==================== block 1
### Metal 1, block 1

Supply wires on this layer in grey.
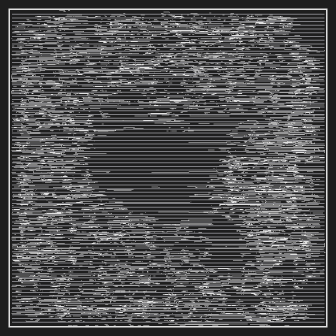

<file path="src/rtl/pmem_write_buffer.sv">
// rtl/pmem_write_buffer.sv - eviction write buffer between the arbiter port and physical memory
// Coalesces block writebacks, serves read hits locally, and drains buffered lines in FIFO order.
module pmem_write_buffer #(
    parameter int DEPTH = 2
) (
    input  logic                     clk,
    input  logic                     reset,
    input  logic                     up_read,
    input  logic                     up_write,
    input  logic [15:0]              up_address,
    input  logic [127:0]             up_wdata,
    output logic [127:0]             up_rdata,
    output logic                     up_resp,
    output logic                     mem_read,
    output logic                     mem_write,
    output logic [15:0]              mem_address,
    output logic [127:0]             mem_wdata,
    input  logic [127:0]             mem_rdata,
    input  logic                     mem_resp,
    output logic [$clog2(DEPTH):0]   buf_count
);

    localparam int PW = $clog2(DEPTH);
    localparam logic [PW:0] FULL = (PW + 1)'(DEPTH);

    typedef enum logic [1:0] {IDLE, READ_MEM, DRAIN, RESP} state_t;

    state_t         state;
    state_t         state_next;

    logic [DEPTH-1:0] valid;
    logic [11:0]      tags  [DEPTH];
    logic [127:0]     datas [DEPTH];
    logic [PW-1:0]    head;
    logic [PW-1:0]    tail;
    logic [PW:0]      count;
    logic [11:0]      rd_block;

    logic [11:0]      block;
    logic             hit;
    logic [PW-1:0]    hit_idx;
    logic             wr_hit;
    logic             wr_enq;
    logic             deq;
    logic             rd_latch;
    logic [11:0]      rd_block_next;
    logic [127:0]     up_rdata_next;
    logic [15:0]      mem_address_next;
    logic [127:0]     mem_wdata_next;
    logic             unused_offset;

    assign block         = up_address[15:4];
    assign unused_offset = ^up_address[3:0];
    assign buf_count     = count;

    // Coalescing on every write keeps tags unique, so at most one entry can hit.
    always_comb begin
        hit     = 1'b0;
        hit_idx = '0;
        for (int i = 0; i < DEPTH; i++) begin
            if (valid[i] && tags[i] == block) begin
                hit     = 1'b1;
                hit_idx = PW'(i);
            end
        end
    end

    always_comb begin
        state_next    = state;
        wr_hit        = 1'b0;
        wr_enq        = 1'b0;
        deq           = 1'b0;
        rd_latch      = 1'b0;
        up_rdata_next = up_rdata;
        case (state)
            IDLE: begin
                // A simultaneous read and write is illegal; the write wins.
                if (up_write) begin
                    if (hit) begin
                        wr_hit     = 1'b1;
                        state_next = RESP;
                    end else if (count < FULL) begin
                        wr_enq     = 1'b1;
                        state_next = RESP;
                    end else begin
                        state_next = DRAIN;
                    end
                end else if (up_read) begin
                    if (hit) begin
                        up_rdata_next = datas[hit_idx];
                        state_next    = RESP;
                    end else begin
                        rd_latch   = 1'b1;
                        state_next = READ_MEM;
                    end
                end else if (count != '0) begin
                    state_next = DRAIN;
                end
            end
            READ_MEM: begin
                if (mem_resp) begin
                    up_rdata_next = mem_rdata;
                    state_next    = RESP;
                end
            end
            DRAIN: begin
                if (mem_resp) begin
                    deq        = 1'b1;
                    state_next = IDLE;
                end
            end
            RESP: state_next = IDLE;
            default: state_next = IDLE;
        endcase
    end

    // Memory-side outputs are registered from the next state so they track it exactly.
    always_comb begin
        rd_block_next    = rd_latch ? block : rd_block;
        mem_address_next = '0;
        mem_wdata_next   = '0;
        if (state_next == READ_MEM) begin
            mem_address_next = {rd_block_next, 4'b0};
        end else if (state_next == DRAIN) begin
            mem_address_next = {tags[head], 4'b0};
            mem_wdata_next   = datas[head];
        end
    end

    always_ff @(posedge clk) begin
        if (reset) begin
            state       <= IDLE;
            valid       <= '0;
            head        <= '0;
            tail        <= '0;
            count       <= '0;
            rd_block    <= '0;
            up_rdata    <= '0;
            up_resp     <= 1'b0;
            mem_read    <= 1'b0;
            mem_write   <= 1'b0;
            mem_address <= '0;
            mem_wdata   <= '0;
        end else begin
            state       <= state_next;
            rd_block    <= rd_block_next;
            up_rdata    <= up_rdata_next;
            up_resp     <= (state_next == RESP);
            mem_read    <= (state_next == READ_MEM);
            mem_write   <= (state_next == DRAIN);
            mem_address <= mem_address_next;
            mem_wdata   <= mem_wdata_next;
            if (wr_hit) begin
                datas[hit_idx] <= up_wdata;
            end
            if (wr_enq) begin
                valid[tail] <= 1'b1;
                tags[tail]  <= block;
                datas[tail] <= up_wdata;
                tail        <= tail + 1'b1;
                count       <= count + 1'b1;
            end
            if (deq) begin
                valid[head] <= 1'b0;
                head        <= head + 1'b1;
                count       <= count - 1'b1;
            end
        end
    end

endmodule
</file>
<file path="config.mk">
export PLATFORM = sky130hd
export DESIGN_NAME = pmem_write_buffer
export DESIGN_NICKNAME = d
export VERILOG_FILES = /design/src/rtl/pmem_write_buffer.sv
export SDC_FILE = /design/constraint.sdc
export NUM_CORES = 1
export LEC_CHECK = 0
export CORE_MARGIN = 1
export CORE_UTILIZATION = 43
export CTS_CLUSTER_DIAMETER = 60
export DETAILED_ROUTE_END_ITERATION = 7
export PLACE_DENSITY = 0.7
export SYNTH_ARGS = -nofsm -noshare
export SYNTH_HDL_FRONTEND = slang
export SYNTH_SLANG_ARGS = --single-unit
</file>
<file path="constraint.sdc">
create_clock -name clk -period 17.95 [get_ports clk]
set_input_delay 3.59 -clock clk [delete_from_list [all_inputs] [get_ports clk]]
set_output_delay 3.59 -clock clk [all_outputs]
set_load 0.05 [all_outputs]
</file>
==================== block 2
--- src/rtl/io_port_receiver_if.sv ---
// CPU port bank and downstream byte stream for the parallel-port receiver.
// The receiver uses the slave view; the CPU model / consumer uses master.
interface io_port_receiver_if;
  logic [7:0] cpu_ctrl;
  logic [7:0] cpu_data;
  logic [7:0] status;
  logic [7:0] m_data;
  logic       m_valid;
  logic       m_ready;

  modport slave (
    input  cpu_ctrl,
    input  cpu_data,
    input  m_ready,
    output status,
    output m_data,
    output m_valid
  );

  modport master (
    output cpu_ctrl,
    output cpu_data,
    output m_ready,
    input  status,
    input  m_data,
    input  m_valid
  );
endinterface

--- src/rtl/io_port_receiver.sv ---
// Peripheral end of the CPU parallel-port protocol: toggle request/ack
// handshake in, first-word fall-through FIFO out on a valid/ready stream.
// The ack toggles for every recognised request, so the CPU never stalls;
// bytes that arrive while the FIFO is full are dropped and flagged.
module io_port_receiver #(
  parameter int AW = 3
) (
  input  logic               clk,
  input  logic               reset,
  io_port_receiver_if.slave  io
);

  localparam int DEPTH = 1 << AW;
  localparam logic [AW:0]   DEPTH_C = {1'b1, {AW{1'b0}}};
  localparam logic [AW:0]   CNT_ONE = {{AW{1'b0}}, 1'b1};
  localparam logic [AW-1:0] PTR_ONE = {{(AW-1){1'b0}}, 1'b1};

  logic          req_q, req_d;
  logic          ack_q, ack_d;
  logic          armed_q, armed_d;
  logic          ovf_q, ovf_d;
  logic [AW-1:0] wr_ptr_q, wr_ptr_d;
  logic [AW-1:0] rd_ptr_q, rd_ptr_d;
  logic [AW:0]   count_q, count_d;
  logic [7:0]    mem_q [DEPTH];

  logic req, flush, pop, push, ovf_set, full, empty;

  // Handshake decode and FIFO next-state; flush overrides push and pop.
  always_comb begin
    flush   = io.cpu_ctrl[7];
    req     = armed_q & (io.cpu_ctrl[0] ^ req_q);
    full    = (count_q == DEPTH_C);
    empty   = (count_q == '0);
    pop     = ~empty & io.m_ready & ~flush;
    push    = req & ~flush & (~full | pop);
    ovf_set = req & ~flush & full & ~pop;

    req_d    = io.cpu_ctrl[0];
    armed_d  = 1'b1;
    ack_d    = ack_q ^ req;
    ovf_d    = ovf_q | ovf_set;
    wr_ptr_d = wr_ptr_q;
    rd_ptr_d = rd_ptr_q;
    count_d  = count_q;

    if (flush) begin
      wr_ptr_d = '0;
      rd_ptr_d = '0;
      count_d  = '0;
      ovf_d    = 1'b0;
    end else begin
      if (push) wr_ptr_d = wr_ptr_q + PTR_ONE;
      if (pop)  rd_ptr_d = rd_ptr_q + PTR_ONE;
      case ({push, pop})
        2'b10:   count_d = count_q + CNT_ONE;
        2'b01:   count_d = count_q - CNT_ONE;
        default: count_d = count_q;
      endcase
    end
  end

  // Control and pointer registers, cleared by the async active-low reset.
  always_ff @(posedge clk or negedge reset) begin
    if (!reset) begin
      req_q    <= 1'b0;
      ack_q    <= 1'b0;
      armed_q  <= 1'b0;
      ovf_q    <= 1'b0;
      wr_ptr_q <= '0;
      rd_ptr_q <= '0;
      count_q  <= '0;
    end else begin
      req_q    <= req_d;
      ack_q    <= ack_d;
      armed_q  <= armed_d;
      ovf_q    <= ovf_d;
      wr_ptr_q <= wr_ptr_d;
      rd_ptr_q <= rd_ptr_d;
      count_q  <= count_d;
    end
  end

  // Storage array; not reset because m_data is gated while the FIFO is empty.
  always_ff @(posedge clk) begin
    if (push) mem_q[wr_ptr_q] <= io.cpu_data;
  end

  // Status word and stream outputs decoded from registered state.
  always_comb begin
    io.status  = {4'(count_q), ovf_q, empty, full, ack_q};
    io.m_valid = ~empty;
    io.m_data  = empty ? 8'h00 : mem_q[rd_ptr_q];
  end

endmodule

--- src/flat_wrapper.sv ---
// flat-port wrapper written by rule: the top's interface ports become plain ports
module io_port_receiver_flat 
#(
  parameter int AW = 3
)
  (clk, reset, io_cpu_ctrl, io_cpu_data, io_m_ready, io_status, io_m_data, io_m_valid);
  io_port_receiver_if io_i ();
  input  logic clk;
  input  logic reset;
  input wire logic [$bits(io_i.cpu_ctrl)-1:0] io_cpu_ctrl;
  input wire logic [$bits(io_i.cpu_data)-1:0] io_cpu_data;
  input wire logic [$bits(io_i.m_ready)-1:0] io_m_ready;
  output wire logic [$bits(io_i.status)-1:0] io_status;
  output wire logic [$bits(io_i.m_data)-1:0] io_m_data;
  output wire logic [$bits(io_i.m_valid)-1:0] io_m_valid;
  assign io_i.cpu_ctrl = io_cpu_ctrl;
  assign io_i.cpu_data = io_cpu_data;
  assign io_i.m_ready = io_m_ready;
  assign io_status = io_i.status;
  assign io_m_data = io_i.m_data;
  assign io_m_valid = io_i.m_valid;
  io_port_receiver #(.AW(AW)) u_core (.clk(clk), .reset(reset), .io(io_i));
endmodule
--- config.mk ---
export PLATFORM = sky130hd
export DESIGN_NAME = io_port_receiver_flat
export DESIGN_NICKNAME = d
export VERILOG_FILES = /design/src/rtl/io_port_receiver_if.sv /design/src/rtl/io_port_receiver.sv /design/src/flat_wrapper.sv
export SDC_FILE = /design/constraint.sdc
export NUM_CORES = 1
export LEC_CHECK = 0
export CAP_MARGIN = 20
export CORE_MARGIN = 1
export CORE_UTILIZATION = 60
export CTS_CLUSTER_DIAMETER = 50
export DETAILED_ROUTE_END_ITERATION = 10
export HOLD_SLACK_MARGIN = 0.05
export PLACE_DENSITY = 0.85
export REMOVE_ABC_BUFFERS = 1
export SETUP_SLACK_MARGIN = 0.05
export SYNTH_ARGS = -nofsm -noshare
export SYNTH_HDL_FRONTEND = slang
export SYNTH_SLANG_ARGS = --single-unit
--- constraint.sdc ---
create_clock -name clk -period 3.8 [get_ports clk]
set_clock_uncertainty 0.15 [all_clocks]
set_input_delay 0.38 -clock clk [delete_from_list [all_inputs] [get_ports clk]]
set_output_delay 0.38 -clock clk [all_outputs]
set_load 0.01 [all_outputs]
==================== block 3
**src/rtl/oled_sequencer_if.sv**
```systemverilog
// SPI byte-engine handshake between the panel sequencer (master) and the spi core (slave).
interface oled_sequencer_if;
  logic       spi_tx_start_out;
  logic       spi_deact_cs_out;
  logic [7:0] spi_data_out;
  logic       spi_tx_done_in;

  modport master (
    output spi_tx_start_out,
    output spi_deact_cs_out,
    output spi_data_out,
    input  spi_tx_done_in
  );

  modport slave (
    input  spi_tx_start_out,
    input  spi_deact_cs_out,
    input  spi_data_out,
    output spi_tx_done_in
  );
endinterface

```
**src/rtl/oled_sequencer.sv**
```systemverilog
// SSD1306 sequencer: panel reset pulse, init list from ROM, then window preamble + framebuffer per refresh.
// One byte in flight at a time; each byte waits for the spi core to go busy and return idle.
module oled_sequencer #(
  parameter int INIT_LEN   = 25,
  parameter int COLS       = 128,
  parameter int PAGES      = 8,
  parameter int RST_CYCLES = 1000,
  localparam int RW = (INIT_LEN > 1) ? $clog2(INIT_LEN) : 1,
  localparam int FW = (COLS * PAGES > 1) ? $clog2(COLS * PAGES) : 1
) (
  input  logic             clk_in,
  input  logic             reset_in,
  input  logic             refresh_req_in,
  output logic             busy_out,
  output logic             init_done_out,
  output logic [RW-1:0]    rom_addr_out,
  input  logic [7:0]       rom_data_in,
  output logic [FW-1:0]    fb_addr_out,
  input  logic [7:0]       fb_data_in,
  oled_sequencer_if.master spi,
  output logic             oled_rst_out,
  output logic             oled_dc_out
);

  localparam int CW = (RST_CYCLES > 1) ? $clog2(RST_CYCLES) : 1;
  localparam logic [CW-1:0] RST_MAX  = CW'(RST_CYCLES - 1);
  localparam logic [RW-1:0] ROM_LAST = RW'(INIT_LEN - 1);
  localparam logic [FW-1:0] FB_LAST  = FW'(COLS * PAGES - 1);

  typedef enum logic [3:0] {
    RST_LOW, RST_WAIT, INIT_SEND, INIT_WAIT, IDLE,
    PRE_SEND, PRE_WAIT, FB_FETCH, FB_SEND, FB_WAIT
  } state_e;

  state_e        state_q, state_d;
  logic [CW-1:0] rst_cnt_q, rst_cnt_d;
  logic [RW-1:0] rom_addr_q, rom_addr_d;
  logic [FW-1:0] fb_addr_q, fb_addr_d;
  logic [2:0]    pre_idx_q, pre_idx_d;
  logic          busy_seen_q, busy_seen_d;
  logic          fetch_ph_q, fetch_ph_d;
  logic          pending_q, pending_d;
  logic          start_q, start_d;
  logic          deact_q, deact_d;
  logic [7:0]    data_q, data_d;
  logic          dc_q, dc_d;
  logic          oled_rst_q, oled_rst_d;
  logic          busy_q, busy_d;
  logic          init_done_q, init_done_d;
  logic          byte_done;

  function automatic logic [7:0] pre_byte(input logic [2:0] idx);
    case (idx)
      3'd0:    return 8'h21;
      3'd2:    return 8'(COLS - 1);
      3'd3:    return 8'h22;
      3'd5:    return 8'(PAGES - 1);
      default: return 8'h00;
    endcase
  endfunction

  // A byte is finished only once the engine has been seen busy and is idle again.
  assign byte_done = busy_seen_q & spi.spi_tx_done_in;

  always_comb begin
    state_d     = state_q;
    rst_cnt_d   = rst_cnt_q;
    rom_addr_d  = rom_addr_q;
    fb_addr_d   = fb_addr_q;
    pre_idx_d   = pre_idx_q;
    busy_seen_d = busy_seen_q;
    fetch_ph_d  = fetch_ph_q;
    pending_d   = pending_q | refresh_req_in;
    start_d     = 1'b0;
    deact_d     = deact_q;
    data_d      = data_q;
    dc_d        = dc_q;
    oled_rst_d  = oled_rst_q;
    busy_d      = busy_q;
    init_done_d = init_done_q;

    case (state_q)
      RST_LOW: begin
        if (rst_cnt_q == RST_MAX) begin
          rst_cnt_d  = '0;
          oled_rst_d = 1'b1;
          state_d    = RST_WAIT;
        end else begin
          rst_cnt_d = rst_cnt_q + 1'b1;
        end
      end
      RST_WAIT: begin
        if (rst_cnt_q != RST_MAX) begin
          rst_cnt_d = rst_cnt_q + 1'b1;
        end else if (spi.spi_tx_done_in) begin
          rst_cnt_d = '0;
          state_d   = INIT_SEND;
          start_d   = 1'b1;
          data_d    = rom_data_in;
          dc_d      = 1'b0;
          deact_d   = (rom_addr_q == ROM_LAST);
        end
      end
      INIT_SEND: begin
        // Step the ROM address now so the next byte is already on rom_data_in at completion.
        busy_seen_d = 1'b0;
        state_d     = INIT_WAIT;
        if (rom_addr_q != ROM_LAST) begin
          rom_addr_d = rom_addr_q + 1'b1;
        end
      end
      INIT_WAIT: begin
        if (!spi.spi_tx_done_in) begin
          busy_seen_d = 1'b1;
        end else if (byte_done) begin
          if (deact_q) begin
            state_d     = IDLE;
            init_done_d = 1'b1;
            busy_d      = 1'b0;
          end else begin
            state_d = INIT_SEND;
            start_d = 1'b1;
            data_d  = rom_data_in;
            dc_d    = 1'b0;
            deact_d = (rom_addr_q == ROM_LAST);
          end
        end
      end
      IDLE: begin
        if ((refresh_req_in || pending_q) && spi.spi_tx_done_in) begin
          pending_d = 1'b0;
          busy_d    = 1'b1;
          state_d   = PRE_SEND;
          start_d   = 1'b1;
          data_d    = pre_byte(pre_idx_q);
          dc_d      = 1'b0;
          deact_d   = 1'b0;
        end
      end
      PRE_SEND: begin
        busy_seen_d = 1'b0;
        pre_idx_d   = pre_idx_q + 1'b1;
        state_d     = PRE_WAIT;
      end
      PRE_WAIT: begin
        if (!spi.spi_tx_done_in) begin
          busy_seen_d = 1'b1;
        end else if (byte_done) begin
          if (deact_q) begin
            state_d    = FB_FETCH;
            pre_idx_d  = '0;
            fetch_ph_d = 1'b0;
            fb_addr_d  = '0;
          end else begin
            state_d = PRE_SEND;
            start_d = 1'b1;
            data_d  = pre_byte(pre_idx_q);
            dc_d    = 1'b0;
            deact_d = (pre_idx_q == 3'd5);
          end
        end
      end
      FB_FETCH: begin
        // First cycle presents the address; RAM data is usable in the second.
        if (!fetch_ph_q) begin
          fetch_ph_d = 1'b1;
        end else if (spi.spi_tx_done_in) begin
          fetch_ph_d = 1'b0;
          state_d    = FB_SEND;
          start_d    = 1'b1;
          data_d     = fb_data_in;
          dc_d       = 1'b1;
          deact_d    = (fb_addr_q == FB_LAST);
        end
      end
      FB_SEND: begin
        busy_seen_d = 1'b0;
        state_d     = FB_WAIT;
      end
      FB_WAIT: begin
        if (!spi.spi_tx_done_in) begin
          busy_seen_d = 1'b1;
        end else if (byte_done) begin
          if (deact_q) begin
            state_d   = IDLE;
            busy_d    = 1'b0;
            fb_addr_d = '0;
          end else begin
            state_d   = FB_FETCH;
            fb_addr_d = fb_addr_q + 1'b1;
          end
        end
      end
      default: state_d = RST_LOW;
    endcase
  end

  always_ff @(posedge clk_in) begin
    if (reset_in) begin
      state_q     <= RST_LOW;
      rst_cnt_q   <= '0;
      rom_addr_q  <= '0;
      fb_addr_q   <= '0;
      pre_idx_q   <= '0;
      busy_seen_q <= 1'b0;
      fetch_ph_q  <= 1'b0;
      pending_q   <= 1'b0;
      start_q     <= 1'b0;
      deact_q     <= 1'b0;
      data_q      <= '0;
      dc_q        <= 1'b0;
      oled_rst_q  <= 1'b0;
      busy_q      <= 1'b1;
      init_done_q <= 1'b0;
    end else begin
      state_q     <= state_d;
      rst_cnt_q   <= rst_cnt_d;
      rom_addr_q  <= rom_addr_d;
      fb_addr_q   <= fb_addr_d;
      pre_idx_q   <= pre_idx_d;
      busy_seen_q <= busy_seen_d;
      fetch_ph_q  <= fetch_ph_d;
      pending_q   <= pending_d;
      start_q     <= start_d;
      deact_q     <= deact_d;
      data_q      <= data_d;
      dc_q        <= dc_d;
      oled_rst_q  <= oled_rst_d;
      busy_q      <= busy_d;
      init_done_q <= init_done_d;
    end
  end

  assign busy_out             = busy_q;
  assign init_done_out        = init_done_q;
  assign rom_addr_out         = rom_addr_q;
  assign fb_addr_out          = fb_addr_q;
  assign spi.spi_tx_start_out = start_q;
  assign spi.spi_deact_cs_out = deact_q;
  assign spi.spi_data_out     = data_q;
  assign oled_rst_out         = oled_rst_q;
  assign oled_dc_out          = dc_q;

endmodule

```
**src/flat_wrapper.sv**
```systemverilog
// flat-port wrapper written by rule: the top's interface ports become plain ports
module oled_sequencer_flat 
#(
  parameter int INIT_LEN   = 25,
  parameter int COLS       = 128,
  parameter int PAGES      = 8,
  parameter int RST_CYCLES = 1000,
  localparam int RW = (INIT_LEN > 1) ? $clog2(INIT_LEN) : 1,
  localparam int FW = (COLS * PAGES > 1) ? $clog2(COLS * PAGES) : 1
)
  (clk_in, reset_in, refresh_req_in, busy_out, init_done_out, rom_addr_out, rom_data_in, fb_addr_out, fb_data_in, oled_rst_out, oled_dc_out, spi_spi_tx_start_out, spi_spi_deact_cs_out, spi_spi_data_out, spi_spi_tx_done_in);
  oled_sequencer_if spi_i ();
  input  logic clk_in;
  input  logic reset_in;
  input  logic refresh_req_in;
  output logic busy_out;
  output logic init_done_out;
  output logic [RW-1:0] rom_addr_out;
  input  logic [7:0] rom_data_in;
  output logic [FW-1:0] fb_addr_out;
  input  logic [7:0] fb_data_in;
  output logic oled_rst_out;
  output logic oled_dc_out;
  output wire logic [$bits(spi_i.spi_tx_start_out)-1:0] spi_spi_tx_start_out;
  output wire logic [$bits(spi_i.spi_deact_cs_out)-1:0] spi_spi_deact_cs_out;
  output wire logic [$bits(spi_i.spi_data_out)-1:0] spi_spi_data_out;
  input wire logic [$bits(spi_i.spi_tx_done_in)-1:0] spi_spi_tx_done_in;
  assign spi_spi_tx_start_out = spi_i.spi_tx_start_out;
  assign spi_spi_deact_cs_out = spi_i.spi_deact_cs_out;
  assign spi_spi_data_out = spi_i.spi_data_out;
  assign spi_i.spi_tx_done_in = spi_spi_tx_done_in;
  oled_sequencer #(.INIT_LEN(INIT_LEN), .COLS(COLS), .PAGES(PAGES), .RST_CYCLES(RST_CYCLES)) u_core (.clk_in(clk_in), .reset_in(reset_in), .refresh_req_in(refresh_req_in), .busy_out(busy_out), .init_done_out(init_done_out), .rom_addr_out(rom_addr_out), .rom_data_in(rom_data_in), .fb_addr_out(fb_addr_out), .fb_data_in(fb_data_in), .spi(spi_i), .oled_rst_out(oled_rst_out), .oled_dc_out(oled_dc_out));
endmodule
```
**config.mk**
```make
export PLATFORM = sky130hd
export DESIGN_NAME = oled_sequencer_flat
export DESIGN_NICKNAME = d
export VERILOG_FILES = /design/src/rtl/oled_sequencer_if.sv /design/src/rtl/oled_sequencer.sv /design/src/flat_wrapper.sv
export SDC_FILE = /design/constraint.sdc
export NUM_CORES = 1
export LEC_CHECK = 0
export CAP_MARGIN = 20
export CORE_ASPECT_RATIO = 2
export CORE_UTILIZATION = 45
export CTS_CLUSTER_SIZE = 24
export DETAILED_ROUTE_END_ITERATION = 12
export PLACE_DENSITY = 0.71
export SLEW_MARGIN = 20
export SYNTH_ARGS = -nofsm -noshare
export SYNTH_HDL_FRONTEND = slang
export SYNTH_SLANG_ARGS = --single-unit
```
**constraint.sdc**
```tcl
create_clock -name clk_in -period 2.7 [get_ports clk_in]
set_input_delay 0.54 -clock clk_in [delete_from_list [all_inputs] [get_ports clk_in]]
set_output_delay 0.54 -clock clk_in [all_outputs]
set_load 0.05 [all_outputs]
```
==================== block 4
===== src/rtl/msg_stream_serializer.sv =====
// Queues extracted 256-bit messages in a small FIFO and replays each one as a
// 32-bit Avalon-ST packet (sop/eop/empty) under ready/valid flow control.
module msg_stream_serializer #(
  parameter int unsigned DEPTH = 4,
  parameter int unsigned CNT_W = 16
) (
  input  logic                       clk,
  input  logic                       reset,
  input  logic                       in_valid,
  input  logic [255:0]               in_data,
  input  logic [31:0]                in_bytemask,
  output logic                       out_valid,
  input  logic                       out_ready,
  output logic [31:0]                out_data,
  output logic                       out_startofpacket,
  output logic                       out_endofpacket,
  output logic [1:0]                 out_empty,
  output logic [$clog2(DEPTH):0]     fifo_level,
  output logic [CNT_W-1:0]           drop_count,
  output logic                       overflow
);

  localparam int unsigned AW = $clog2(DEPTH);
  localparam logic [AW:0] FULL_LEVEL = (AW+1)'(DEPTH);

  localparam logic [0:0] ST_IDLE = 1'b0;
  localparam logic [0:0] ST_SEND = 1'b1;

  logic [255:0]  data_mem [DEPTH];
  logic [5:0]    len_mem  [DEPTH];
  logic [AW-1:0] wr_ptr;
  logic [AW-1:0] rd_ptr;
  logic [AW:0]   count;

  logic [0:0]    state;
  logic [2:0]    beat_idx;
  logic [255:0]  shreg;
  logic [5:0]    cur_len;

  logic [5:0]    in_len;
  logic          run;
  logic [255:0]  head_masked;
  logic          full;
  logic          fifo_empty;
  logic          accept;
  logic          last_beat;
  logic          push;
  logic          pop;
  logic          drop;

  // Message length is the run of ones from bit 31; anything after the first zero is ignored.
  always_comb begin
    in_len = '0;
    run    = 1'b1;
    for (int unsigned i = 0; i < 32; i++) begin
      if (run && in_bytemask[5'(31 - i)]) in_len = in_len + 6'd1;
      else                                run    = 1'b0;
    end
  end

  // Bytes beyond the message length are zeroed once, when the head is loaded.
  always_comb begin
    head_masked = '0;
    for (int unsigned i = 0; i < 32; i++) begin
      if (i < 32'(len_mem[rd_ptr]))
        head_masked[8'(255 - 8*i) -: 8] = data_mem[rd_ptr][8'(255 - 8*i) -: 8];
    end
  end

  always_comb begin
    full       = (count == FULL_LEVEL);
    fifo_empty = (count == '0);
    accept     = (state == ST_SEND) && out_ready;
    last_beat  = ({3'b000, beat_idx} == ((cur_len - 6'd1) >> 2));
    pop        = !fifo_empty && ((state == ST_IDLE) || (accept && last_beat));
    push       = in_valid && in_bytemask[31] && (!full || pop);
    drop       = in_valid && !push;
  end

  always_ff @(posedge clk) begin
    if (push) begin
      data_mem[wr_ptr] <= in_data;
      len_mem[wr_ptr]  <= in_len;
    end
  end

  always_ff @(posedge clk or posedge reset) begin
    if (reset) begin
      wr_ptr <= '0;
      rd_ptr <= '0;
      count  <= '0;
    end else begin
      if (push) wr_ptr <= wr_ptr + AW'(1);
      if (pop)  rd_ptr <= rd_ptr + AW'(1);
      case ({push, pop})
        2'b10:   count <= count + (AW+1)'(1);
        2'b01:   count <= count - (AW+1)'(1);
        default: count <= count;
      endcase
    end
  end

  // Loading the next head on the eop-accept edge keeps consecutive packets gap-free.
  always_ff @(posedge clk or posedge reset) begin
    if (reset) begin
      state    <= ST_IDLE;
      beat_idx <= '0;
      shreg    <= '0;
      cur_len  <= '0;
    end else if (pop) begin
      state    <= ST_SEND;
      beat_idx <= '0;
      shreg    <= head_masked;
      cur_len  <= len_mem[rd_ptr];
    end else if (accept) begin
      if (last_beat) begin
        state <= ST_IDLE;
      end else begin
        shreg    <= {shreg[223:0], 32'h0};
        beat_idx <= beat_idx + 3'd1;
      end
    end
  end

  always_ff @(posedge clk or posedge reset) begin
    if (reset) begin
      overflow   <= 1'b0;
      drop_count <= '0;
    end else begin
      overflow <= drop;
      if (drop && (drop_count != '1)) drop_count <= drop_count + CNT_W'(1);
    end
  end

  always_comb begin
    out_valid         = (state == ST_SEND);
    out_data          = out_valid ? shreg[255:224] : '0;
    out_startofpacket = out_valid && (beat_idx == '0);
    out_endofpacket   = out_valid && last_beat;
    out_empty         = (out_valid && last_beat) ? (2'd0 - cur_len[1:0]) : '0;
    fifo_level        = count;
  end

endmodule

===== config.mk =====
export PLATFORM = sky130hd
export DESIGN_NAME = msg_stream_serializer
export DESIGN_NICKNAME = d
export VERILOG_FILES = /design/src/rtl/msg_stream_serializer.sv
export SDC_FILE = /design/constraint.sdc
export NUM_CORES = 1
export LEC_CHECK = 0
export CAP_MARGIN = 5
export CORE_MARGIN = 2
export CORE_UTILIZATION = 55
export CTS_BUF_LIST = sky130_fd_sc_hd__clkbuf_2
export DETAILED_ROUTE_END_ITERATION = 8
export PLACE_DENSITY = 0.82
export SLEW_MARGIN = 20
export SYNTH_ARGS = -nofsm -noshare
export SYNTH_HDL_FRONTEND = slang
export SYNTH_SLANG_ARGS = --single-unit

===== constraint.sdc =====
create_clock -name clk -period 11.19 [get_ports clk]
set_clock_uncertainty 0.1 [all_clocks]
set_input_delay 2.238 -clock clk [delete_from_list [all_inputs] [get_ports clk]]
set_output_delay 2.238 -clock clk [all_outputs]
set_load 0.01 [all_outputs]

### The metal 4 layer, block 4

Scale bar: 100 microns. Supply wires on this layer in grey. Cells faint in the background.
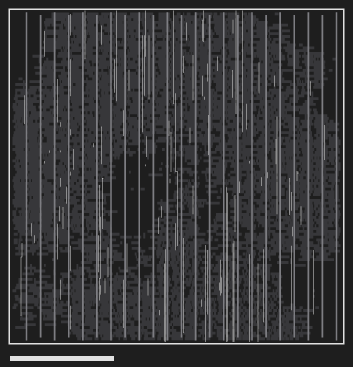
longest straight run = 149 microns
share of all routed wire = 3.0%
wire length on this layer = 3,890 microns
main direction = vertical
nets with wire on the layer = 80
routed vias: 32,730
Post-Route WL: 131.0 mm

==> impl_metrics.toml, block 4 <==
# synthesis and place-and-route metrics
[worst_setup_path]
worstSetupEndpoint = "len_mem[0][5]"

[die]
initCoreUtil_pct = 55.31
dieArea_sq_um = 102800

[hold_path]
whs_endpoint = "shreg[167]"
hold_path.class = "reg2reg"
hold_depth = 2

[layout]
instances_no_fill = 5610
drive_gt1_share_pct = 26.85
layout.cells.most_common = "edfxtp_1"

[yosys]
synthTopCellsByCount = "edfxtp_1, dfrtp_1, mux4_2"
yosys.area_share.simple_pct = 4.576
adder_share_pct = 0.9166

[timing]
finalSetupViolations = 20
finalWorstSetupSlack_ns = -1.336

[outcome]
violations = "setup timing"
status = "finished with violations"

[detailed_routing]
firstDrtPassIters = 6

[global_routing]
grt_overflow = 0

[clock_network]
clk_pin_slew_worst_paths_ns = 0.11
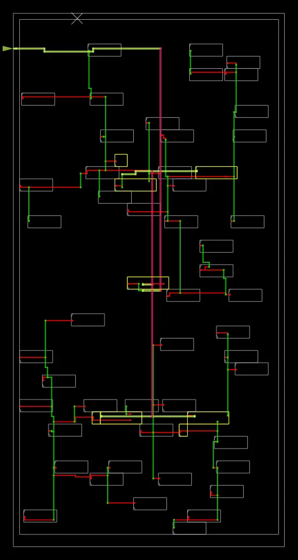
*Clock nets, block 3*
cts bufs inserted: 5
Latency at later pin: 0.30 ns
clock buffer count: 5
clock sink count: 49
flop count: 49

==> impl_metrics.toml, block 3 <==
# synthesis and place-and-route metrics
[worst_setup_path]
crit_path_end_kind = "flip-flop"
start_kind = "flip-flop"
critPathTopFamily = "flip-flops"

[layout]
clock_area_share_pct = 3.790
comb_share_pct = 49.77
seq_area_sq_um = 980.9
lay_top_cells = "dfxtp_1, clkdlybuf4s50_1, nor2_1, a21oi_1, buf_4"

[yosys]
fp_nets = 388
ys_sh_xor_pct = 6.289
ys_cells = 359
yosys.area_share.simple_pct = 28.40
edf_count = 0
synth_top_area_share_pct = 32.22
yosys_area_sq_um = 3044

[power_and_ir_drop]
internal_power_mw = 1.108
seq-power_mw = 0.733

[detailed_routing]
drc = 1
via_per_inst = 5.930

[timing]
worst_slew_pin_slew_ns = 0.8854
finClkSkew_ns = 0.006443
finalSetupViolations = 0
finalWorstSetupSlack_ns = 0.3397
slew_headroom_pct = 40.89
slew_violations = 0
tns_ns = 0

[job]
warnings = 30

[global_routing]
grtUsageMet3_pct = 2.845
antenna_found_initial = 0
grt_max_degree = 35

[hold_path]
whs_endpoint = "u_core.oled_rst_out"

[die]
io_pins = 49
dieWidth_microns = 60.16

[clock_network]
clockBufferDepth = 2

[placement]
dp_cells = 491
pre_cts_ws_ns = 0.3307

[outcome]
violations = "DRC"
status = "finished with violations"
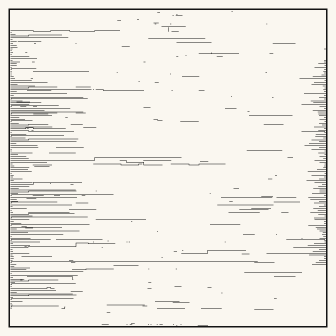
*Signal wires on met3, block 1*
main direction = horizontal
longest straight run = 180 microns

Notes on 'Metal 1' of block 1 above:
longest straight run = 69.5 microns
nets with wire on the layer = 2,266
wire length on this layer = 24.1 mm
routed vias: 15,330
met1 Use GR: 25.74%

==> impl_metrics.toml, block 1 <==
# synthesis and place-and-route metrics
[clock_network]
clock_latency_ns = 0.61
clockBufferDepth = 3
cts_num_sinks = 572
post_cts_buffers = 0
cts_inserted_buffers = 58
holdBufCountCts = 0
cts_tree = "yes"

[worst_setup_path]
crit_path_end_kind = "flip-flop"
worstPathArrival_ns = 9.42
cp.required_ns = 18.43

[power_and_ir_drop]
top_power_group = "registers"
pwr-share-comb_pct = 17.3
powerDensity_nw_per_um2 = 105.9
p_clk_mw = 1.17
finalPower_mw = 3.218
p_seq_share_pct = 46.2

[yosys]
yosysUniqueCellTypes = 36
ys_cells = 1737
async_flop_share_pct = 0
ys_sh_mux_pct = 18.07
synthTopCellsByCount = "mux2i_1, dfxtp_1, edfxtp_1, nor2_1, nand2b_1"
top_area_cell = "edfxtp_1"
area_leaders = "edfxtp_1, dfxtp_1, mux2i_1"

[timing]
finClkSkew_ns = 0.01641
tns_ns = 0
slew_headroom_pct = 26.74
grt_setup_unrepaired = "no"
fin_crit_ns = 8.938
finalWorstSetupSlack_ns = 9.012

[die]
core_sq_um = 51720
initCoreUtil_pct = 43.81
dieWidth_microns = 231.6
dieArea_sq_um = 53620

[global_routing]
grtUsageMet3_pct = 7.911
grt_overflow = 0

[layout]
layout.cells.most_common = "clkdlybuf4s50_1"
drive_gt1_share_pct = 4.987
largest_reg_flops = 256
largestClassByArea = "registers"
logic_area_sq_um = 7765

[hold_path]
hold_depth = 2
hold_path.class = "reg2reg"

[detailed_routing]
ant_nets = 0

[outcome]
status = "completed"
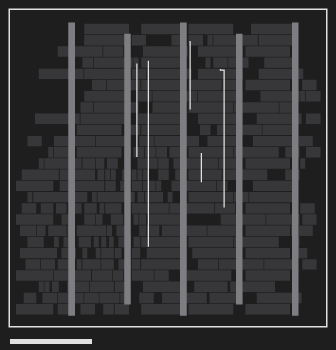
*The metal 4 layer, block 2*
Scale bar: 20 microns. Supply wires on this layer in grey. Cells faint in the background.
main direction = vertical
wire length on this layer = 125 microns
longest straight run = 44.9 microns
share of all routed wire = 2.0%
routed vias: 1,861
Post-Route WL: 6.275 mm

==> impl_metrics.toml, block 2 <==
# synthesis and place-and-route metrics
[power_and_ir_drop]
internal_power_mw = 1.613
ir_worst_vdd_uv = 340.3
pwr-share-comb_pct = 27.2
p_clk_mw = 0.615

[yosys]
top_area_cell = "edfxtp_1"
synth_flops = 78
syn_area_sq_um = 3348

[layout]
nonClockBufferCount = 43
seq_area_sq_um = 2272

[placement]
pre_cts_ws_ns = 0.7711

[job]
maxCapViolations = 0

[clock_network]
htree_levels = 3
clock_latency_ns = 0.35

[timing]
fin_crit_sh_pct = 81.61

[die]
die_h_microns = 76.70
rows = 26

[outcome]
status = "completed"

==================== block 5
### Signal wires on met3, block 5

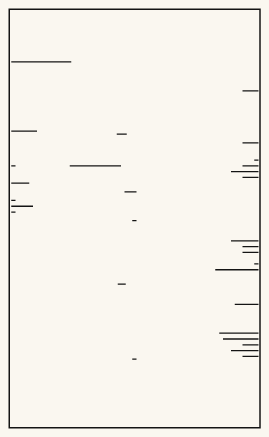

$ cat config.mk
export PLATFORM = sky130hd
export DESIGN_NAME = fifo_wptr_wrap_ctrl_flat
export DESIGN_NICKNAME = d
export VERILOG_FILES = /design/src/rtl/fifo_wptr_wrap_ctrl_pkg.sv /design/src/rtl/fifo_wptr_wrap_ctrl_if.sv /design/src/rtl/fifo_wptr_wrap_ctrl_ptr_gray_enc.sv /design/src/rtl/fifo_wptr_wrap_ctrl.sv /design/src/flat_wrapper.sv
export SDC_FILE = /design/constraint.sdc
export NUM_CORES = 1
export LEC_CHECK = 0
export CAP_MARGIN = 20
export CELL_PAD_IN_SITES_DETAIL_PLACEMENT = 1
export CELL_PAD_IN_SITES_GLOBAL_PLACEMENT = 2
export CORE_ASPECT_RATIO = 1.75
export CORE_MARGIN = 3
export CORE_UTILIZATION = 26
export CTS_CLUSTER_SIZE = 20
export DETAILED_ROUTE_END_ITERATION = 10
export PLACE_DENSITY_LB_ADDON = 0.15
export REMOVE_ABC_BUFFERS = 1
export SYNTH_ARGS = -nofsm -noshare
export SYNTH_HDL_FRONTEND = slang
export SYNTH_SLANG_ARGS = --single-unit
$ cat constraint.sdc
create_clock -name clk_w -period 3.35 [get_ports clk_w]
set_input_delay 0.335 -clock clk_w [delete_from_list [all_inputs] [get_ports clk_w]]
set_output_delay 0.335 -clock clk_w [all_outputs]
set_load 0.05 [all_outputs]
$ cat src/rtl/fifo_wptr_wrap_ctrl_pkg.sv
// Shared definitions for the FIFO write/read pointer controllers.
//  - PTR_MAX_W / ptr_max_t : widest pointer the Gray helpers handle; callers
//    zero-extend into it and truncate the result back to their own width.
//  - bin2gray / gray2bin   : pointer code conversion for clock-domain crossing.
//  - depth_ok / ndly_ok    : elaboration-time parameter legality rules.
//  - wflags_t              : registered write-side status flags.
package fifo_wptr_wrap_ctrl_pkg;

  localparam int PTR_MAX_W = 16;
  typedef logic [PTR_MAX_W-1:0] ptr_max_t;

  function automatic ptr_max_t bin2gray(input ptr_max_t b);
    return b ^ (b >> 1);
  endfunction

  function automatic ptr_max_t gray2bin(input ptr_max_t g);
    ptr_max_t b;
    b[PTR_MAX_W-1] = g[PTR_MAX_W-1];
    for (int i = PTR_MAX_W - 2; i >= 0; i--) begin
      b[i] = b[i+1] ^ g[i];
    end
    return b;
  endfunction

  // DEPTH must be a power of two, at least 4, and fit the Gray helpers.
  function automatic bit depth_ok(input int d);
    return (d >= 4) && ((d & (d - 1)) == 0) && (d < (1 << (PTR_MAX_W - 1)));
  endfunction

  function automatic bit ndly_ok(input int n);
    return (n >= 1) && (n <= 4);
  endfunction

  typedef struct packed {
    logic full;
    logic almost_full;
    logic wrap_pulse;
    logic overflow;
    logic ptr_err;
  } wflags_t;

endpackage

$ cat src/rtl/fifo_wptr_wrap_ctrl_if.sv
// Bus between the write-side pointer controller and its user.
//  Handshake: a write happens in exactly the cycles where wr_en=1 and
//  wr_accept=1 at the clk_w edge. wr_accept is combinational (wr_en & ~full)
//  and full is registered, so a requester may drop or re-raise wr_en freely;
//  there is no obligation to hold wr_en until accepted.
//  Inputs to the controller : wr_en, rptr_sync, af_thr_ld, af_thr, clr_err
//  Outputs of the controller: wr_accept, waddr, wptr, wptr_gray, level, full,
//                             almost_full, wrap_pulse, wrap_dly, overflow, ptr_err
//  master = FIFO user / testbench, slave = the controller.
interface fifo_wptr_wrap_ctrl_if #(
  parameter int DEPTH = 16
);
  localparam int AW = $clog2(DEPTH);

  logic          wr_en;
  logic [AW:0]   rptr_sync;
  logic          af_thr_ld;
  logic [AW:0]   af_thr;
  logic          clr_err;

  logic          wr_accept;
  logic [AW-1:0] waddr;
  logic [AW:0]   wptr;
  logic [AW:0]   wptr_gray;
  logic [AW:0]   level;
  logic          full;
  logic          almost_full;
  logic          wrap_pulse;
  logic          wrap_dly;
  logic          overflow;
  logic          ptr_err;

  modport master (
    output wr_en, rptr_sync, af_thr_ld, af_thr, clr_err,
    input  wr_accept, waddr, wptr, wptr_gray, level, full, almost_full,
           wrap_pulse, wrap_dly, overflow, ptr_err
  );

  modport slave (
    input  wr_en, rptr_sync, af_thr_ld, af_thr, clr_err,
    output wr_accept, waddr, wptr, wptr_gray, level, full, almost_full,
           wrap_pulse, wrap_dly, overflow, ptr_err
  );

endinterface

$ cat src/rtl/fifo_wptr_wrap_ctrl_ptr_gray_enc.sv
// Registered binary-to-Gray pointer encoder, shared by both FIFO pointer
// controllers. Feed it the next-state pointer so gray_o lines up with the
// registered binary pointer on the same edge.
//  clk_i  in  1  clock
//  rst_i  in  1  synchronous active-high reset (gray_o -> 0)
//  bin_i  in  W  binary pointer (next-state value)
//  gray_o out W  registered Gray code of bin_i
module fifo_wptr_wrap_ctrl_ptr_gray_enc
  import fifo_wptr_wrap_ctrl_pkg::*;
#(
  parameter int W = 5
) (
  input  logic         clk_i,
  input  logic         rst_i,
  input  logic [W-1:0] bin_i,
  output logic [W-1:0] gray_o
);

  logic [W-1:0] gray_q;
  logic [W-1:0] gray_d;

  always_comb begin
    gray_d = W'(bin2gray(PTR_MAX_W'(bin_i)));
  end

  always_ff @(posedge clk_i) begin
    if (rst_i) begin
      gray_q <= '0;
    end else begin
      gray_q <= gray_d;
    end
  end

  assign gray_o = gray_q;

endmodule

$ cat src/rtl/fifo_wptr_wrap_ctrl.sv
// Write-side pointer and status controller for the FIFO (clk_w domain only).
// Owns the binary write pointer (with wrap bit), takes the read pointer already
// synchronised into clk_w, and produces registered level/full/almost-full,
// a wrap pulse, a delayed wrap indication and sticky error flags.
//  clk_w  in  1  write clock
//  rst_w  in  1  synchronous active-high reset; wins over every other input
//  bus    slave modport of fifo_wptr_wrap_ctrl_if (DEPTH must match)
// Parameters: DEPTH (power of 2, >= 4), NDLY (1..4 wrap_dly stages),
//             AF_RST (almost-full threshold after reset, 1..DEPTH).
module fifo_wptr_wrap_ctrl
  import fifo_wptr_wrap_ctrl_pkg::*;
#(
  parameter int DEPTH  = 16,
  parameter int NDLY   = 1,
  parameter int AF_RST = DEPTH - 2
) (
  input logic                   clk_w,
  input logic                   rst_w,
  fifo_wptr_wrap_ctrl_if.slave  bus
);

  localparam int AW = $clog2(DEPTH);
  localparam int PW = AW + 1;
  localparam logic [AW:0]   DEPTH_P   = PW'(DEPTH);
  localparam logic [AW-1:0] LAST_ADDR = AW'(DEPTH - 1);
  // An out-of-range reset threshold is treated like an out-of-range load.
  localparam logic [AW:0]   AF_RST_P  =
    ((AF_RST < 1) || (AF_RST > DEPTH)) ? DEPTH_P : PW'(AF_RST);

  if (!depth_ok(DEPTH)) begin : g_bad_depth
    $error("fifo_wptr_wrap_ctrl: DEPTH must be a power of two >= 4");
  end
  if (!ndly_ok(NDLY)) begin : g_bad_ndly
    $error("fifo_wptr_wrap_ctrl: NDLY must be in 1..4");
  end

  logic [AW:0]     wptr_q, wptr_d;
  logic [AW:0]     level_q;
  logic [AW:0]     lvl_nxt;
  logic [AW:0]     af_thr_q, af_thr_d;
  wflags_t         flags_q, flags_d;
  logic            wr_accept;
  logic            wrap_a;
  logic [NDLY-1:0] dly_q;
  logic [NDLY-1:0] dly_in;
  logic [AW:0]     wptr_gray;

  always_comb begin
    wr_accept = bus.wr_en & ~flags_q.full;
    wptr_d    = wptr_q + {{AW{1'b0}}, wr_accept};
    // Modular subtract: a read pointer ahead of the write pointer shows up as
    // a level above DEPTH, which is how ptr_err detects corruption.
    lvl_nxt   = wptr_d - bus.rptr_sync;
    // Uses the registered almost_full, not the next-state one.
    wrap_a    = flags_q.almost_full & (bus.rptr_sync[AW-1:0] > wptr_q[AW-1:0]);

    af_thr_d = af_thr_q;
    if (bus.af_thr_ld) begin
      if ((bus.af_thr == '0) || (bus.af_thr > DEPTH_P)) begin
        af_thr_d = DEPTH_P;
      end else begin
        af_thr_d = bus.af_thr;
      end
    end

    flags_d             = flags_q;
    flags_d.full        = (lvl_nxt == DEPTH_P);
    flags_d.almost_full = (lvl_nxt >= af_thr_q);
    flags_d.wrap_pulse  = wr_accept & (wptr_q[AW-1:0] == LAST_ADDR);
    // Sticky errors: a set condition beats a simultaneous clear.
    flags_d.overflow    = (flags_q.overflow & ~bus.clr_err) | (bus.wr_en & flags_q.full);
    flags_d.ptr_err     = (flags_q.ptr_err  & ~bus.clr_err) | (lvl_nxt > DEPTH_P);
  end

  // wrap_A delay line: stage 0 takes wrap_a, each later stage the one before.
  assign dly_in[0] = wrap_a;
  for (genvar i = 1; i < NDLY; i++) begin : g_dly
    assign dly_in[i] = dly_q[i-1];
  end

  always_ff @(posedge clk_w) begin
    if (rst_w) begin
      wptr_q   <= '0;
      level_q  <= '0;
      flags_q  <= '0;
      dly_q    <= '0;
      af_thr_q <= AF_RST_P;
    end else begin
      wptr_q   <= wptr_d;
      level_q  <= lvl_nxt;
      flags_q  <= flags_d;
      dly_q    <= dly_in;
      af_thr_q <= af_thr_d;
    end
  end

  // Encoding wptr_d keeps wptr_gray in step with wptr on every edge.
  fifo_wptr_wrap_ctrl_ptr_gray_enc #(
    .W (PW)
  ) u_gray_enc (
    .clk_i  (clk_w),
    .rst_i  (rst_w),
    .bin_i  (wptr_d),
    .gray_o (wptr_gray)
  );

  assign bus.wr_accept   = wr_accept;
  assign bus.waddr       = wptr_q[AW-1:0];
  assign bus.wptr        = wptr_q;
  assign bus.wptr_gray   = wptr_gray;
  assign bus.level       = level_q;
  assign bus.full        = flags_q.full;
  assign bus.almost_full = flags_q.almost_full;
  assign bus.wrap_pulse  = flags_q.wrap_pulse;
  assign bus.wrap_dly    = dly_q[NDLY-1];
  assign bus.overflow    = flags_q.overflow;
  assign bus.ptr_err     = flags_q.ptr_err;

endmodule
$ cat src/flat_wrapper.sv
// flat-port wrapper written by rule: the top's interface ports become plain ports
module fifo_wptr_wrap_ctrl_flat import fifo_wptr_wrap_ctrl_pkg::*;
#(
  parameter int DEPTH  = 16,
  parameter int NDLY   = 1,
  parameter int AF_RST = DEPTH - 2
)
  (clk_w, rst_w, bus_wr_en, bus_rptr_sync, bus_af_thr_ld, bus_af_thr, bus_clr_err, bus_wr_accept, bus_waddr, bus_wptr, bus_wptr_gray, bus_level, bus_full, bus_almost_full, bus_wrap_pulse, bus_wrap_dly, bus_overflow, bus_ptr_err);
  fifo_wptr_wrap_ctrl_if #(.DEPTH(DEPTH)) bus_i ();
  input logic clk_w;
  input logic rst_w;
  input wire logic [$bits(bus_i.wr_en)-1:0] bus_wr_en;
  input wire logic [$bits(bus_i.rptr_sync)-1:0] bus_rptr_sync;
  input wire logic [$bits(bus_i.af_thr_ld)-1:0] bus_af_thr_ld;
  input wire logic [$bits(bus_i.af_thr)-1:0] bus_af_thr;
  input wire logic [$bits(bus_i.clr_err)-1:0] bus_clr_err;
  output wire logic [$bits(bus_i.wr_accept)-1:0] bus_wr_accept;
  output wire logic [$bits(bus_i.waddr)-1:0] bus_waddr;
  output wire logic [$bits(bus_i.wptr)-1:0] bus_wptr;
  output wire logic [$bits(bus_i.wptr_gray)-1:0] bus_wptr_gray;
  output wire logic [$bits(bus_i.level)-1:0] bus_level;
  output wire logic [$bits(bus_i.full)-1:0] bus_full;
  output wire logic [$bits(bus_i.almost_full)-1:0] bus_almost_full;
  output wire logic [$bits(bus_i.wrap_pulse)-1:0] bus_wrap_pulse;
  output wire logic [$bits(bus_i.wrap_dly)-1:0] bus_wrap_dly;
  output wire logic [$bits(bus_i.overflow)-1:0] bus_overflow;
  output wire logic [$bits(bus_i.ptr_err)-1:0] bus_ptr_err;
  assign bus_i.wr_en = bus_wr_en;
  assign bus_i.rptr_sync = bus_rptr_sync;
  assign bus_i.af_thr_ld = bus_af_thr_ld;
  assign bus_i.af_thr = bus_af_thr;
  assign bus_i.clr_err = bus_clr_err;
  assign bus_wr_accept = bus_i.wr_accept;
  assign bus_waddr = bus_i.waddr;
  assign bus_wptr = bus_i.wptr;
  assign bus_wptr_gray = bus_i.wptr_gray;
  assign bus_level = bus_i.level;
  assign bus_full = bus_i.full;
  assign bus_almost_full = bus_i.almost_full;
  assign bus_wrap_pulse = bus_i.wrap_pulse;
  assign bus_wrap_dly = bus_i.wrap_dly;
  assign bus_overflow = bus_i.overflow;
  assign bus_ptr_err = bus_i.ptr_err;
  fifo_wptr_wrap_ctrl #(.DEPTH(DEPTH), .NDLY(NDLY), .AF_RST(AF_RST)) u_core (.clk_w(clk_w), .rst_w(rst_w), .bus(bus_i));
endmodule
==================== block 6
## config.mk

```make
export PLATFORM = sky130hd
export DESIGN_NAME = regfile_access_ctrl
export DESIGN_NICKNAME = d
export VERILOG_FILES = /design/src/rtl/regfile_access_ctrl.sv
export SDC_FILE = /design/constraint.sdc
export NUM_CORES = 1
export LEC_CHECK = 0
export ABC_AREA = 1
export ABC_CLOCK_PERIOD_IN_PS = 2300
export CORE_MARGIN = 2
export CORE_UTILIZATION = 43
export DETAILED_ROUTE_END_ITERATION = 10
export GPL_TIMING_DRIVEN = 0
export PLACE_DENSITY = 0.84
export SYNTH_ARGS = -nofsm -noshare
export SYNTH_HDL_FRONTEND = slang
export SYNTH_SLANG_ARGS = --single-unit
```

## constraint.sdc

```tcl
create_clock -name i_clk -period 2.3 [get_ports i_clk]
set_input_delay 0.23 -clock i_clk [delete_from_list [all_inputs] [get_ports i_clk]]
set_output_delay 0.23 -clock i_clk [all_outputs]
set_load 0.01 [all_outputs]
```

## src/rtl/regfile_access_ctrl.sv

```systemverilog
// Register-file access controller: sequences READ/WRITE/COPY/CLEAR commands onto a
// single-write, dual-read register file port and returns one response per command.
// Optional build macro: RFC_READBACK_EN adds a verify read after every WRITE/COPY write
// and reports a mismatch on o_rsp_err (tied to 0 when the macro is undefined).
module regfile_access_ctrl #(
  parameter int unsigned NUM_REGS = 32,
  parameter int unsigned ADDR_W   = 5,
  parameter int unsigned DATA_W   = 32
) (
  input  logic              i_clk,
  input  logic              i_rst,
  // Command channel
  input  logic              i_cmd_valid,
  output logic              o_cmd_ready,
  input  logic [1:0]        i_cmd_op,
  input  logic [ADDR_W-1:0] i_cmd_addr_a,
  input  logic [ADDR_W-1:0] i_cmd_addr_b,
  input  logic [DATA_W-1:0] i_cmd_wdata,
  // Response channel
  output logic              o_rsp_valid,
  input  logic              i_rsp_ready,
  output logic [DATA_W-1:0] o_rsp_data_a,
  output logic [DATA_W-1:0] o_rsp_data_b,
  output logic              o_rsp_err,
  // Register file port
  output logic              o_rf_write,
  output logic [ADDR_W-1:0] o_rf_rdaddr1,
  output logic [ADDR_W-1:0] o_rf_rdaddr2,
  output logic [ADDR_W-1:0] o_rf_wraddr,
  output logic [DATA_W-1:0] o_rf_wrdata,
  input  logic [DATA_W-1:0] i_rf_rddata1,
  input  logic [DATA_W-1:0] i_rf_rddata2
);

  typedef enum logic [2:0] {
    StIdle,
    StRd,
    StWr,
    StClr,
    StVfy,
    StResp
  } state_e;

  localparam logic [1:0] OpRead  = 2'b00;
  localparam logic [1:0] OpWrite = 2'b01;
  localparam logic [1:0] OpCopy  = 2'b10;
  localparam logic [1:0] OpClear = 2'b11;

  localparam logic [ADDR_W-1:0] LastIdx = ADDR_W'(NUM_REGS - 1);

  state_e            r_state, w_state_d;
  logic [1:0]        r_op, w_op_d;
  logic [ADDR_W-1:0] r_dst, w_dst_d;      // COPY destination, used after the read cycle
  logic [ADDR_W-1:0] r_cnt, w_cnt_d;      // CLEAR index currently being written
  logic              r_rf_write, w_rf_write_d;
  logic [ADDR_W-1:0] r_rf_rdaddr1, w_rf_rdaddr1_d;
  logic [ADDR_W-1:0] r_rf_rdaddr2, w_rf_rdaddr2_d;
  logic [ADDR_W-1:0] r_rf_wraddr, w_rf_wraddr_d;
  logic [DATA_W-1:0] r_rf_wrdata, w_rf_wrdata_d;
  logic              r_rsp_valid, w_rsp_valid_d;
  logic [DATA_W-1:0] r_rsp_data_a, w_rsp_data_a_d;
  logic [DATA_W-1:0] r_rsp_data_b, w_rsp_data_b_d;
`ifdef RFC_READBACK_EN
  logic              r_rsp_err, w_rsp_err_d;
`endif

  // Next-state and next-output logic; rf_write defaults low so it only pulses where driven.
  always_comb begin
    w_state_d      = r_state;
    w_op_d         = r_op;
    w_dst_d        = r_dst;
    w_cnt_d        = r_cnt;
    w_rf_write_d   = 1'b0;
    w_rf_rdaddr1_d = r_rf_rdaddr1;
    w_rf_rdaddr2_d = r_rf_rdaddr2;
    w_rf_wraddr_d  = r_rf_wraddr;
    w_rf_wrdata_d  = r_rf_wrdata;
    w_rsp_valid_d  = r_rsp_valid;
    w_rsp_data_a_d = r_rsp_data_a;
    w_rsp_data_b_d = r_rsp_data_b;
`ifdef RFC_READBACK_EN
    w_rsp_err_d    = r_rsp_err;
`endif

    case (r_state)
      StIdle: begin
        if (i_cmd_valid) begin
          w_op_d         = i_cmd_op;
          w_dst_d        = i_cmd_addr_b;
          w_rsp_data_a_d = '0;
          w_rsp_data_b_d = '0;
`ifdef RFC_READBACK_EN
          w_rsp_err_d    = 1'b0;
`endif
          case (i_cmd_op)
            OpRead: begin
              w_state_d      = StRd;
              w_rf_rdaddr1_d = i_cmd_addr_a;
              w_rf_rdaddr2_d = i_cmd_addr_b;
            end
            OpWrite: begin
              w_state_d     = StWr;
              w_rf_write_d  = 1'b1;
              w_rf_wraddr_d = i_cmd_addr_a;
              w_rf_wrdata_d = i_cmd_wdata;
            end
            OpCopy: begin
              w_state_d      = StRd;
              w_rf_rdaddr1_d = i_cmd_addr_a;
            end
            OpClear: begin
              w_state_d     = StClr;
              w_cnt_d       = '0;
              w_rf_write_d  = 1'b1;
              w_rf_wraddr_d = '0;
              w_rf_wrdata_d = '0;
            end
          endcase
        end
      end

      // Read data sampled at the end of this cycle; write is low so the ports are valid.
      StRd: begin
        if (r_op == OpCopy) begin
          w_state_d      = StWr;
          w_rsp_data_a_d = i_rf_rddata1;
          w_rf_write_d   = 1'b1;
          w_rf_wraddr_d  = r_dst;
          w_rf_wrdata_d  = i_rf_rddata1;
        end else begin
          w_state_d      = StResp;
          w_rsp_data_a_d = i_rf_rddata1;
          w_rsp_data_b_d = i_rf_rddata2;
          w_rsp_valid_d  = 1'b1;
        end
      end

      StWr: begin
`ifdef RFC_READBACK_EN
        w_state_d      = StVfy;
        w_rf_rdaddr1_d = r_rf_wraddr;
`else
        w_state_d      = StResp;
        w_rsp_valid_d  = 1'b1;
`endif
      end

      StVfy: begin
`ifdef RFC_READBACK_EN
        w_state_d     = StResp;
        w_rsp_err_d   = (i_rf_rddata1 != r_rf_wrdata);
        w_rsp_valid_d = 1'b1;
`else
        w_state_d     = StIdle;
`endif
      end

      StClr: begin
        if (r_cnt == LastIdx) begin
          w_state_d     = StResp;
          w_rsp_valid_d = 1'b1;
        end else begin
          w_cnt_d       = r_cnt + ADDR_W'(1);
          w_rf_write_d  = 1'b1;
          w_rf_wraddr_d = r_cnt + ADDR_W'(1);
          w_rf_wrdata_d = '0;
        end
      end

      StResp: begin
        if (i_rsp_ready) begin
          w_state_d     = StIdle;
          w_rsp_valid_d = 1'b0;
        end
      end

      default: w_state_d = StIdle;
    endcase
  end

  // State and registered outputs, synchronous active-high reset.
  always_ff @(posedge i_clk) begin
    if (i_rst) begin
      r_state      <= StIdle;
      r_op         <= OpRead;
      r_dst        <= '0;
      r_cnt        <= '0;
      r_rf_write   <= 1'b0;
      r_rf_rdaddr1 <= '0;
      r_rf_rdaddr2 <= '0;
      r_rf_wraddr  <= '0;
      r_rf_wrdata  <= '0;
      r_rsp_valid  <= 1'b0;
      r_rsp_data_a <= '0;
      r_rsp_data_b <= '0;
`ifdef RFC_READBACK_EN
      r_rsp_err    <= 1'b0;
`endif
    end else begin
      r_state      <= w_state_d;
      r_op         <= w_op_d;
      r_dst        <= w_dst_d;
      r_cnt        <= w_cnt_d;
      r_rf_write   <= w_rf_write_d;
      r_rf_rdaddr1 <= w_rf_rdaddr1_d;
      r_rf_rdaddr2 <= w_rf_rdaddr2_d;
      r_rf_wraddr  <= w_rf_wraddr_d;
      r_rf_wrdata  <= w_rf_wrdata_d;
      r_rsp_valid  <= w_rsp_valid_d;
      r_rsp_data_a <= w_rsp_data_a_d;
      r_rsp_data_b <= w_rsp_data_b_d;
`ifdef RFC_READBACK_EN
      r_rsp_err    <= w_rsp_err_d;
`endif
    end
  end

  assign o_cmd_ready  = (r_state == StIdle);
  assign o_rsp_valid  = r_rsp_valid;
  assign o_rsp_data_a = r_rsp_data_a;
  assign o_rsp_data_b = r_rsp_data_b;
  assign o_rf_write   = r_rf_write;
  assign o_rf_rdaddr1 = r_rf_rdaddr1;
  assign o_rf_rdaddr2 = r_rf_rdaddr2;
  assign o_rf_wraddr  = r_rf_wraddr;
  assign o_rf_wrdata  = r_rf_wrdata;
`ifdef RFC_READBACK_EN
  assign o_rsp_err    = r_rsp_err;
`else
  assign o_rsp_err    = 1'b0;
`endif

endmodule
```

==================== block 7
## config.mk

```make
export PLATFORM = sky130hd
export DESIGN_NAME = alu_result_fifo
export DESIGN_NICKNAME = d
export VERILOG_FILES = /design/src/rtl/alu_pkg.sv /design/src/rtl/alu_result_fifo_mem.sv /design/src/rtl/alu_result_fifo.sv
export SDC_FILE = /design/constraint.sdc
export NUM_CORES = 1
export LEC_CHECK = 0
export CAP_MARGIN = 30
export CORE_MARGIN = 2
export CORE_UTILIZATION = 56
export DETAILED_ROUTE_END_ITERATION = 12
export PLACE_DENSITY = 0.93
export SKIP_CTS_REPAIR_TIMING = 1
export SYNTH_ARGS = -nofsm -noshare
export SYNTH_HDL_FRONTEND = slang
export SYNTH_HIERARCHICAL = 1
export SYNTH_SLANG_ARGS = --single-unit
```

## constraint.sdc

```tcl
create_clock -name clk -period 7.72 [get_ports clk]
set_input_delay 0.772 -clock clk [delete_from_list [all_inputs] [get_ports clk]]
set_output_delay 0.772 -clock clk [all_outputs]
set_load 0.005 [all_outputs]
```

## src/rtl/alu_pkg.sv

```systemverilog
`default_nettype none
// ============================================================================
//  Module   : alu_pkg
//  Purpose  : Shared ALU types: flag bundle and result-buffer entry.
//  Revision : 1.0 - initial release
// ============================================================================
package alu_pkg;

    localparam int ALU_W      = 32;
    localparam int DROP_CNT_W = 8;

    typedef struct packed {
        logic c;
        logic n;
        logic z;
        logic v;
    } alu_flags_t;

    typedef struct packed {
        logic [ALU_W-1:0] result;
        alu_flags_t       flags;
    } alu_entry_t;

endpackage : alu_pkg
`default_nettype wire

```

## src/rtl/alu_result_fifo_mem.sv

```systemverilog
`default_nettype none
// ============================================================================
//  Module   : alu_result_fifo_mem
//  Purpose  : DEPTH x alu_entry_t register array, one write port and one
//             asynchronous read port. Contents are never reset.
//  Revision : 1.0 - initial release
// ============================================================================
module alu_result_fifo_mem
    import alu_pkg::*;
#(
    parameter int DEPTH  = 4,
    parameter int ADDR_W = $clog2(DEPTH)
) (
    input  logic              clk,
    input  logic              wr_en,
    input  logic [ADDR_W-1:0] wr_addr,
    input  alu_entry_t        wr_data,
    input  logic [ADDR_W-1:0] rd_addr,
    output alu_entry_t        rd_data
);

    alu_entry_t r_mem [DEPTH];

    always_ff @(posedge clk) begin
        if (wr_en) begin
            r_mem[wr_addr] <= wr_data;
        end
    end

    assign rd_data = r_mem[rd_addr];

endmodule : alu_result_fifo_mem
`default_nettype wire

```

## src/rtl/alu_result_fifo.sv

```systemverilog
`default_nettype none
// ============================================================================
//  Module   : alu_result_fifo
//  Purpose  : Result buffer behind alu32: FIFO of {result, C/N/Z/V} with a
//             valid/ready output, sticky C/V status and a dropped-entry count.
//  Revision : 1.0 - initial release
// ============================================================================
module alu_result_fifo
    import alu_pkg::*;
#(
    parameter int DEPTH = 4,
    parameter int WIDTH = ALU_W
) (
    input  logic                      clk,
    input  logic                      reset,
    input  logic                      in_valid,
    output logic                      in_ready,
    input  logic [WIDTH-1:0]          in_result,
    input  logic                      in_c,
    input  logic                      in_n,
    input  logic                      in_z,
    input  logic                      in_v,
    output logic                      out_valid,
    input  logic                      out_ready,
    output logic [WIDTH-1:0]          out_result,
    output logic                      out_c,
    output logic                      out_n,
    output logic                      out_z,
    output logic                      out_v,
    output logic [$clog2(DEPTH):0]    count,
    output logic                      sticky_c,
    output logic                      sticky_v,
    input  logic                      sticky_clr,
    output logic                      drop_err,
    output logic [DROP_CNT_W-1:0]     drop_cnt
);

    localparam int PTR_W = $clog2(DEPTH);
    localparam int CNT_W = PTR_W + 1;

    localparam logic [CNT_W-1:0]      c_full     = CNT_W'(DEPTH);
    localparam logic [DROP_CNT_W-1:0] c_drop_max = '1;

    logic [PTR_W-1:0]      r_wr_ptr;
    logic [PTR_W-1:0]      r_rd_ptr;
    logic [CNT_W-1:0]      r_count;
    logic                  r_sticky_c;
    logic                  r_sticky_v;
    logic                  r_drop_err;
    logic [DROP_CNT_W-1:0] r_drop_cnt;

    logic       w_in_ready;
    logic       w_out_valid;
    logic       w_push;
    logic       w_pop;
    logic       w_drop;
    alu_entry_t w_wr_entry;
    alu_entry_t w_rd_entry;

    // Ready is purely a function of the occupancy register, so a full buffer
    // refuses input even when the consumer is popping in the same cycle.
    assign w_in_ready  = (r_count != c_full);
    assign w_out_valid = (r_count != '0);
    assign w_push      = in_valid && w_in_ready;
    assign w_pop       = w_out_valid && out_ready;
    assign w_drop      = in_valid && !w_in_ready;

    assign w_wr_entry.result  = in_result;
    assign w_wr_entry.flags.c = in_c;
    assign w_wr_entry.flags.n = in_n;
    assign w_wr_entry.flags.z = in_z;
    assign w_wr_entry.flags.v = in_v;

    alu_result_fifo_mem #(
        .DEPTH  (DEPTH),
        .ADDR_W (PTR_W)
    ) u_mem (
        .clk     (clk),
        .wr_en   (w_push),
        .wr_addr (r_wr_ptr),
        .wr_data (w_wr_entry),
        .rd_addr (r_rd_ptr),
        .rd_data (w_rd_entry)
    );

    // Pointers wrap naturally because DEPTH is a power of two.
    always_ff @(posedge clk) begin
        if (!reset) begin
            r_wr_ptr <= '0;
            r_rd_ptr <= '0;
            r_count  <= '0;
        end else begin
            if (w_push) begin
                r_wr_ptr <= r_wr_ptr + 1'b1;
            end
            if (w_pop) begin
                r_rd_ptr <= r_rd_ptr + 1'b1;
            end
            case ({w_push, w_pop})
                2'b10:   r_count <= r_count + 1'b1;
                2'b01:   r_count <= r_count - 1'b1;
                default: r_count <= r_count;
            endcase
        end
    end

    // A clear that coincides with a push/drop still records that event.
    always_ff @(posedge clk) begin
        if (!reset) begin
            r_sticky_c <= 1'b0;
            r_sticky_v <= 1'b0;
            r_drop_err <= 1'b0;
            r_drop_cnt <= '0;
        end else if (sticky_clr) begin
            r_sticky_c <= w_push && in_c;
            r_sticky_v <= w_push && in_v;
            r_drop_err <= w_drop;
            r_drop_cnt <= w_drop ? DROP_CNT_W'(1) : '0;
        end else begin
            r_sticky_c <= r_sticky_c | (w_push && in_c);
            r_sticky_v <= r_sticky_v | (w_push && in_v);
            r_drop_err <= r_drop_err | w_drop;
            if (w_drop && (r_drop_cnt != c_drop_max)) begin
                r_drop_cnt <= r_drop_cnt + 1'b1;
            end
        end
    end

    assign in_ready   = w_in_ready;
    assign out_valid  = w_out_valid;
    assign out_result = w_rd_entry.result;
    assign out_c      = w_rd_entry.flags.c;
    assign out_n      = w_rd_entry.flags.n;
    assign out_z      = w_rd_entry.flags.z;
    assign out_v      = w_rd_entry.flags.v;
    assign count      = r_count;
    assign sticky_c   = r_sticky_c;
    assign sticky_v   = r_sticky_v;
    assign drop_err   = r_drop_err;
    assign drop_cnt   = r_drop_cnt;

endmodule : alu_result_fifo
`default_nettype wire

```

==================== block 8
**config.mk**
```make
export PLATFORM = sky130hd
export DESIGN_NAME = priority_encoder_8to3_scan
export DESIGN_NICKNAME = d
export VERILOG_FILES = /design/src/rtl/priority_enc_pkg.sv /design/src/rtl/priority_encoder_8to3.sv /design/src/rtl/priority_encoder_8to3_scan.sv
export SDC_FILE = /design/constraint.sdc
export NUM_CORES = 1
export LEC_CHECK = 0
export ABC_AREA = 0
export CORE_UTILIZATION = 52
export DETAILED_ROUTE_END_ITERATION = 10
export GPL_TIMING_DRIVEN = 0
export PLACE_DENSITY = 0.77
export SLEW_MARGIN = 20
export SYNTH_ARGS = -nofsm -noshare
export SYNTH_HDL_FRONTEND = slang
export SYNTH_HIERARCHICAL = 1
export SYNTH_SLANG_ARGS = --single-unit
```
**constraint.sdc**
```tcl
create_clock -name clk -period 2.2 [get_ports clk]
set_input_delay 0.44 -clock clk [delete_from_list [all_inputs] [get_ports clk]]
set_output_delay 0.44 -clock clk [all_outputs]
set_load 0.01 [all_outputs]
```
**src/rtl/priority_enc_pkg.sv**
```systemverilog
// rtl/priority_enc_pkg.sv - shared types, widths and bit-vector helpers for the scanning priority encoder
package priority_enc_pkg;

    localparam int VEC_W = 8;
    localparam int IDX_W = 3;
    localparam int CNT_W = 4;

    typedef enum logic [0:0] {
        IDLE = 1'b0,
        EMIT = 1'b1
    } state_t;

    // Number of set bits; CNT_W is wide enough to hold VEC_W without wrapping
    function automatic logic [CNT_W-1:0] popcount(input logic [VEC_W-1:0] v);
        logic [CNT_W-1:0] c;
        c = '0;
        for (int i = 0; i < VEC_W; i++) begin
            c = c + CNT_W'(v[i]);
        end
        return c;
    endfunction

    // True for an all-zero or one-hot vector
    function automatic logic at_most_one(input logic [VEC_W-1:0] v);
        return ((v & (v - VEC_W'(1))) == '0);
    endfunction

endpackage

```
**src/rtl/priority_encoder_8to3.sv**
```systemverilog
// rtl/priority_encoder_8to3.sv - combinational highest-set-bit encoder with any-bit flag
module priority_encoder_8to3
    import priority_enc_pkg::*;
(
    input  logic [VEC_W-1:0] vec,
    output logic [IDX_W-1:0] idx,
    output logic             any
);

    // Scan upward so the highest set bit is the last one to win
    always_comb begin
        idx = '0;
        for (int i = 0; i < VEC_W; i++) begin
            if (vec[i]) begin
                idx = IDX_W'(i);
            end
        end
    end

    assign any = |vec;

endmodule

```
**src/rtl/priority_encoder_8to3_scan.sv**
```systemverilog
// rtl/priority_encoder_8to3_scan.sv - captures a request vector and streams its set indices high to low
module priority_encoder_8to3_scan
    import priority_enc_pkg::*;
(
    input  logic             clk,
    input  logic             rst_n,
    input  logic             en,
    input  logic             in_valid,
    input  logic [VEC_W-1:0] in,
    output logic             in_ready,
    output logic [IDX_W-1:0] out,
    output logic             out_valid,
    input  logic             out_ready,
    output logic             last,
    output logic             zero,
    output logic [CNT_W-1:0] count
);

    state_t           state;
    logic [VEC_W-1:0] pending;
    logic [VEC_W-1:0] next_vec;
    logic [IDX_W-1:0] next_idx;
    logic             next_any;
    logic             accept;
    logic             beat_done;

    assign in_ready  = (state == IDLE) && en;
    assign accept    = in_valid && in_ready;
    assign beat_done = out_valid && out_ready;

    // Vector the next presented beat is drawn from: the incoming vector while idle,
    // otherwise pending with the currently presented bit removed
    always_comb begin
        next_vec = '0;
        if (state == IDLE) begin
            next_vec = in;
        end else begin
            next_vec = pending & ~(VEC_W'(1) << out);
        end
    end

    priority_encoder_8to3 u_enc (
        .vec (next_vec),
        .idx (next_idx),
        .any (next_any)
    );

    // State, pending bits and all registered outputs; a beat only advances on handshake
    always_ff @(posedge clk or negedge rst_n) begin
        if (!rst_n) begin
            state     <= IDLE;
            pending   <= '0;
            out       <= '0;
            out_valid <= 1'b0;
            last      <= 1'b0;
            zero      <= 1'b0;
            count     <= '0;
        end else begin
            case (state)
                IDLE: begin
                    if (accept) begin
                        state     <= EMIT;
                        pending   <= in;
                        out       <= next_idx;
                        out_valid <= 1'b1;
                        last      <= at_most_one(in);
                        zero      <= !next_any;
                        count     <= popcount(in);
                    end
                end
                EMIT: begin
                    if (beat_done) begin
                        if (last) begin
                            state     <= IDLE;
                            pending   <= '0;
                            out       <= '0;
                            out_valid <= 1'b0;
                            last      <= 1'b0;
                            zero      <= 1'b0;
                            count     <= '0;
                        end else begin
                            pending <= next_vec;
                            out     <= next_idx;
                            last    <= at_most_one(next_vec);
                        end
                    end
                end
                default: begin
                    state <= IDLE;
                end
            endcase
        end
    end

endmodule
```
### Signal wires on met3, block 8

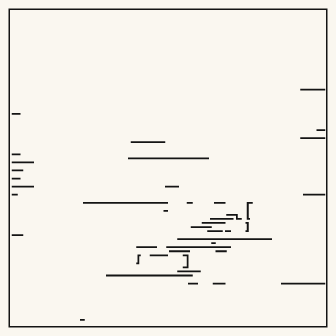
longest straight run = 15.6 microns
wire length on this layer = 157 microns
Post-Route WL: 3.572 mm
GR Util met3: 2.011%
routed vias: 1,357

==> impl_metrics.toml, block 8 <==
# synthesis and place-and-route metrics
[yosys]
synth.logic.top_family = "simple AND/OR/NAND/NOR gates"
yosys.area_share.simple_pct = 23.60

[global_routing]
met1_usage_pct = 33.39

[worst_setup_path]
crit_path_end_kind = "flip-flop"
worstPathArrival_ns = 2.83

[clock_network]
cts_tree = "yes"

[detailed_routing]
met2_length_mm = 1.884
ant_nets = 0
via_per_inst = 5.952

[layout]
seq_area_share_pct = 27.40
seq_area_sq_um = 475.5

[timing]
finalSetupViolations = 4
finalWorstSetupSlack_ns = -0.4436
slew_violations = 0

[outcome]
violations = "setup timing"
status = "finished with violations"

[die]
dieArea_sq_um = 2829

[hold_path]
hold_path.class = "in2reg"

[job]
warnings = 31
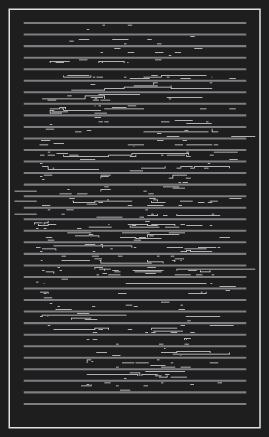
*Metal 1, block 5*
Supply wires on this layer in grey.
share of all routed wire = 30%
wire length on this layer = 957 microns
nets with wire on the layer = 186

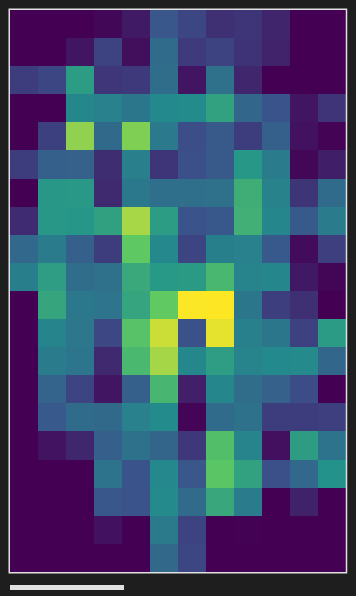
*Signal metal coverage by tile, block 5*
Scale bar: 20 microns. The die is cut into 12 by 20 equal tiles; dark purple is low, yellow is high, scaled to the fullest tile. Values are wire area over tile area, all layers added.
nearly empty tiles = 23%
emptiest ninth of the die = south-west
mean over tiles = 0.086
tiles over half the peak = 16%

## Picture notes: 'Signal wires on met3' of block 5
wire length on this layer = 130 microns
nets with wire on the layer = 26
GR Util met3: 1.587%
routed vias: 1,091
Post-Route WL: 3.163 mm

==> impl_metrics.toml, block 5 <==
# synthesis and place-and-route metrics
[detailed_routing]
met2_length_mm = 1.983
drtIter0Drc = 13

[yosys]
ys_seq_share_pct = 39.56
yosysUniqueCellTypes = 31
edf_count = 0
yosys.area_share.simple_pct = 17.01

[worst_setup_path]
critPathTopFamily = "adder cells"
cp.required_ns = 3.50
reg2reg_slack_ns = 0.48
worstPathArrival_ns = 3.24
crit_chain = "clkdlybuf4s50_1 -> nor2b_1 -> ha_1 -> ha_1 -> ha_1 -> a21o_1 -> a21oi_1 -> xor2_1 -> inv_1 -> ha_1 -> o21a_1 -> a21oi_1 -> maj3_2 -> nor2_2"
start_kind = "input port"

[outcome]
status = "completed"

[timing]
tns_ns = 0
slew_violations = 0

[layout]
logic_area_sq_um = 648.1
nonClockBufferCount = 47
buf_share_pct = 25.35
lay_top_cells = "clkdlybuf4s50_1, dfxtp_1, inv_1, nor2_1, ha_1"
fin_util_pct = 37.96
seq_area_share_pct = 28.01
instances_no_fill = 235
inverters = 19

[placement]
port_buffers = 40
dp_hpwl_mm = 2.712

[global_routing]
grt-busiest-layer = "met2"
grt_pass1_wl_mm = 5.216

[clock_network]
holdBufCountCts = 0
cts-root-buf = "clkbuf_8"
clockBufferDepth = 2

[power_and_ir_drop]
power_leakage_nw = 0.8038

[hold_path]
hold_depth = 2
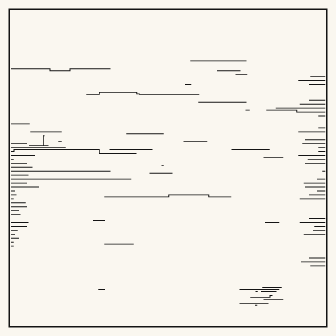
*Signal wires on met3, block 7*
main direction = horizontal
longest straight run = 41.2 microns
wire length on this layer = 757 microns

==> impl_metrics.toml, block 7 <==
# synthesis and place-and-route metrics
[timing]
grt_setup_unrepaired = "no"
worst_slew_pin_slew_ns = 0.9876

[worst_setup_path]
startpoint = "r_rd_ptr[0]"
crit_fanout = 25
rr_worst_depth = 9

[detailed_routing]
met2_length_mm = 5.996
met3_length_microns = 757

[outcome]
status = "completed"

[power_and_ir_drop]
finalPower_mw = 2.396
seq-power_mw = 1.11
power_leakage_nw = 2.482

[layout]
nClkBuffers = 18
clock_area_share_pct = 6.630
nonClockBufferCount = 94

[yosys]
ys_seq_share_pct = 75.88
synthTopCellsByCount = "edfxtp_1, mux4_2, dfxtp_1"
most_common_cell = "edfxtp_1"

[global_routing]
met1_usage_pct = 24.40
grtUsageMet3_pct = 7.053
grtUsageMet2_pct = 35.18

[clock_network]
clock_latency_ns = 0.52
cts_tree = "yes"
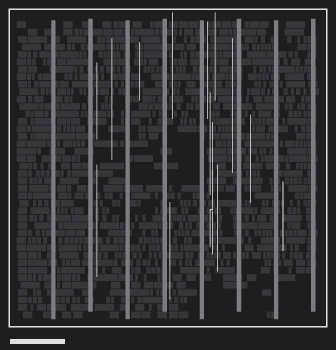
*The metal 4 layer, block 6*
Scale bar: 20 microns. Supply wires on this layer in grey. Cells faint in the background.
main direction = vertical
share of all routed wire = 3.0%
longest straight run = 49.0 microns
Post-Route WL: 17.28 mm
routed vias: 5,807

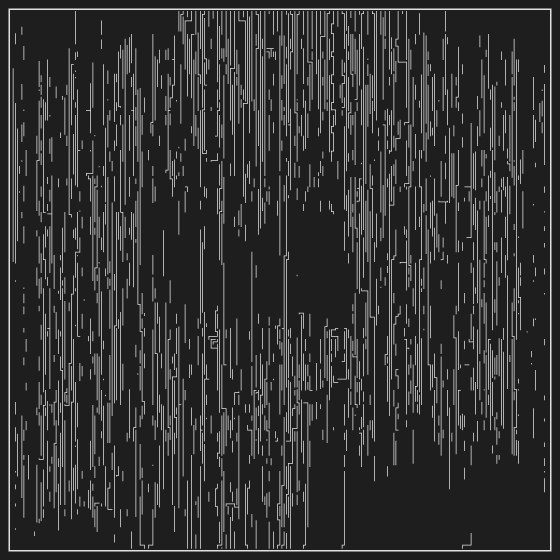
*The metal 2 layer, block 6*
main direction = vertical
nets with wire on the layer = 905

==> impl_metrics.toml, block 6 <==
# synthesis and place-and-route metrics
[outcome]
status = "completed"

[yosys]
yosysWarnings = 0
top_area_cell = "dfxtp_1"
async_flop_share_pct = 0
synth-main-ff-cell = "dfxtp_1"

[layout]
layout.cells.most_common = "clkdlybuf4s50_1"
buf_share_pct = 29.61

[clock_network]
cts_inserted_buffers = 17

[worst_setup_path]
crit_chain = "ha_1 -> nand2_1 -> nor2_1 -> ha_1 -> inv_1 -> nand2_2 -> nand2_1 -> nor2_4 -> buf_6 -> clkbuf_4 -> nor2_1 -> nor2_1"

[hold_path]
hold_path.class = "in2reg"

[detailed_routing]
highest_layer = "met4"
met3_length_mm = 1.605

[timing]
holdWs_ns = 0.3993

[placement]
dp_cells = 1179

[die]
initCoreUtil_pct = 44.35

==================== block 9
### The metal 4 layer, block 9

Scale bar: 20 microns. Supply wires on this layer in grey. Cells faint in the background.
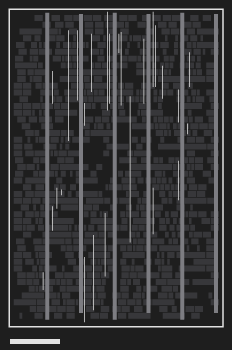

==> src/rtl/term_inj_arbiter.sv <==
// Round-robin arbiter feeding one mesh-router terminal injection port from NREQ pending/pop FIFO heads.
// Optional offer watchdog built when TERM_INJ_ARB_TIMEOUT_EN is defined; otherwise timeout_err is tied low.
//
// state   | meaning
// --------+----------------------------------------------------------
// S_IDLE  | nothing held; arbitrate among req_pndng, pop the winner
// S_OFFER | hold_q offered on pndng_i_in until popin is sampled high
module term_inj_arbiter #(
    parameter int NREQ    = 4,
    parameter int pckg_sz = 40,
    parameter int TIMEOUT = 50
) (
    input  logic                      clk,
    input  logic                      reset,
    input  logic [NREQ-1:0]           req_pndng,
    input  logic [NREQ*pckg_sz-1:0]   req_data,
    output logic [NREQ-1:0]           req_pop,
    output logic                      pndng_i_in,
    output logic [pckg_sz-1:0]        data_out_i_in,
    input  logic                      popin,
    output logic [$clog2(NREQ)-1:0]   grant_id,
    output logic                      timeout_err
);
    localparam int IDW = $clog2(NREQ);

    typedef enum logic {
        S_IDLE  = 1'b0,
        S_OFFER = 1'b1
    } state_t;

    state_t             r_state;
    state_t             w_state_nxt;
    logic [IDW-1:0]     r_ptr;
    logic [IDW-1:0]     r_grant;
    logic [NREQ-1:0]    r_pop;
    logic [pckg_sz-1:0] r_hold;
    logic               w_found;
    logic [IDW-1:0]     w_win;
    logic [IDW-1:0]     w_ptr_nxt;
    logic [pckg_sz-1:0] w_win_data;

    // Lower-priority pass (below ptr) first; the at-or-above-ptr pass overrides it.
    always_comb begin
        w_found    = 1'b0;
        w_win      = '0;
        w_win_data = '0;
        for (int i = NREQ - 1; i >= 0; i--) begin
            if (req_pndng[i] && (i < int'(r_ptr))) begin
                w_found    = 1'b1;
                w_win      = IDW'(i);
                w_win_data = req_data[i*pckg_sz +: pckg_sz];
            end
        end
        for (int i = NREQ - 1; i >= 0; i--) begin
            if (req_pndng[i] && (i >= int'(r_ptr))) begin
                w_found    = 1'b1;
                w_win      = IDW'(i);
                w_win_data = req_data[i*pckg_sz +: pckg_sz];
            end
        end
    end

    assign w_ptr_nxt = (w_win == IDW'(NREQ - 1)) ? '0 : w_win + IDW'(1);

    always_comb begin
        w_state_nxt = r_state;
        case (r_state)
            S_IDLE:  if (w_found) w_state_nxt = S_OFFER;
            S_OFFER: if (popin)   w_state_nxt = S_IDLE;
            default: w_state_nxt = S_IDLE;
        endcase
    end

    always_ff @(posedge clk or negedge reset) begin
        if (!reset) begin
            r_state <= S_IDLE;
        end else begin
            r_state <= w_state_nxt;
        end
    end

    // Holding register and grant only load in IDLE, so they stay frozen for the whole offer.
    always_ff @(posedge clk or negedge reset) begin
        if (!reset) begin
            r_ptr   <= '0;
            r_grant <= '0;
            r_pop   <= '0;
            r_hold  <= '0;
        end else begin
            r_pop <= '0;
            if (r_state == S_IDLE && w_found) begin
                r_hold  <= w_win_data;
                r_grant <= w_win;
                r_ptr   <= w_ptr_nxt;
                r_pop   <= NREQ'(1) << w_win;
            end
        end
    end

    assign req_pop       = r_pop;
    assign pndng_i_in    = (r_state == S_OFFER);
    assign data_out_i_in = r_hold;
    assign grant_id      = r_grant;

`ifdef TERM_INJ_ARB_TIMEOUT_EN
    localparam int CW = $clog2(TIMEOUT + 1);

    logic [CW-1:0] r_cnt;
    logic          r_err;

    // Counter saturates at TIMEOUT; the flag is sticky until reset and never disturbs the offer.
    always_ff @(posedge clk or negedge reset) begin
        if (!reset) begin
            r_cnt <= '0;
            r_err <= 1'b0;
        end else if (r_state == S_IDLE) begin
            r_cnt <= '0;
        end else if (!popin) begin
            if (r_cnt == CW'(TIMEOUT - 1)) r_err <= 1'b1;
            if (r_cnt != CW'(TIMEOUT))     r_cnt <= r_cnt + CW'(1);
        end
    end

    assign timeout_err = r_err;
`else
    // Tied low; TIMEOUT only matters when the watchdog is built.
    assign timeout_err = (TIMEOUT < 0);
`endif

endmodule
==> config.mk <==
export PLATFORM = sky130hd
export DESIGN_NAME = term_inj_arbiter
export DESIGN_NICKNAME = d
export VERILOG_FILES = /design/src/rtl/term_inj_arbiter.sv
export SDC_FILE = /design/constraint.sdc
export NUM_CORES = 1
export LEC_CHECK = 0
export CAP_MARGIN = 20
export CORE_ASPECT_RATIO = 1.5
export CORE_MARGIN = 1
export CORE_UTILIZATION = 41
export DETAILED_ROUTE_END_ITERATION = 16
export GPL_ROUTABILITY_DRIVEN = 0
export HOLD_SLACK_MARGIN = 0.03
export PLACE_DENSITY_LB_ADDON = 0.05
export SLEW_MARGIN = 20
export SYNTH_ARGS = -nofsm -noshare
export SYNTH_HDL_FRONTEND = slang
export SYNTH_SLANG_ARGS = --single-unit
==> constraint.sdc <==
create_clock -name clk -period 2.3 [get_ports clk]
set_clock_uncertainty 0.15 [all_clocks]
set_input_delay 0.345 -clock clk [delete_from_list [all_inputs] [get_ports clk]]
set_output_delay 0.345 -clock clk [all_outputs]
set_load 0.005 [all_outputs]
==================== block 10
$ cat src/rtl/alu_seq_unit.sv
// WIDTH-bit execution unit: single-cycle ADD/SUB/AND/OR/NEG/PASS, iterative shift-add MUL and ASR.
// Latency: 1 cycle for single-cycle ops; WIDTH cycles for MUL; max(1,shamt) cycles for ASR.
// No backpressure: start is taken only while busy=0; a start seen while busy is dropped, never queued.
module alu_seq_unit #(
   parameter int WIDTH = 16
) (
   input  logic             clk,
   input  logic             rst,
   input  logic             start,
   input  logic [2:0]       op,
   input  logic [WIDTH-1:0] x,
   input  logic [WIDTH-1:0] y,
   input  logic             flag_en,
   input  logic [3:0]       cond,
   output logic             busy,
   output logic             done,
   output logic [WIDTH-1:0] z,
   output logic [3:0]       flags,
   output logic             dcondn
);
   localparam int SHW = $clog2(WIDTH);
   // One extra bit so the counter can hold WIDTH itself for MUL.
   localparam int CW  = SHW + 1;

   localparam logic [2:0] OP_ADD  = 3'b000;
   localparam logic [2:0] OP_SUB  = 3'b001;
   localparam logic [2:0] OP_AND  = 3'b010;
   localparam logic [2:0] OP_OR   = 3'b011;
   localparam logic [2:0] OP_MUL  = 3'b100;
   localparam logic [2:0] OP_NEG  = 3'b101;
   localparam logic [2:0] OP_PASS = 3'b110;
   localparam logic [2:0] OP_ASR  = 3'b111;

   typedef enum logic {IDLE, RUN} state_t;

   state_t               state_q;
   logic [CW-1:0]        cnt_q;
   logic [2*WIDTH-1:0]   acc_q;     // MUL: {partial sum, multiplier}; ASR: low half is the shifting value
   logic [WIDTH-1:0]     x_q;       // captured multiplicand
   logic                 mul_q;     // 1 = running MUL, 0 = running ASR
   logic                 fen_q;     // captured flag_en
   logic [WIDTH-1:0]     z_q;
   logic [3:0]           flags_q;   // {S,V,C,Z}
   logic                 done_q;

   logic [WIDTH-1:0]     add_a, add_b;
   logic                 add_cin;
   logic [WIDTH:0]       add_sum;
   logic [WIDTH-1:0]     sc_res;
   logic                 sc_c, sc_v;
   logic [3:0]           sc_flg;

   logic [WIDTH-1:0]     mul_add;
   logic [WIDTH:0]       mul_sum;
   logic [WIDTH-1:0]     asr_nxt;
   logic [2*WIDTH-1:0]   acc_d;
   logic [WIDTH-1:0]     run_res;
   logic                 run_c, run_v;
   logic [3:0]           run_flg;

   logic [SHW-1:0]       shamt;
   assign shamt = y[SHW-1:0];

   // Single-cycle result and flags, computed straight from the live operands on the accepting edge.
   always_comb begin
      add_a   = x;
      add_b   = y;
      add_cin = 1'b0;
      case (op)
         OP_SUB:  begin add_b = ~y; add_cin = 1'b1; end
         OP_NEG:  begin add_a = ~x; add_b = '0; add_cin = 1'b1; end
         default: ;
      endcase
      add_sum = {1'b0, add_a} + {1'b0, add_b} + {{WIDTH{1'b0}}, add_cin};
      sc_res  = '0;
      sc_c    = 1'b0;
      sc_v    = 1'b0;
      case (op)
         OP_ADD, OP_SUB, OP_NEG: begin
            sc_res = add_sum[WIDTH-1:0];
            sc_c   = add_sum[WIDTH];
            // carry into MSB xor carry out of MSB
            sc_v   = add_a[WIDTH-1] ^ add_b[WIDTH-1] ^ add_sum[WIDTH-1] ^ add_sum[WIDTH];
         end
         OP_AND:           sc_res = x & y;
         OP_OR:            sc_res = x | y;
         OP_PASS, OP_ASR:  sc_res = x;   // ASR only lands here with shamt=0
         default:          ;
      endcase
      sc_flg = {sc_res[WIDTH-1], sc_v, sc_c, (sc_res == '0)};
   end

   // One iteration of the running multi-cycle op, plus the result/flags if this is the last one.
   always_comb begin
      mul_add = acc_q[0] ? x_q : {WIDTH{1'b0}};
      mul_sum = {1'b0, acc_q[2*WIDTH-1:WIDTH]} + {1'b0, mul_add};
      asr_nxt = {acc_q[WIDTH-1], acc_q[WIDTH-1:1]};
      if (mul_q) begin
         acc_d   = {mul_sum, acc_q[WIDTH-1:1]};
         run_res = acc_d[WIDTH-1:0];
         run_c   = 1'b0;
         run_v   = |acc_d[2*WIDTH-1:WIDTH];
      end else begin
         acc_d   = {acc_q[2*WIDTH-1:WIDTH], asr_nxt};
         run_res = asr_nxt;
         run_c   = acc_q[0];   // bit shifted out on this final step
         run_v   = 1'b0;
      end
      run_flg = {run_res[WIDTH-1], run_v, run_c, (run_res == '0)};
   end

   // Control FSM with registered result, flags and done pulse.
   always_ff @(posedge clk) begin
      if (rst) begin
         state_q <= IDLE;
         cnt_q   <= '0;
         acc_q   <= '0;
         x_q     <= '0;
         mul_q   <= 1'b0;
         fen_q   <= 1'b0;
         z_q     <= '0;
         flags_q <= '0;
         done_q  <= 1'b0;
      end else begin
         done_q <= 1'b0;
         case (state_q)
            IDLE: begin
               if (start) begin
                  fen_q <= flag_en;
                  if (op == OP_MUL) begin
                     acc_q   <= {{WIDTH{1'b0}}, y};
                     x_q     <= x;
                     mul_q   <= 1'b1;
                     cnt_q   <= CW'(WIDTH);
                     state_q <= RUN;
                  end else if (op == OP_ASR && shamt != '0) begin
                     acc_q   <= {{WIDTH{1'b0}}, x};
                     mul_q   <= 1'b0;
                     cnt_q   <= CW'(shamt);
                     state_q <= RUN;
                  end else begin
                     z_q    <= sc_res;
                     done_q <= 1'b1;
                     if (flag_en) flags_q <= sc_flg;
                  end
               end
            end
            RUN: begin
               acc_q <= acc_d;
               cnt_q <= cnt_q - CW'(1);
               if (cnt_q == CW'(1)) begin
                  z_q     <= run_res;
                  done_q  <= 1'b1;
                  state_q <= IDLE;
                  if (fen_q) flags_q <= run_flg;
               end
            end
            default: state_q <= IDLE;
         endcase
      end
   end

   // Branch condition decode from the registered flags.
   always_comb begin
      case (cond)
         4'b0000: dcondn = 1'b1;
         4'b1000: dcondn = flags_q[0];
         4'b1001: dcondn = ~flags_q[0];
         4'b1010: dcondn = flags_q[1];
         4'b1011: dcondn = ~flags_q[1];
         4'b1100: dcondn = flags_q[2];
         4'b1101: dcondn = ~flags_q[2];
         4'b1110: dcondn = flags_q[3];
         4'b1111: dcondn = ~flags_q[3];
         default: dcondn = 1'b0;
      endcase
   end

   assign busy  = (state_q == RUN);
   assign done  = done_q;
   assign z     = z_q;
   assign flags = flags_q;
endmodule

$ cat config.mk
export PLATFORM = sky130hd
export DESIGN_NAME = alu_seq_unit
export DESIGN_NICKNAME = d
export VERILOG_FILES = /design/src/rtl/alu_seq_unit.sv
export SDC_FILE = /design/constraint.sdc
export NUM_CORES = 1
export LEC_CHECK = 0
export ABC_AREA = 0
export CORE_AREA = 8 8 125 127
export DETAILED_ROUTE_END_ITERATION = 8
export DIE_AREA = 0 0 133 135
export HOLD_SLACK_MARGIN = 0.1
export PLACE_DENSITY = 0.69
export SLEW_MARGIN = 15
export SYNTH_ARGS = -nofsm -noshare
export SYNTH_HDL_FRONTEND = slang
export SYNTH_SLANG_ARGS = --single-unit
$ cat constraint.sdc
create_clock -name clk -period 4.9 [get_ports clk]
set_clock_uncertainty 0.1 [all_clocks]
set_input_delay 0.98 -clock clk [delete_from_list [all_inputs] [get_ports clk]]
set_output_delay 0.98 -clock clk [all_outputs]
set_load 0.02 [all_outputs]
### Signal wires on met3, block 9

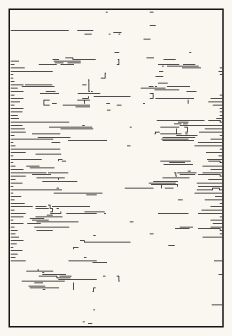
nets with wire on the layer = 192
longest straight run = 23.2 microns

## Picture notes: 'The metal 4 layer' of block 9
longest straight run = 58.5 microns
main direction = vertical
share of all routed wire = 3.2%

==> impl_metrics.toml, block 9 <==
# synthesis and place-and-route metrics
[layout]
seq_area_sq_um = 1226
layout.cells.most_common = "clkdlybuf4s50_1"
lay_top_cells = "clkdlybuf4s50_1, a21oi_1, dfrtp_1, buf_4"
fin_util_pct = 67.57
flops = 49
antenna_cells = 0
comb_share_pct = 38.59

[die]
dieWidth_microns = 85.32
die_h_microns = 127.0
core_sq_um = 10130
dieArea_sq_um = 10830

[clock_network]
cts_inserted_buffers = 5

[power_and_ir_drop]
p_sw_mw = 2.669
ir_worst_vdd_uv = 439.8
power_leakage_nw = 2.733

[global_routing]
grt_use_total_pct = 30.40
grt_overflow = 0

[yosys]
synthCells = 534
edf_count = 0

[detailed_routing]
num_vias = 5416

[timing]
finalHoldViolCount = 0

[hold_path]
min_from = "grant_id[1]"
hold_depth = 2

[outcome]
status = "completed"

[worst_setup_path]
rr_worst_depth = 5
critPathBufInv = 1
cp.required_ns = 2.32

[placement]
pre_cts_ws_ns = -0.03355
port_buffers = 213
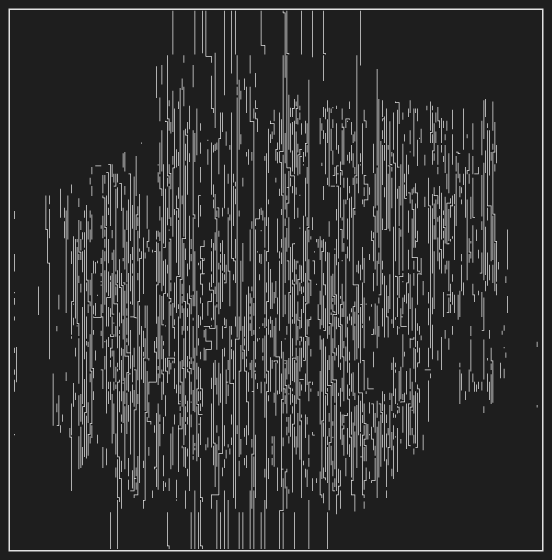
*The metal 2 layer, block 10*
longest straight run = 59.8 microns
share of all routed wire = 47%

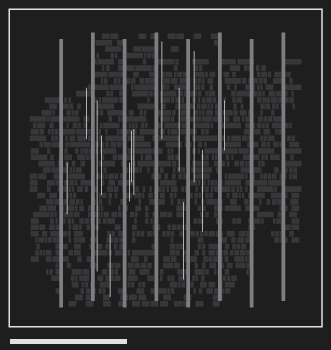
*The metal 4 layer, block 10*
Scale bar: 50 microns. Supply wires on this layer in grey. Cells faint in the background.
main direction = vertical
wire length on this layer = 455 microns
share of all routed wire = 2.4%
Post-Route WL: 19.05 mm
routed vias: 6,384

==> impl_metrics.toml, block 10 <==
# synthesis and place-and-route metrics
[timing]
worst_slew_pin_slew_ns = 1.002
tns_ns = 0
holdWs_ns = 0.3481
slew_headroom_pct = 33.06
finalWorstSetupSlack_ns = 0.6741

[layout]
lay_top_cells = "nand2_1, a21oi_1, dfxtp_1, o21ai_0, clkdlybuf4s50_1"
final_cell_area_sq_um = 7188
seq_area_sq_um = 1543
nonClockBufferCount = 86

[yosys]
edf_count = 0
ys_sh_mux_pct = 1.497
async_flop_share_pct = 0
ys_cells = 834
synth_flops = 77
yosys.area_share.simple_pct = 24.18

[die]
dieWidth_microns = 133
rows = 43
io_pins = 66

[job]
maxCapViolations = 0

[worst_setup_path]
startpoint = "op[0]"
criticalPathCategory = "in2reg"
r2r-start = "acc_q[0]"

[power_and_ir_drop]
finalPower_mw = 1.951
pwr-share-comb_pct = 28.0

[clock_network]
post_cts_buffers = 0

[outcome]
status = "completed"

==> notes/layouts.md <==
Pictures saved along the way, in no particular order.

Metal 1.
Supply wires on this layer in grey.
(a)
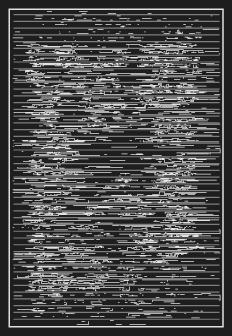
(b)
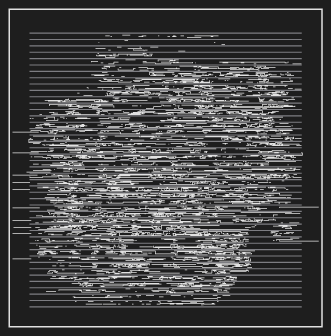
(b) -> block 10
(a) -> block 9

Key to (a):
share of all routed wire = 37%
main direction = horizontal
nets with wire on the layer = 782
longest straight run = 22.3 microns
wire length on this layer = 6,220 microns


==================== block 11
[config.mk]
export PLATFORM = sky130hd
export DESIGN_NAME = thermal_upscaler
export DESIGN_NICKNAME = d
export VERILOG_FILES = /design/src/rtl/thermal_upscaler.sv
export SDC_FILE = /design/constraint.sdc
export NUM_CORES = 1
export LEC_CHECK = 0
export ABC_AREA = 1
export CAP_MARGIN = 20
export CORE_ASPECT_RATIO = 0.75
export CORE_MARGIN = 4
export CORE_UTILIZATION = 61
export CTS_BUF_LIST = sky130_fd_sc_hd__clkbuf_4 sky130_fd_sc_hd__clkbuf_8 sky130_fd_sc_hd__clkbuf_16
export CTS_CLUSTER_DIAMETER = 150
export DETAILED_ROUTE_END_ITERATION = 8
export PLACE_DENSITY = 0.82
export SLEW_MARGIN = 10
export SYNTH_ARGS = -nofsm -noshare
export SYNTH_HDL_FRONTEND = slang
export SYNTH_SLANG_ARGS = --single-unit
[constraint.sdc]
create_clock -name i_clk_pixel -period 5.7 [get_ports i_clk_pixel]
set_input_delay 1.14 -clock i_clk_pixel [delete_from_list [all_inputs] [get_ports i_clk_pixel]]
set_output_delay 1.14 -clock i_clk_pixel [all_outputs]
set_load 0.03 [all_outputs]
[src/rtl/thermal_upscaler.sv]
// Thermal-camera upscaler: maps each screen pixel to its thermal cell, fetches the
// sample, auto-ranges it per frame and colours it; syncs are delayed to stay aligned.
module thermal_upscaler #(
    parameter int P_SCALE = 20,
    parameter int P_COLS  = 32,
    parameter int P_ROWS  = 24
) (
    input  logic               i_clk_pixel,
    input  logic               i_rst,
    input  logic               i_hsync,
    input  logic               i_vsync,
    input  logic               i_de,
    input  logic signed [15:0] i_x_pos,
    input  logic signed [15:0] i_y_pos,
    output logic [9:0]         o_rd_addr,
    input  logic [15:0]        i_rd_data,
    output logic               o_hsync,
    output logic               o_vsync,
    output logic               o_de,
    output logic [23:0]        o_data
);
    localparam int SW = (P_SCALE > 1) ? $clog2(P_SCALE) : 1;
    localparam logic [SW-1:0]      L_SUB_LAST = SW'(P_SCALE - 1);
    localparam logic [4:0]         L_COL_LAST = 5'(P_COLS - 1);
    localparam logic [4:0]         L_ROW_LAST = 5'(P_ROWS - 1);
    localparam logic signed [15:0] L_X_LIM    = 16'(P_COLS * P_SCALE);
    localparam logic signed [15:0] L_Y_LIM    = 16'(P_ROWS * P_SCALE);

    logic          r_de_prev, r_vs_prev;
    logic          r_col_run, r_row_run;
    logic [SW-1:0] r_sub_x, r_sub_y;
    logic [4:0]    r_cell_x, r_cell_y;

    logic          w_de_rise, w_de_fall, w_row_clr, w_area, w_vs_rise;
    logic [SW-1:0] w_sub_x;
    logic [4:0]    w_cell_x, w_cell_y;

    logic [9:0]    r_rd_addr;
    logic [2:0]    r_sync1, r_sync2, r_sync3, r_sync4;
    logic          r_area1, r_area2, r_area3;
    logic [7:0]    r_idx;
    logic [23:0]   r_data;

    logic [15:0]   r_min, r_max, r_act_min;
    logic [3:0]    r_act_shift;

    logic [15:0]   w_range, w_diff, w_scaled;
    logic [4:0]    w_len;
    logic [3:0]    w_shift;
    logic [7:0]    w_idx;
    logic [7:0]    w_red, w_grn, w_blu;

    assign w_de_rise = i_de & ~r_de_prev;
    assign w_de_fall = ~i_de & r_de_prev;
    assign w_row_clr = w_de_rise && (i_y_pos == 16'sd0);
    assign w_vs_rise = i_vsync & ~r_vs_prev;
    assign w_area    = i_de && (i_x_pos >= 16'sd0) && (i_x_pos < L_X_LIM)
                            && (i_y_pos >= 16'sd0) && (i_y_pos < L_Y_LIM);

    // Position of the pixel being sampled now; a line start overrides the stored count.
    always_comb begin
        w_sub_x  = w_de_rise ? '0 : r_sub_x;
        w_cell_x = w_de_rise ? '0 : r_cell_x;
        w_cell_y = w_row_clr ? '0 : r_cell_y;
    end

    // Run flags keep a line or frame interrupted by reset from counting until realigned.
    always_ff @(posedge i_clk_pixel) begin
        if (i_rst) begin
            r_de_prev <= i_de;
            r_col_run <= 1'b0;
            r_row_run <= 1'b0;
            r_sub_x   <= '0;
            r_cell_x  <= '0;
            r_sub_y   <= '0;
            r_cell_y  <= '0;
        end else begin
            r_de_prev <= i_de;
            if (w_de_rise) begin
                r_col_run <= 1'b1;
            end
            if (i_de && (w_de_rise || r_col_run)) begin
                if (w_sub_x == L_SUB_LAST) begin
                    r_sub_x  <= '0;
                    r_cell_x <= (w_cell_x != L_COL_LAST) ? w_cell_x + 5'd1 : w_cell_x;
                end else begin
                    r_sub_x  <= w_sub_x + 1'b1;
                    r_cell_x <= w_cell_x;
                end
            end
            if (w_row_clr) begin
                r_row_run <= 1'b1;
                r_sub_y   <= '0;
                r_cell_y  <= '0;
            end else if (w_de_fall && r_row_run) begin
                if (r_sub_y == L_SUB_LAST) begin
                    r_sub_y <= '0;
                    if (r_cell_y != L_ROW_LAST) begin
                        r_cell_y <= r_cell_y + 5'd1;
                    end
                end else begin
                    r_sub_y <= r_sub_y + 1'b1;
                end
            end
        end
    end

    // Range bit length drives the shift that fits the frame span into 8 bits.
    always_comb begin
        w_range = r_max - r_min;
        w_len   = 5'd0;
        for (int i = 0; i < 16; i++) begin
            if (w_range[i]) begin
                w_len = 5'(i + 1);
            end
        end
        w_shift  = (w_len > 5'd8) ? 4'(w_len - 5'd8) : 4'd0;
        w_diff   = i_rd_data - r_act_min;
        w_scaled = w_diff >> r_act_shift;
        if (i_rd_data < r_act_min) begin
            w_idx = 8'd0;
        end else if (w_scaled > 16'd255) begin
            w_idx = 8'hFF;
        end else begin
            w_idx = w_scaled[7:0];
        end
    end

    always_comb begin
        w_red = r_idx[7] ? 8'hFF : {r_idx[6:0], 1'b0};
        w_grn = r_idx[7] ? {r_idx[6:0], 1'b1} : 8'h00;
        w_blu = r_idx[7] ? 8'h00 : (r_idx[6] ? {~r_idx[5:0], 2'b00} : {r_idx[5:0], 2'b00});
    end

    // Stages: 1 address, 2 RAM read, 3 colour index, 4 palette.
    always_ff @(posedge i_clk_pixel) begin
        if (i_rst) begin
            r_rd_addr <= '0;
            r_sync1   <= '0;
            r_sync2   <= '0;
            r_sync3   <= '0;
            r_sync4   <= '0;
            r_area1   <= 1'b0;
            r_area2   <= 1'b0;
            r_area3   <= 1'b0;
            r_idx     <= '0;
            r_data    <= '0;
        end else begin
            r_rd_addr <= {w_cell_y, w_cell_x};
            r_sync1   <= {i_hsync, i_vsync, i_de};
            r_area1   <= w_area;
            r_sync2   <= r_sync1;
            r_area2   <= r_area1;
            r_sync3   <= r_sync2;
            r_area3   <= r_area2;
            r_idx     <= r_area2 ? w_idx : 8'd0;
            r_sync4   <= r_sync3;
            r_data    <= r_area3 ? {w_blu, w_grn, w_red} : 24'd0;
        end
    end

    // A sample landing on the vsync edge seeds the new frame's trackers.
    always_ff @(posedge i_clk_pixel) begin
        if (i_rst) begin
            r_vs_prev   <= i_vsync;
            r_min       <= 16'hFFFF;
            r_max       <= 16'h0000;
            r_act_min   <= 16'h0000;
            r_act_shift <= 4'd8;
        end else begin
            r_vs_prev <= i_vsync;
            if (w_vs_rise) begin
                if (r_min <= r_max) begin
                    r_act_min   <= r_min;
                    r_act_shift <= w_shift;
                end
                r_min <= r_area2 ? i_rd_data : 16'hFFFF;
                r_max <= r_area2 ? i_rd_data : 16'h0000;
            end else if (r_area2) begin
                if (i_rd_data < r_min) begin
                    r_min <= i_rd_data;
                end
                if (i_rd_data > r_max) begin
                    r_max <= i_rd_data;
                end
            end
        end
    end

    assign o_rd_addr = r_rd_addr;
    assign o_hsync   = r_sync4[2];
    assign o_vsync   = r_sync4[1];
    assign o_de      = r_sync4[0];
    assign o_data    = r_data;

endmodule

==================== block 12
===== config.mk =====
export PLATFORM = sky130hd
export DESIGN_NAME = sprite_motion_ctrl_flat
export DESIGN_NICKNAME = d
export VERILOG_FILES = /design/src/rtl/sprite_motion_ctrl_if.sv /design/src/rtl/sprite_motion_ctrl.sv /design/src/flat_wrapper.sv
export SDC_FILE = /design/constraint.sdc
export NUM_CORES = 1
export LEC_CHECK = 0
export CAP_MARGIN = 30
export CORE_ASPECT_RATIO = 1.1
export CORE_MARGIN = 5
export CORE_UTILIZATION = 45
export DETAILED_ROUTE_END_ITERATION = 10
export PLACE_DENSITY = 0.66
export SETUP_SLACK_MARGIN = 0.5
export SYNTH_ARGS = -nofsm -noshare
export SYNTH_HDL_FRONTEND = slang
export SYNTH_SLANG_ARGS = --single-unit

===== constraint.sdc =====
create_clock -name iVGA_CLK -period 5.9 [get_ports iVGA_CLK]
set_clock_uncertainty 0.15 [all_clocks]
set_input_delay 0.885 -clock iVGA_CLK [delete_from_list [all_inputs] [get_ports iVGA_CLK]]
set_output_delay 0.885 -clock iVGA_CLK [all_outputs]
set_load 0.01 [all_outputs]

===== src/rtl/sprite_motion_ctrl_if.sv =====
// Interface for the sprite motion controller: frame strobe, freeze, direction buttons in;
// position, speed, hit pulses and moving flag out. Clock and reset stay plain ports.
interface sprite_motion_ctrl_if #(
    parameter int COORD_W = 10,
    parameter int SPD_W   = 3
);
    logic               iFrame_tick;
    logic               iFreeze;
    logic               iSlider_go;
    logic               iSlider_back;
    logic               iSlider_up;
    logic               iSlider_down;
    logic [COORD_W-1:0] oSlider_x;
    logic [COORD_W-1:0] oSlider_y;
    logic [SPD_W-1:0]   oSpeed_x;
    logic [SPD_W-1:0]   oSpeed_y;
    logic [3:0]         oHit;
    logic               oMoving;

    modport master (
        output iFrame_tick, iFreeze, iSlider_go, iSlider_back, iSlider_up, iSlider_down,
        input  oSlider_x, oSlider_y, oSpeed_x, oSpeed_y, oHit, oMoving
    );

    modport slave (
        input  iFrame_tick, iFreeze, iSlider_go, iSlider_back, iSlider_up, iSlider_down,
        output oSlider_x, oSlider_y, oSpeed_x, oSpeed_y, oHit, oMoving
    );
endinterface


===== src/rtl/sprite_motion_ctrl.sv =====
// Two-axis sprite position controller: per-axis accelerate/cruise FSM advanced on frame
// ticks, with clamp or knock-back at the bounds and one-cycle per-edge hit pulses.
module sprite_motion_ctrl #(
    parameter int COORD_W     = 10,
    parameter int X_MIN       = 8,
    parameter int X_MAX       = 600,
    parameter int Y_MIN       = 8,
    parameter int Y_MAX       = 460,
    parameter int X_INIT      = 320,
    parameter int Y_INIT      = 400,
    parameter int MAX_SPEED   = 4,
    parameter int ACCEL_TICKS = 4,
    parameter int KNOCKBACK   = 0,
    parameter int SPD_W       = $clog2(MAX_SPEED + 1)
) (
    input  logic                 iVGA_CLK,
    input  logic                 iRST,
    sprite_motion_ctrl_if.slave  bus
);
    localparam int PW    = COORD_W + 2;
    localparam int CNT_W = (ACCEL_TICKS > 1) ? $clog2(ACCEL_TICKS) : 1;

    typedef enum logic [1:0] {
        ST_IDLE   = 2'd0,
        ST_ACCEL  = 2'd1,
        ST_CRUISE = 2'd2
    } state_e;

    // dir: 0 = towards MAX, 1 = towards MIN
    typedef struct packed {
        state_e             st;
        logic               dir;
        logic [SPD_W-1:0]   spd;
        logic [CNT_W-1:0]   cnt;
        logic [COORD_W-1:0] pos;
        logic               hit_lo;
        logic               hit_hi;
    } axis_t;

    localparam axis_t X_RST = '{st: ST_IDLE, dir: 1'b0, spd: '0, cnt: '0,
                                pos: COORD_W'(X_INIT), hit_lo: 1'b0, hit_hi: 1'b0};
    localparam axis_t Y_RST = '{st: ST_IDLE, dir: 1'b0, spd: '0, cnt: '0,
                                pos: COORD_W'(Y_INIT), hit_lo: 1'b0, hit_hi: 1'b0};

    function automatic axis_t axis_step(
        input axis_t              cur,
        input logic               cmd_p,
        input logic               cmd_n,
        input logic [COORD_W-1:0] lo,
        input logic [COORD_W-1:0] hi
    );
        axis_t                 nx;
        logic signed [PW-1:0]  mag;
        logic signed [PW-1:0]  nxt;
        nx        = cur;
        nx.hit_lo = 1'b0;
        nx.hit_hi = 1'b0;
        if (cmd_p == cmd_n) begin
            nx.st  = ST_IDLE;
            nx.spd = '0;
            nx.cnt = '0;
        end else if ((cur.st == ST_IDLE) || (cmd_n != cur.dir)) begin
            nx.st  = (MAX_SPEED == 1) ? ST_CRUISE : ST_ACCEL;
            nx.dir = cmd_n;
            nx.spd = SPD_W'(1);
            nx.cnt = '0;
        end else if (cur.st == ST_ACCEL) begin
            if (cur.cnt == CNT_W'(ACCEL_TICKS - 1)) begin
                nx.spd = cur.spd + SPD_W'(1);
                nx.cnt = '0;
                nx.st  = (nx.spd == SPD_W'(MAX_SPEED)) ? ST_CRUISE : ST_ACCEL;
            end else begin
                nx.cnt = cur.cnt + CNT_W'(1);
            end
        end else begin
            nx.st  = ST_CRUISE;
            nx.spd = SPD_W'(MAX_SPEED);
        end

        // Widened signed sum so that overshoot on either side is visible before clamping
        mag = $signed({{(PW - SPD_W){1'b0}}, nx.spd});
        nxt = $signed({2'b00, cur.pos}) + (nx.dir ? -mag : mag);
        if (nxt > $signed({2'b00, hi})) begin
            nx.pos    = hi - COORD_W'(KNOCKBACK);
            nx.st     = ST_IDLE;
            nx.spd    = '0;
            nx.cnt    = '0;
            nx.hit_hi = 1'b1;
        end else if (nxt < $signed({2'b00, lo})) begin
            nx.pos    = lo + COORD_W'(KNOCKBACK);
            nx.st     = ST_IDLE;
            nx.spd    = '0;
            nx.cnt    = '0;
            nx.hit_lo = 1'b1;
        end else begin
            nx.pos = nxt[COORD_W-1:0];
        end
        return nx;
    endfunction

    axis_t x_q, x_d;
    axis_t y_q, y_d;
    logic  moving_q, moving_d;
    logic  update_s;

    assign update_s = bus.iFrame_tick & ~bus.iFreeze;

    // Next-state for both axes; hit flags self-clear when no update occurs
    always_comb begin
        x_d        = x_q;
        x_d.hit_lo = 1'b0;
        x_d.hit_hi = 1'b0;
        y_d        = y_q;
        y_d.hit_lo = 1'b0;
        y_d.hit_hi = 1'b0;
        if (update_s) begin
            x_d = axis_step(x_q, bus.iSlider_go, bus.iSlider_back,
                            COORD_W'(X_MIN), COORD_W'(X_MAX));
            y_d = axis_step(y_q, bus.iSlider_down, bus.iSlider_up,
                            COORD_W'(Y_MIN), COORD_W'(Y_MAX));
        end else begin
            x_d.st = x_q.st;
            y_d.st = y_q.st;
        end
        moving_d = (x_d.spd != '0) || (y_d.spd != '0);
    end

    // State registers with synchronous reset taking priority over any tick
    always_ff @(posedge iVGA_CLK) begin
        if (iRST) begin
            x_q      <= X_RST;
            y_q      <= Y_RST;
            moving_q <= 1'b0;
        end else begin
            x_q      <= x_d;
            y_q      <= y_d;
            moving_q <= moving_d;
        end
    end

    assign bus.oSlider_x = x_q.pos;
    assign bus.oSlider_y = y_q.pos;
    assign bus.oSpeed_x  = x_q.spd;
    assign bus.oSpeed_y  = y_q.spd;
    assign bus.oHit      = {y_q.hit_hi, y_q.hit_lo, x_q.hit_hi, x_q.hit_lo};
    assign bus.oMoving   = moving_q;
endmodule

===== src/flat_wrapper.sv =====
// flat-port wrapper written by rule: the top's interface ports become plain ports
module sprite_motion_ctrl_flat 
#(
    parameter int COORD_W     = 10,
    parameter int X_MIN       = 8,
    parameter int X_MAX       = 600,
    parameter int Y_MIN       = 8,
    parameter int Y_MAX       = 460,
    parameter int X_INIT      = 320,
    parameter int Y_INIT      = 400,
    parameter int MAX_SPEED   = 4,
    parameter int ACCEL_TICKS = 4,
    parameter int KNOCKBACK   = 0,
    parameter int SPD_W       = $clog2(MAX_SPEED + 1)
)
  (iVGA_CLK, iRST, bus_iFrame_tick, bus_iFreeze, bus_iSlider_go, bus_iSlider_back, bus_iSlider_up, bus_iSlider_down, bus_oSlider_x, bus_oSlider_y, bus_oSpeed_x, bus_oSpeed_y, bus_oHit, bus_oMoving);
  sprite_motion_ctrl_if #(.COORD_W(COORD_W), .SPD_W(SPD_W)) bus_i ();
  input  logic iVGA_CLK;
  input  logic iRST;
  input wire logic [$bits(bus_i.iFrame_tick)-1:0] bus_iFrame_tick;
  input wire logic [$bits(bus_i.iFreeze)-1:0] bus_iFreeze;
  input wire logic [$bits(bus_i.iSlider_go)-1:0] bus_iSlider_go;
  input wire logic [$bits(bus_i.iSlider_back)-1:0] bus_iSlider_back;
  input wire logic [$bits(bus_i.iSlider_up)-1:0] bus_iSlider_up;
  input wire logic [$bits(bus_i.iSlider_down)-1:0] bus_iSlider_down;
  output wire logic [$bits(bus_i.oSlider_x)-1:0] bus_oSlider_x;
  output wire logic [$bits(bus_i.oSlider_y)-1:0] bus_oSlider_y;
  output wire logic [$bits(bus_i.oSpeed_x)-1:0] bus_oSpeed_x;
  output wire logic [$bits(bus_i.oSpeed_y)-1:0] bus_oSpeed_y;
  output wire logic [$bits(bus_i.oHit)-1:0] bus_oHit;
  output wire logic [$bits(bus_i.oMoving)-1:0] bus_oMoving;
  assign bus_i.iFrame_tick = bus_iFrame_tick;
  assign bus_i.iFreeze = bus_iFreeze;
  assign bus_i.iSlider_go = bus_iSlider_go;
  assign bus_i.iSlider_back = bus_iSlider_back;
  assign bus_i.iSlider_up = bus_iSlider_up;
  assign bus_i.iSlider_down = bus_iSlider_down;
  assign bus_oSlider_x = bus_i.oSlider_x;
  assign bus_oSlider_y = bus_i.oSlider_y;
  assign bus_oSpeed_x = bus_i.oSpeed_x;
  assign bus_oSpeed_y = bus_i.oSpeed_y;
  assign bus_oHit = bus_i.oHit;
  assign bus_oMoving = bus_i.oMoving;
  sprite_motion_ctrl #(.COORD_W(COORD_W), .X_MIN(X_MIN), .X_MAX(X_MAX), .Y_MIN(Y_MIN), .Y_MAX(Y_MAX), .X_INIT(X_INIT), .Y_INIT(Y_INIT), .MAX_SPEED(MAX_SPEED), .ACCEL_TICKS(ACCEL_TICKS), .KNOCKBACK(KNOCKBACK), .SPD_W(SPD_W)) u_core (.iVGA_CLK(iVGA_CLK), .iRST(iRST), .bus(bus_i));
endmodule

### The metal 4 layer, block 11

Scale bar: 50 microns. Supply wires on this layer in grey. Cells faint in the background.
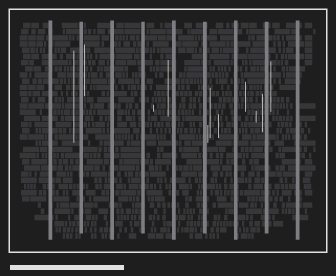
main direction = vertical
wire length on this layer = 185 microns
share of all routed wire = 0.97%
Post-Route WL: 19.15 mm
routed vias: 7,676

==> impl_metrics.toml, block 11 <==
# synthesis and place-and-route metrics
[timing]
finalWorstSetupSlack_ns = 1.819
tns_ns = 0
fin_crit_ns = 3.881

[layout]
antenna_cells = 0
syn2layout_area_growth_pct = 19.21
instances_no_fill = 1398
nClkBuffers = 20

[yosys]
ys_sh_mux_pct = 0
ys_seq_share_pct = 33.27
synth-main-ff-cell = "dfxtp_1"

[global_routing]
grtUsageMet2_pct = 40.78
grt-busiest-layer = "met2"

[clock_network]
htree_levels = 4
clk_pin_slew_worst_paths_ns = 0.06
cts-root-buf = "clkbuf_16"
cts_tree = "yes"
holdBufCountCts = 0

[worst_setup_path]
cp.required_ns = 5.94
r2r-end = "r_act_shift[2]"
worstSetupEndpoint = "r_max[15]"
path_depth = 12
max_stage_delay_ns = 0.57

[power_and_ir_drop]
p_clk_mw = 1.13
p_seq_share_pct = 39.8
powerDensity_nw_per_um2 = 249.7
seq-power_mw = 0.928

[outcome]
status = "completed"

[die]
dieWidth_microns = 138.8
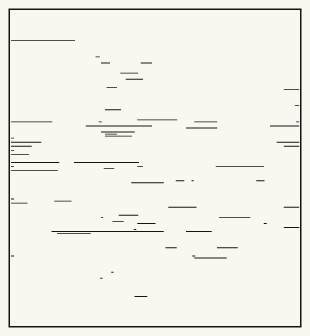
*Signal wires on met3, block 12*
share of all routed wire = 4.3%
longest straight run = 37.3 microns
main direction = horizontal
nets with wire on the layer = 46
wire length on this layer = 421 microns
Post-Route WL: 9.829 mm
GR Util met3: 3.640%
routed vias: 3,508

==> impl_metrics.toml, block 12 <==
# synthesis and place-and-route metrics
[outcome]
status = "completed"

[yosys]
adder_share_pct = 11.73
most_common_cell = "nand2_1"
synth_area_per_cell_sq_um = 7.758
yosysUniqueCellTypes = 70
yosys_area_sq_um = 3755
top_area_cell = "dfxtp_1"
ys_sh_mux_pct = 1.433
ys_sh_xor_pct = 4.199
syn_area_sq_um = 3755
area_leaders = "dfxtp_1, ha_1, buf_4"

[worst_setup_path]
r2r-end = "u_core.bus.oSpeed_y[2]"

[layout]
layout.cells.most_common = "nand2_1"
comb_cells = 369
inverters = 27
final_cell_area_sq_um = 4380
logic_area_sq_um = 2654

[clock_network]
htree_levels = 2
cts-root-buf = "clkbuf_8"
cts_inserted_buffers = 5
clockBufferDepth = 2

[detailed_routing]
drc = 0
avgRoutedWirePerCell_microns = 16.03

[global_routing]
grt_use_total_pct = 18.35
grt-busiest-layer = "met2"

[timing]
fmax_mhz = 192.0
holdWs_ns = 0.3306

[power_and_ir_drop]
powerComb_mw = 0.293
top_power_group = "registers"
seq-power_mw = 0.303
power_leakage_nw = 1.704

[die]
initCoreUtil_pct = 45.37
io_pins = 39
rows = 35

[hold_path]
hold_depth = 2

==================== block 13
### Metal 1, block 13

Supply wires on this layer in grey.
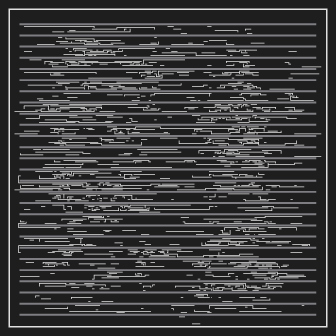
### The metal 2 layer, block 13

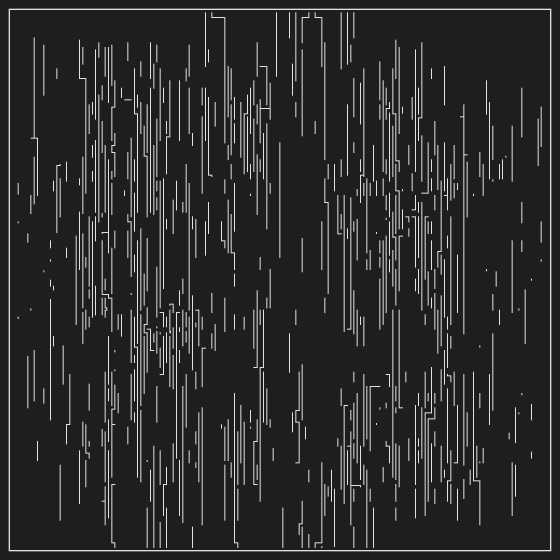
==> config.mk <==
export PLATFORM = sky130hd
export DESIGN_NAME = multi_edge_detect
export DESIGN_NICKNAME = d
export VERILOG_FILES = /design/src/rtl/multi_edge_detect.sv
export SDC_FILE = /design/constraint.sdc
export NUM_CORES = 1
export LEC_CHECK = 0
export CAP_MARGIN = 25
export CORE_MARGIN = 2
export CORE_UTILIZATION = 54
export CTS_CLUSTER_DIAMETER = 80
export DETAILED_ROUTE_END_ITERATION = 8
export PLACE_DENSITY = 0.83
export SLEW_MARGIN = 0
export SYNTH_ARGS = -nofsm -noshare
export SYNTH_HDL_FRONTEND = slang
export SYNTH_SLANG_ARGS = --single-unit
==> constraint.sdc <==
create_clock -name clock -period 4.1 [get_ports clock]
set_input_delay 0.82 -clock clock [delete_from_list [all_inputs] [get_ports clock]]
set_output_delay 0.82 -clock clock [all_outputs]
set_load 0.05 [all_outputs]
==> src/rtl/multi_edge_detect.sv <==
// Multi-channel edge detector: synchroniser, glitch filter, mode-qualified sticky flags,
// saturating edge counters and a combined interrupt.
module multi_edge_detect #(
    parameter int unsigned N_CH        = 4,
    parameter int unsigned SYNC_STAGES = 2,
    parameter int unsigned FILT_CYCLES = 3,
    parameter int unsigned CNT_W       = 8
) (
    input  logic                  clock,
    input  logic                  reset_n,
    input  logic [N_CH-1:0]       sig_in,
    input  logic [2*N_CH-1:0]     mode,
    input  logic [N_CH-1:0]       clear,
    output logic [N_CH-1:0]       rise_pulse,
    output logic [N_CH-1:0]       fall_pulse,
    output logic [N_CH-1:0]       event_flag,
    output logic [N_CH*CNT_W-1:0] edge_count,
    output logic                  irq
);

    localparam int unsigned       FC_W    = $clog2(FILT_CYCLES + 1);
    localparam logic [FC_W-1:0]   FC_LAST = FC_W'(FILT_CYCLES - 1);
    localparam logic [CNT_W-1:0]  CNT_MAX = '1;

    logic [SYNC_STAGES-1:0] r_sync [N_CH];
    logic [FC_W-1:0]        r_fc   [N_CH];
    logic [CNT_W-1:0]       r_cnt  [N_CH];
    logic [N_CH-1:0]        r_filt;
    logic [N_CH-1:0]        r_rise;
    logic [N_CH-1:0]        r_fall;
    logic [N_CH-1:0]        r_flag;
    logic                   r_irq;

    logic [N_CH-1:0]        w_sync;
    logic [N_CH-1:0]        w_qual;

    // Qualification uses the registered pulse against the mode value of this cycle.
    always_comb begin
        w_sync = '0;
        w_qual = '0;
        for (int c = 0; c < int'(N_CH); c++) begin
            w_sync[c] = r_sync[c][SYNC_STAGES-1];
            w_qual[c] = (r_rise[c] & mode[2*c]) | (r_fall[c] & mode[2*c+1]);
        end
    end

    always_ff @(posedge clock or negedge reset_n) begin
        if (!reset_n) begin
            for (int c = 0; c < int'(N_CH); c++) begin
                r_sync[c] <= '0;
                r_fc[c]   <= '0;
                r_cnt[c]  <= '0;
            end
            r_filt <= '0;
            r_rise <= '0;
            r_fall <= '0;
            r_flag <= '0;
            r_irq  <= 1'b0;
        end else begin
            for (int c = 0; c < int'(N_CH); c++) begin
                r_sync[c] <= {r_sync[c][SYNC_STAGES-2:0], sig_in[c]};
                r_rise[c] <= 1'b0;
                r_fall[c] <= 1'b0;

                if (w_sync[c] == r_filt[c]) begin
                    r_fc[c] <= '0;
                end else if (r_fc[c] == FC_LAST) begin
                    r_filt[c] <= w_sync[c];
                    r_fc[c]   <= '0;
                    r_rise[c] <= w_sync[c];
                    r_fall[c] <= ~w_sync[c];
                end else begin
                    r_fc[c] <= r_fc[c] + 1'b1;
                end

                // An edge coinciding with clear wins and restarts the count at one.
                if (w_qual[c]) begin
                    r_flag[c] <= 1'b1;
                    if (clear[c]) begin
                        r_cnt[c] <= CNT_W'(1);
                    end else if (r_cnt[c] != CNT_MAX) begin
                        r_cnt[c] <= r_cnt[c] + 1'b1;
                    end
                end else if (clear[c]) begin
                    r_flag[c] <= 1'b0;
                    r_cnt[c]  <= '0;
                end
            end
            r_irq <= |r_flag;
        end
    end

    always_comb begin
        edge_count = '0;
        for (int c = 0; c < int'(N_CH); c++) begin
            edge_count[c*CNT_W +: CNT_W] = r_cnt[c];
        end
    end

    assign rise_pulse = r_rise;
    assign fall_pulse = r_fall;
    assign event_flag = r_flag;
    assign irq        = r_irq;

endmodule

==> impl_metrics.toml <==
# synthesis and place-and-route metrics
[layout]
fin_util_pct = 73.79
lay_top_cells = "dfrtp_1, clkdlybuf4s50_1, nor2_1, nand2_1"

[global_routing]
grt_pass1_vias = 2218
grt_pass1_wl_mm = 10.31

[clock_network]
clk_pin_slew_worst_paths_ns = 0.07

[placement]
pre_cts_ws_ns = 1.847
dp_cells = 388

[outcome]
status = "completed"

[detailed_routing]
num_vias = 2355

[timing]
finalSetupViolations = 0
finClkSkew_ns = 0.005850
slew_headroom_pct = 44.49
finalWorstSetupSlack_ns = 1.599

[yosys]
edf_count = 0
ys_sh_xor_pct = 2.441

[power_and_ir_drop]
clkPwrFrac_pct = 33.1
## Picture notes: 'Metal 1' of block 13
nets with wire on the layer = 310
longest straight run = 26.2 microns
share of all routed wire = 46%
wire length on this layer = 2,840 microns
main direction = horizontal

## Picture notes: 'The metal 2 layer' of block 13
share of all routed wire = 47%
longest straight run = 32.6 microns



==> notes/layouts.md <==
Pictures saved along the way, in no particular order.

Clock nets.
image #1
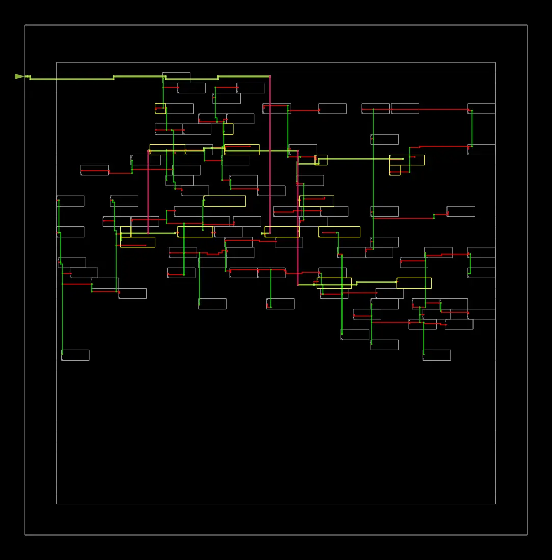
image #2
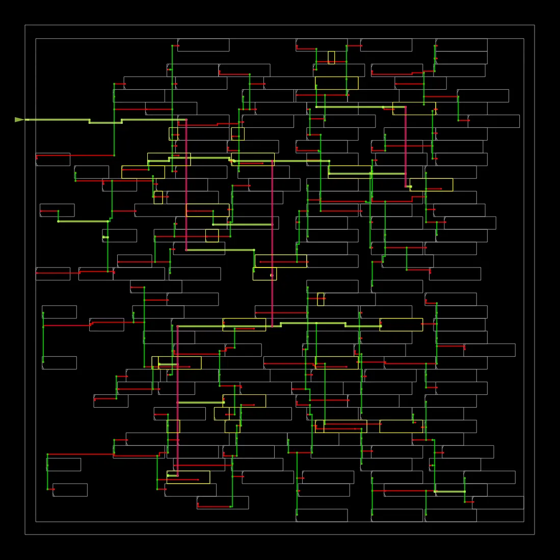
image #3
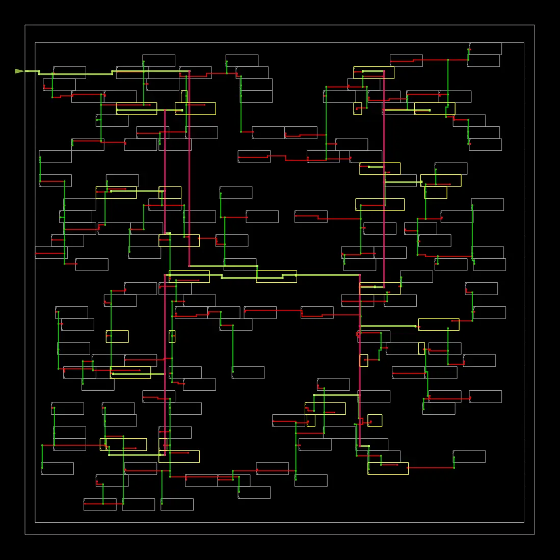
image #4
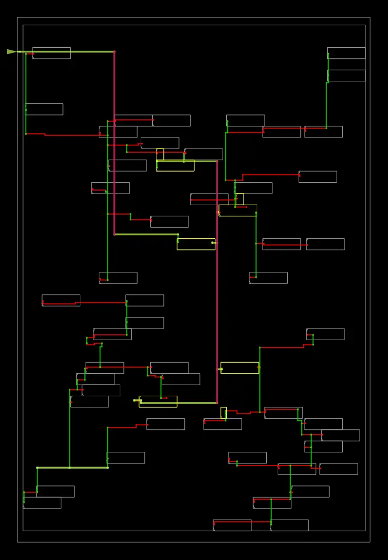
image #5
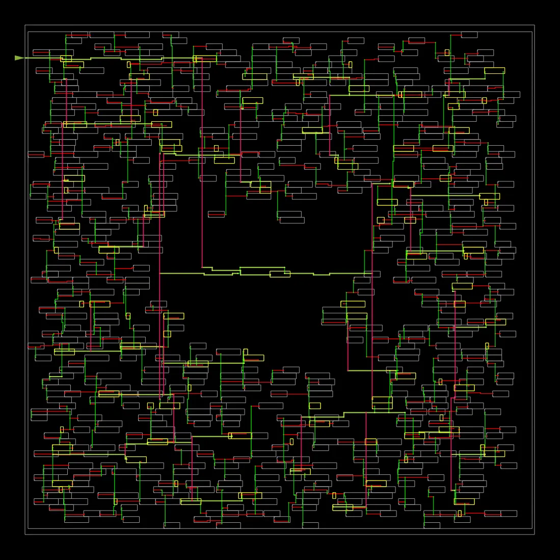
image #6
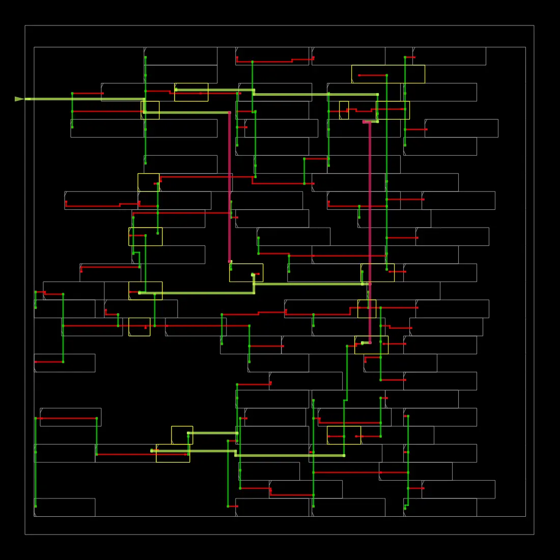
The one with the most sequential cells is image #5.
The one with the fewest clock buffers is image #4.
block 1 -> image #5
block 10 -> image #1
block 2 -> image #6
block 7 -> image #2
block 9 -> image #4
block 6 -> image #3


==> screenshots <==
The metal 2 layer.
panel A
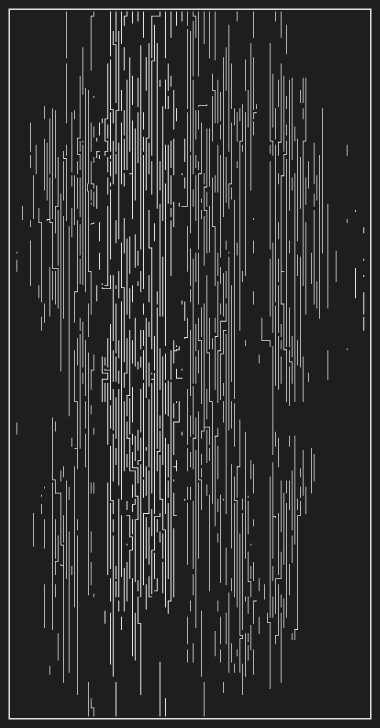
panel B
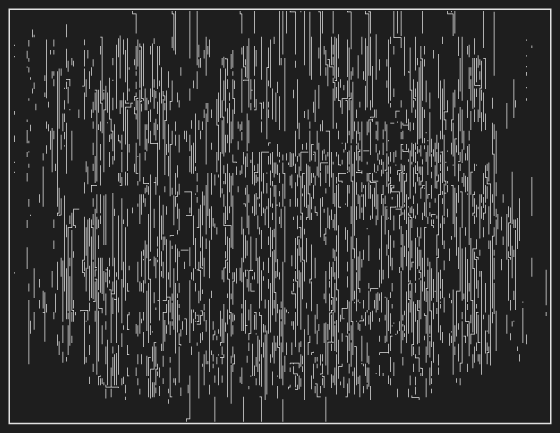
panel C
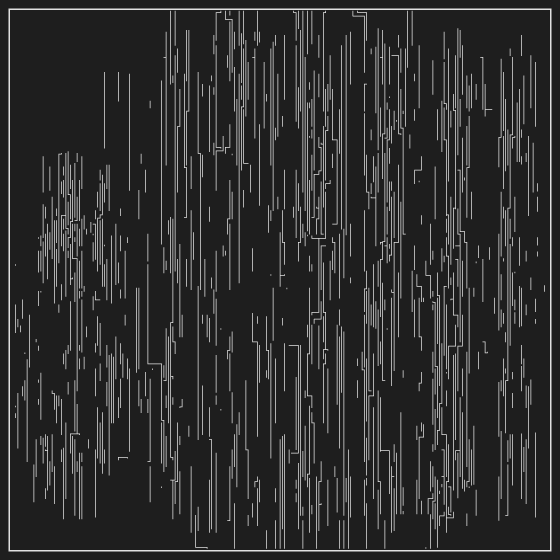
panel D
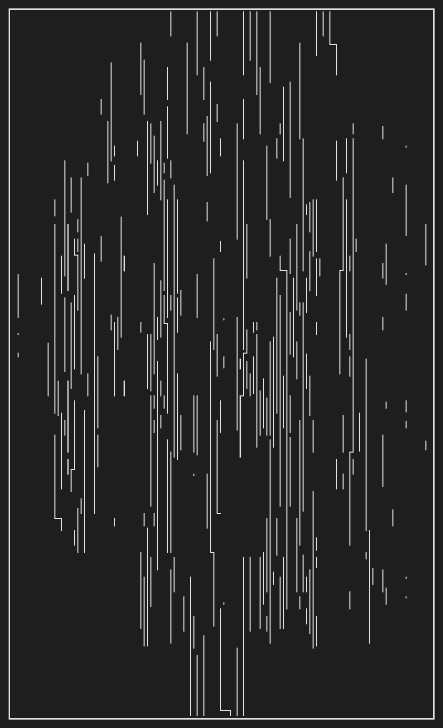
panel E
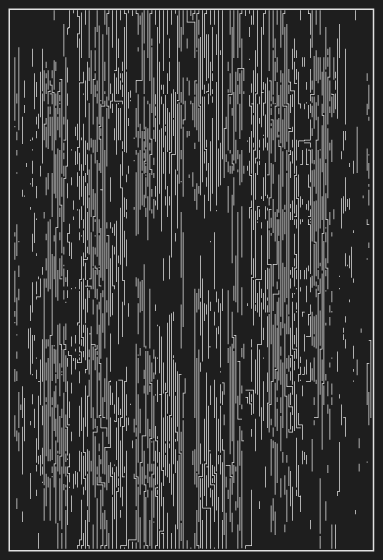
panel F
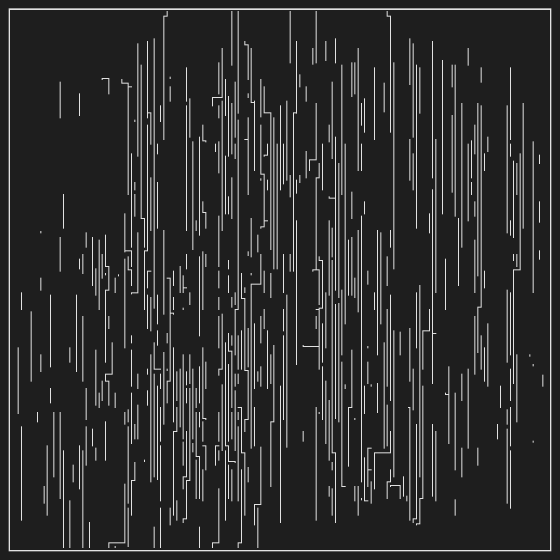
For block 11, see panel B.
For block 5, see panel D.
For block 9, see panel E.
For block 3, see panel A.
For block 2, see panel F.
For block 7, see panel C.

Key to panel E:
nets with wire on the layer = 789
share of all routed wire = 51%
wire length on this layer = 8,740 microns

Power is estimated from default activity; no workload was simulated.
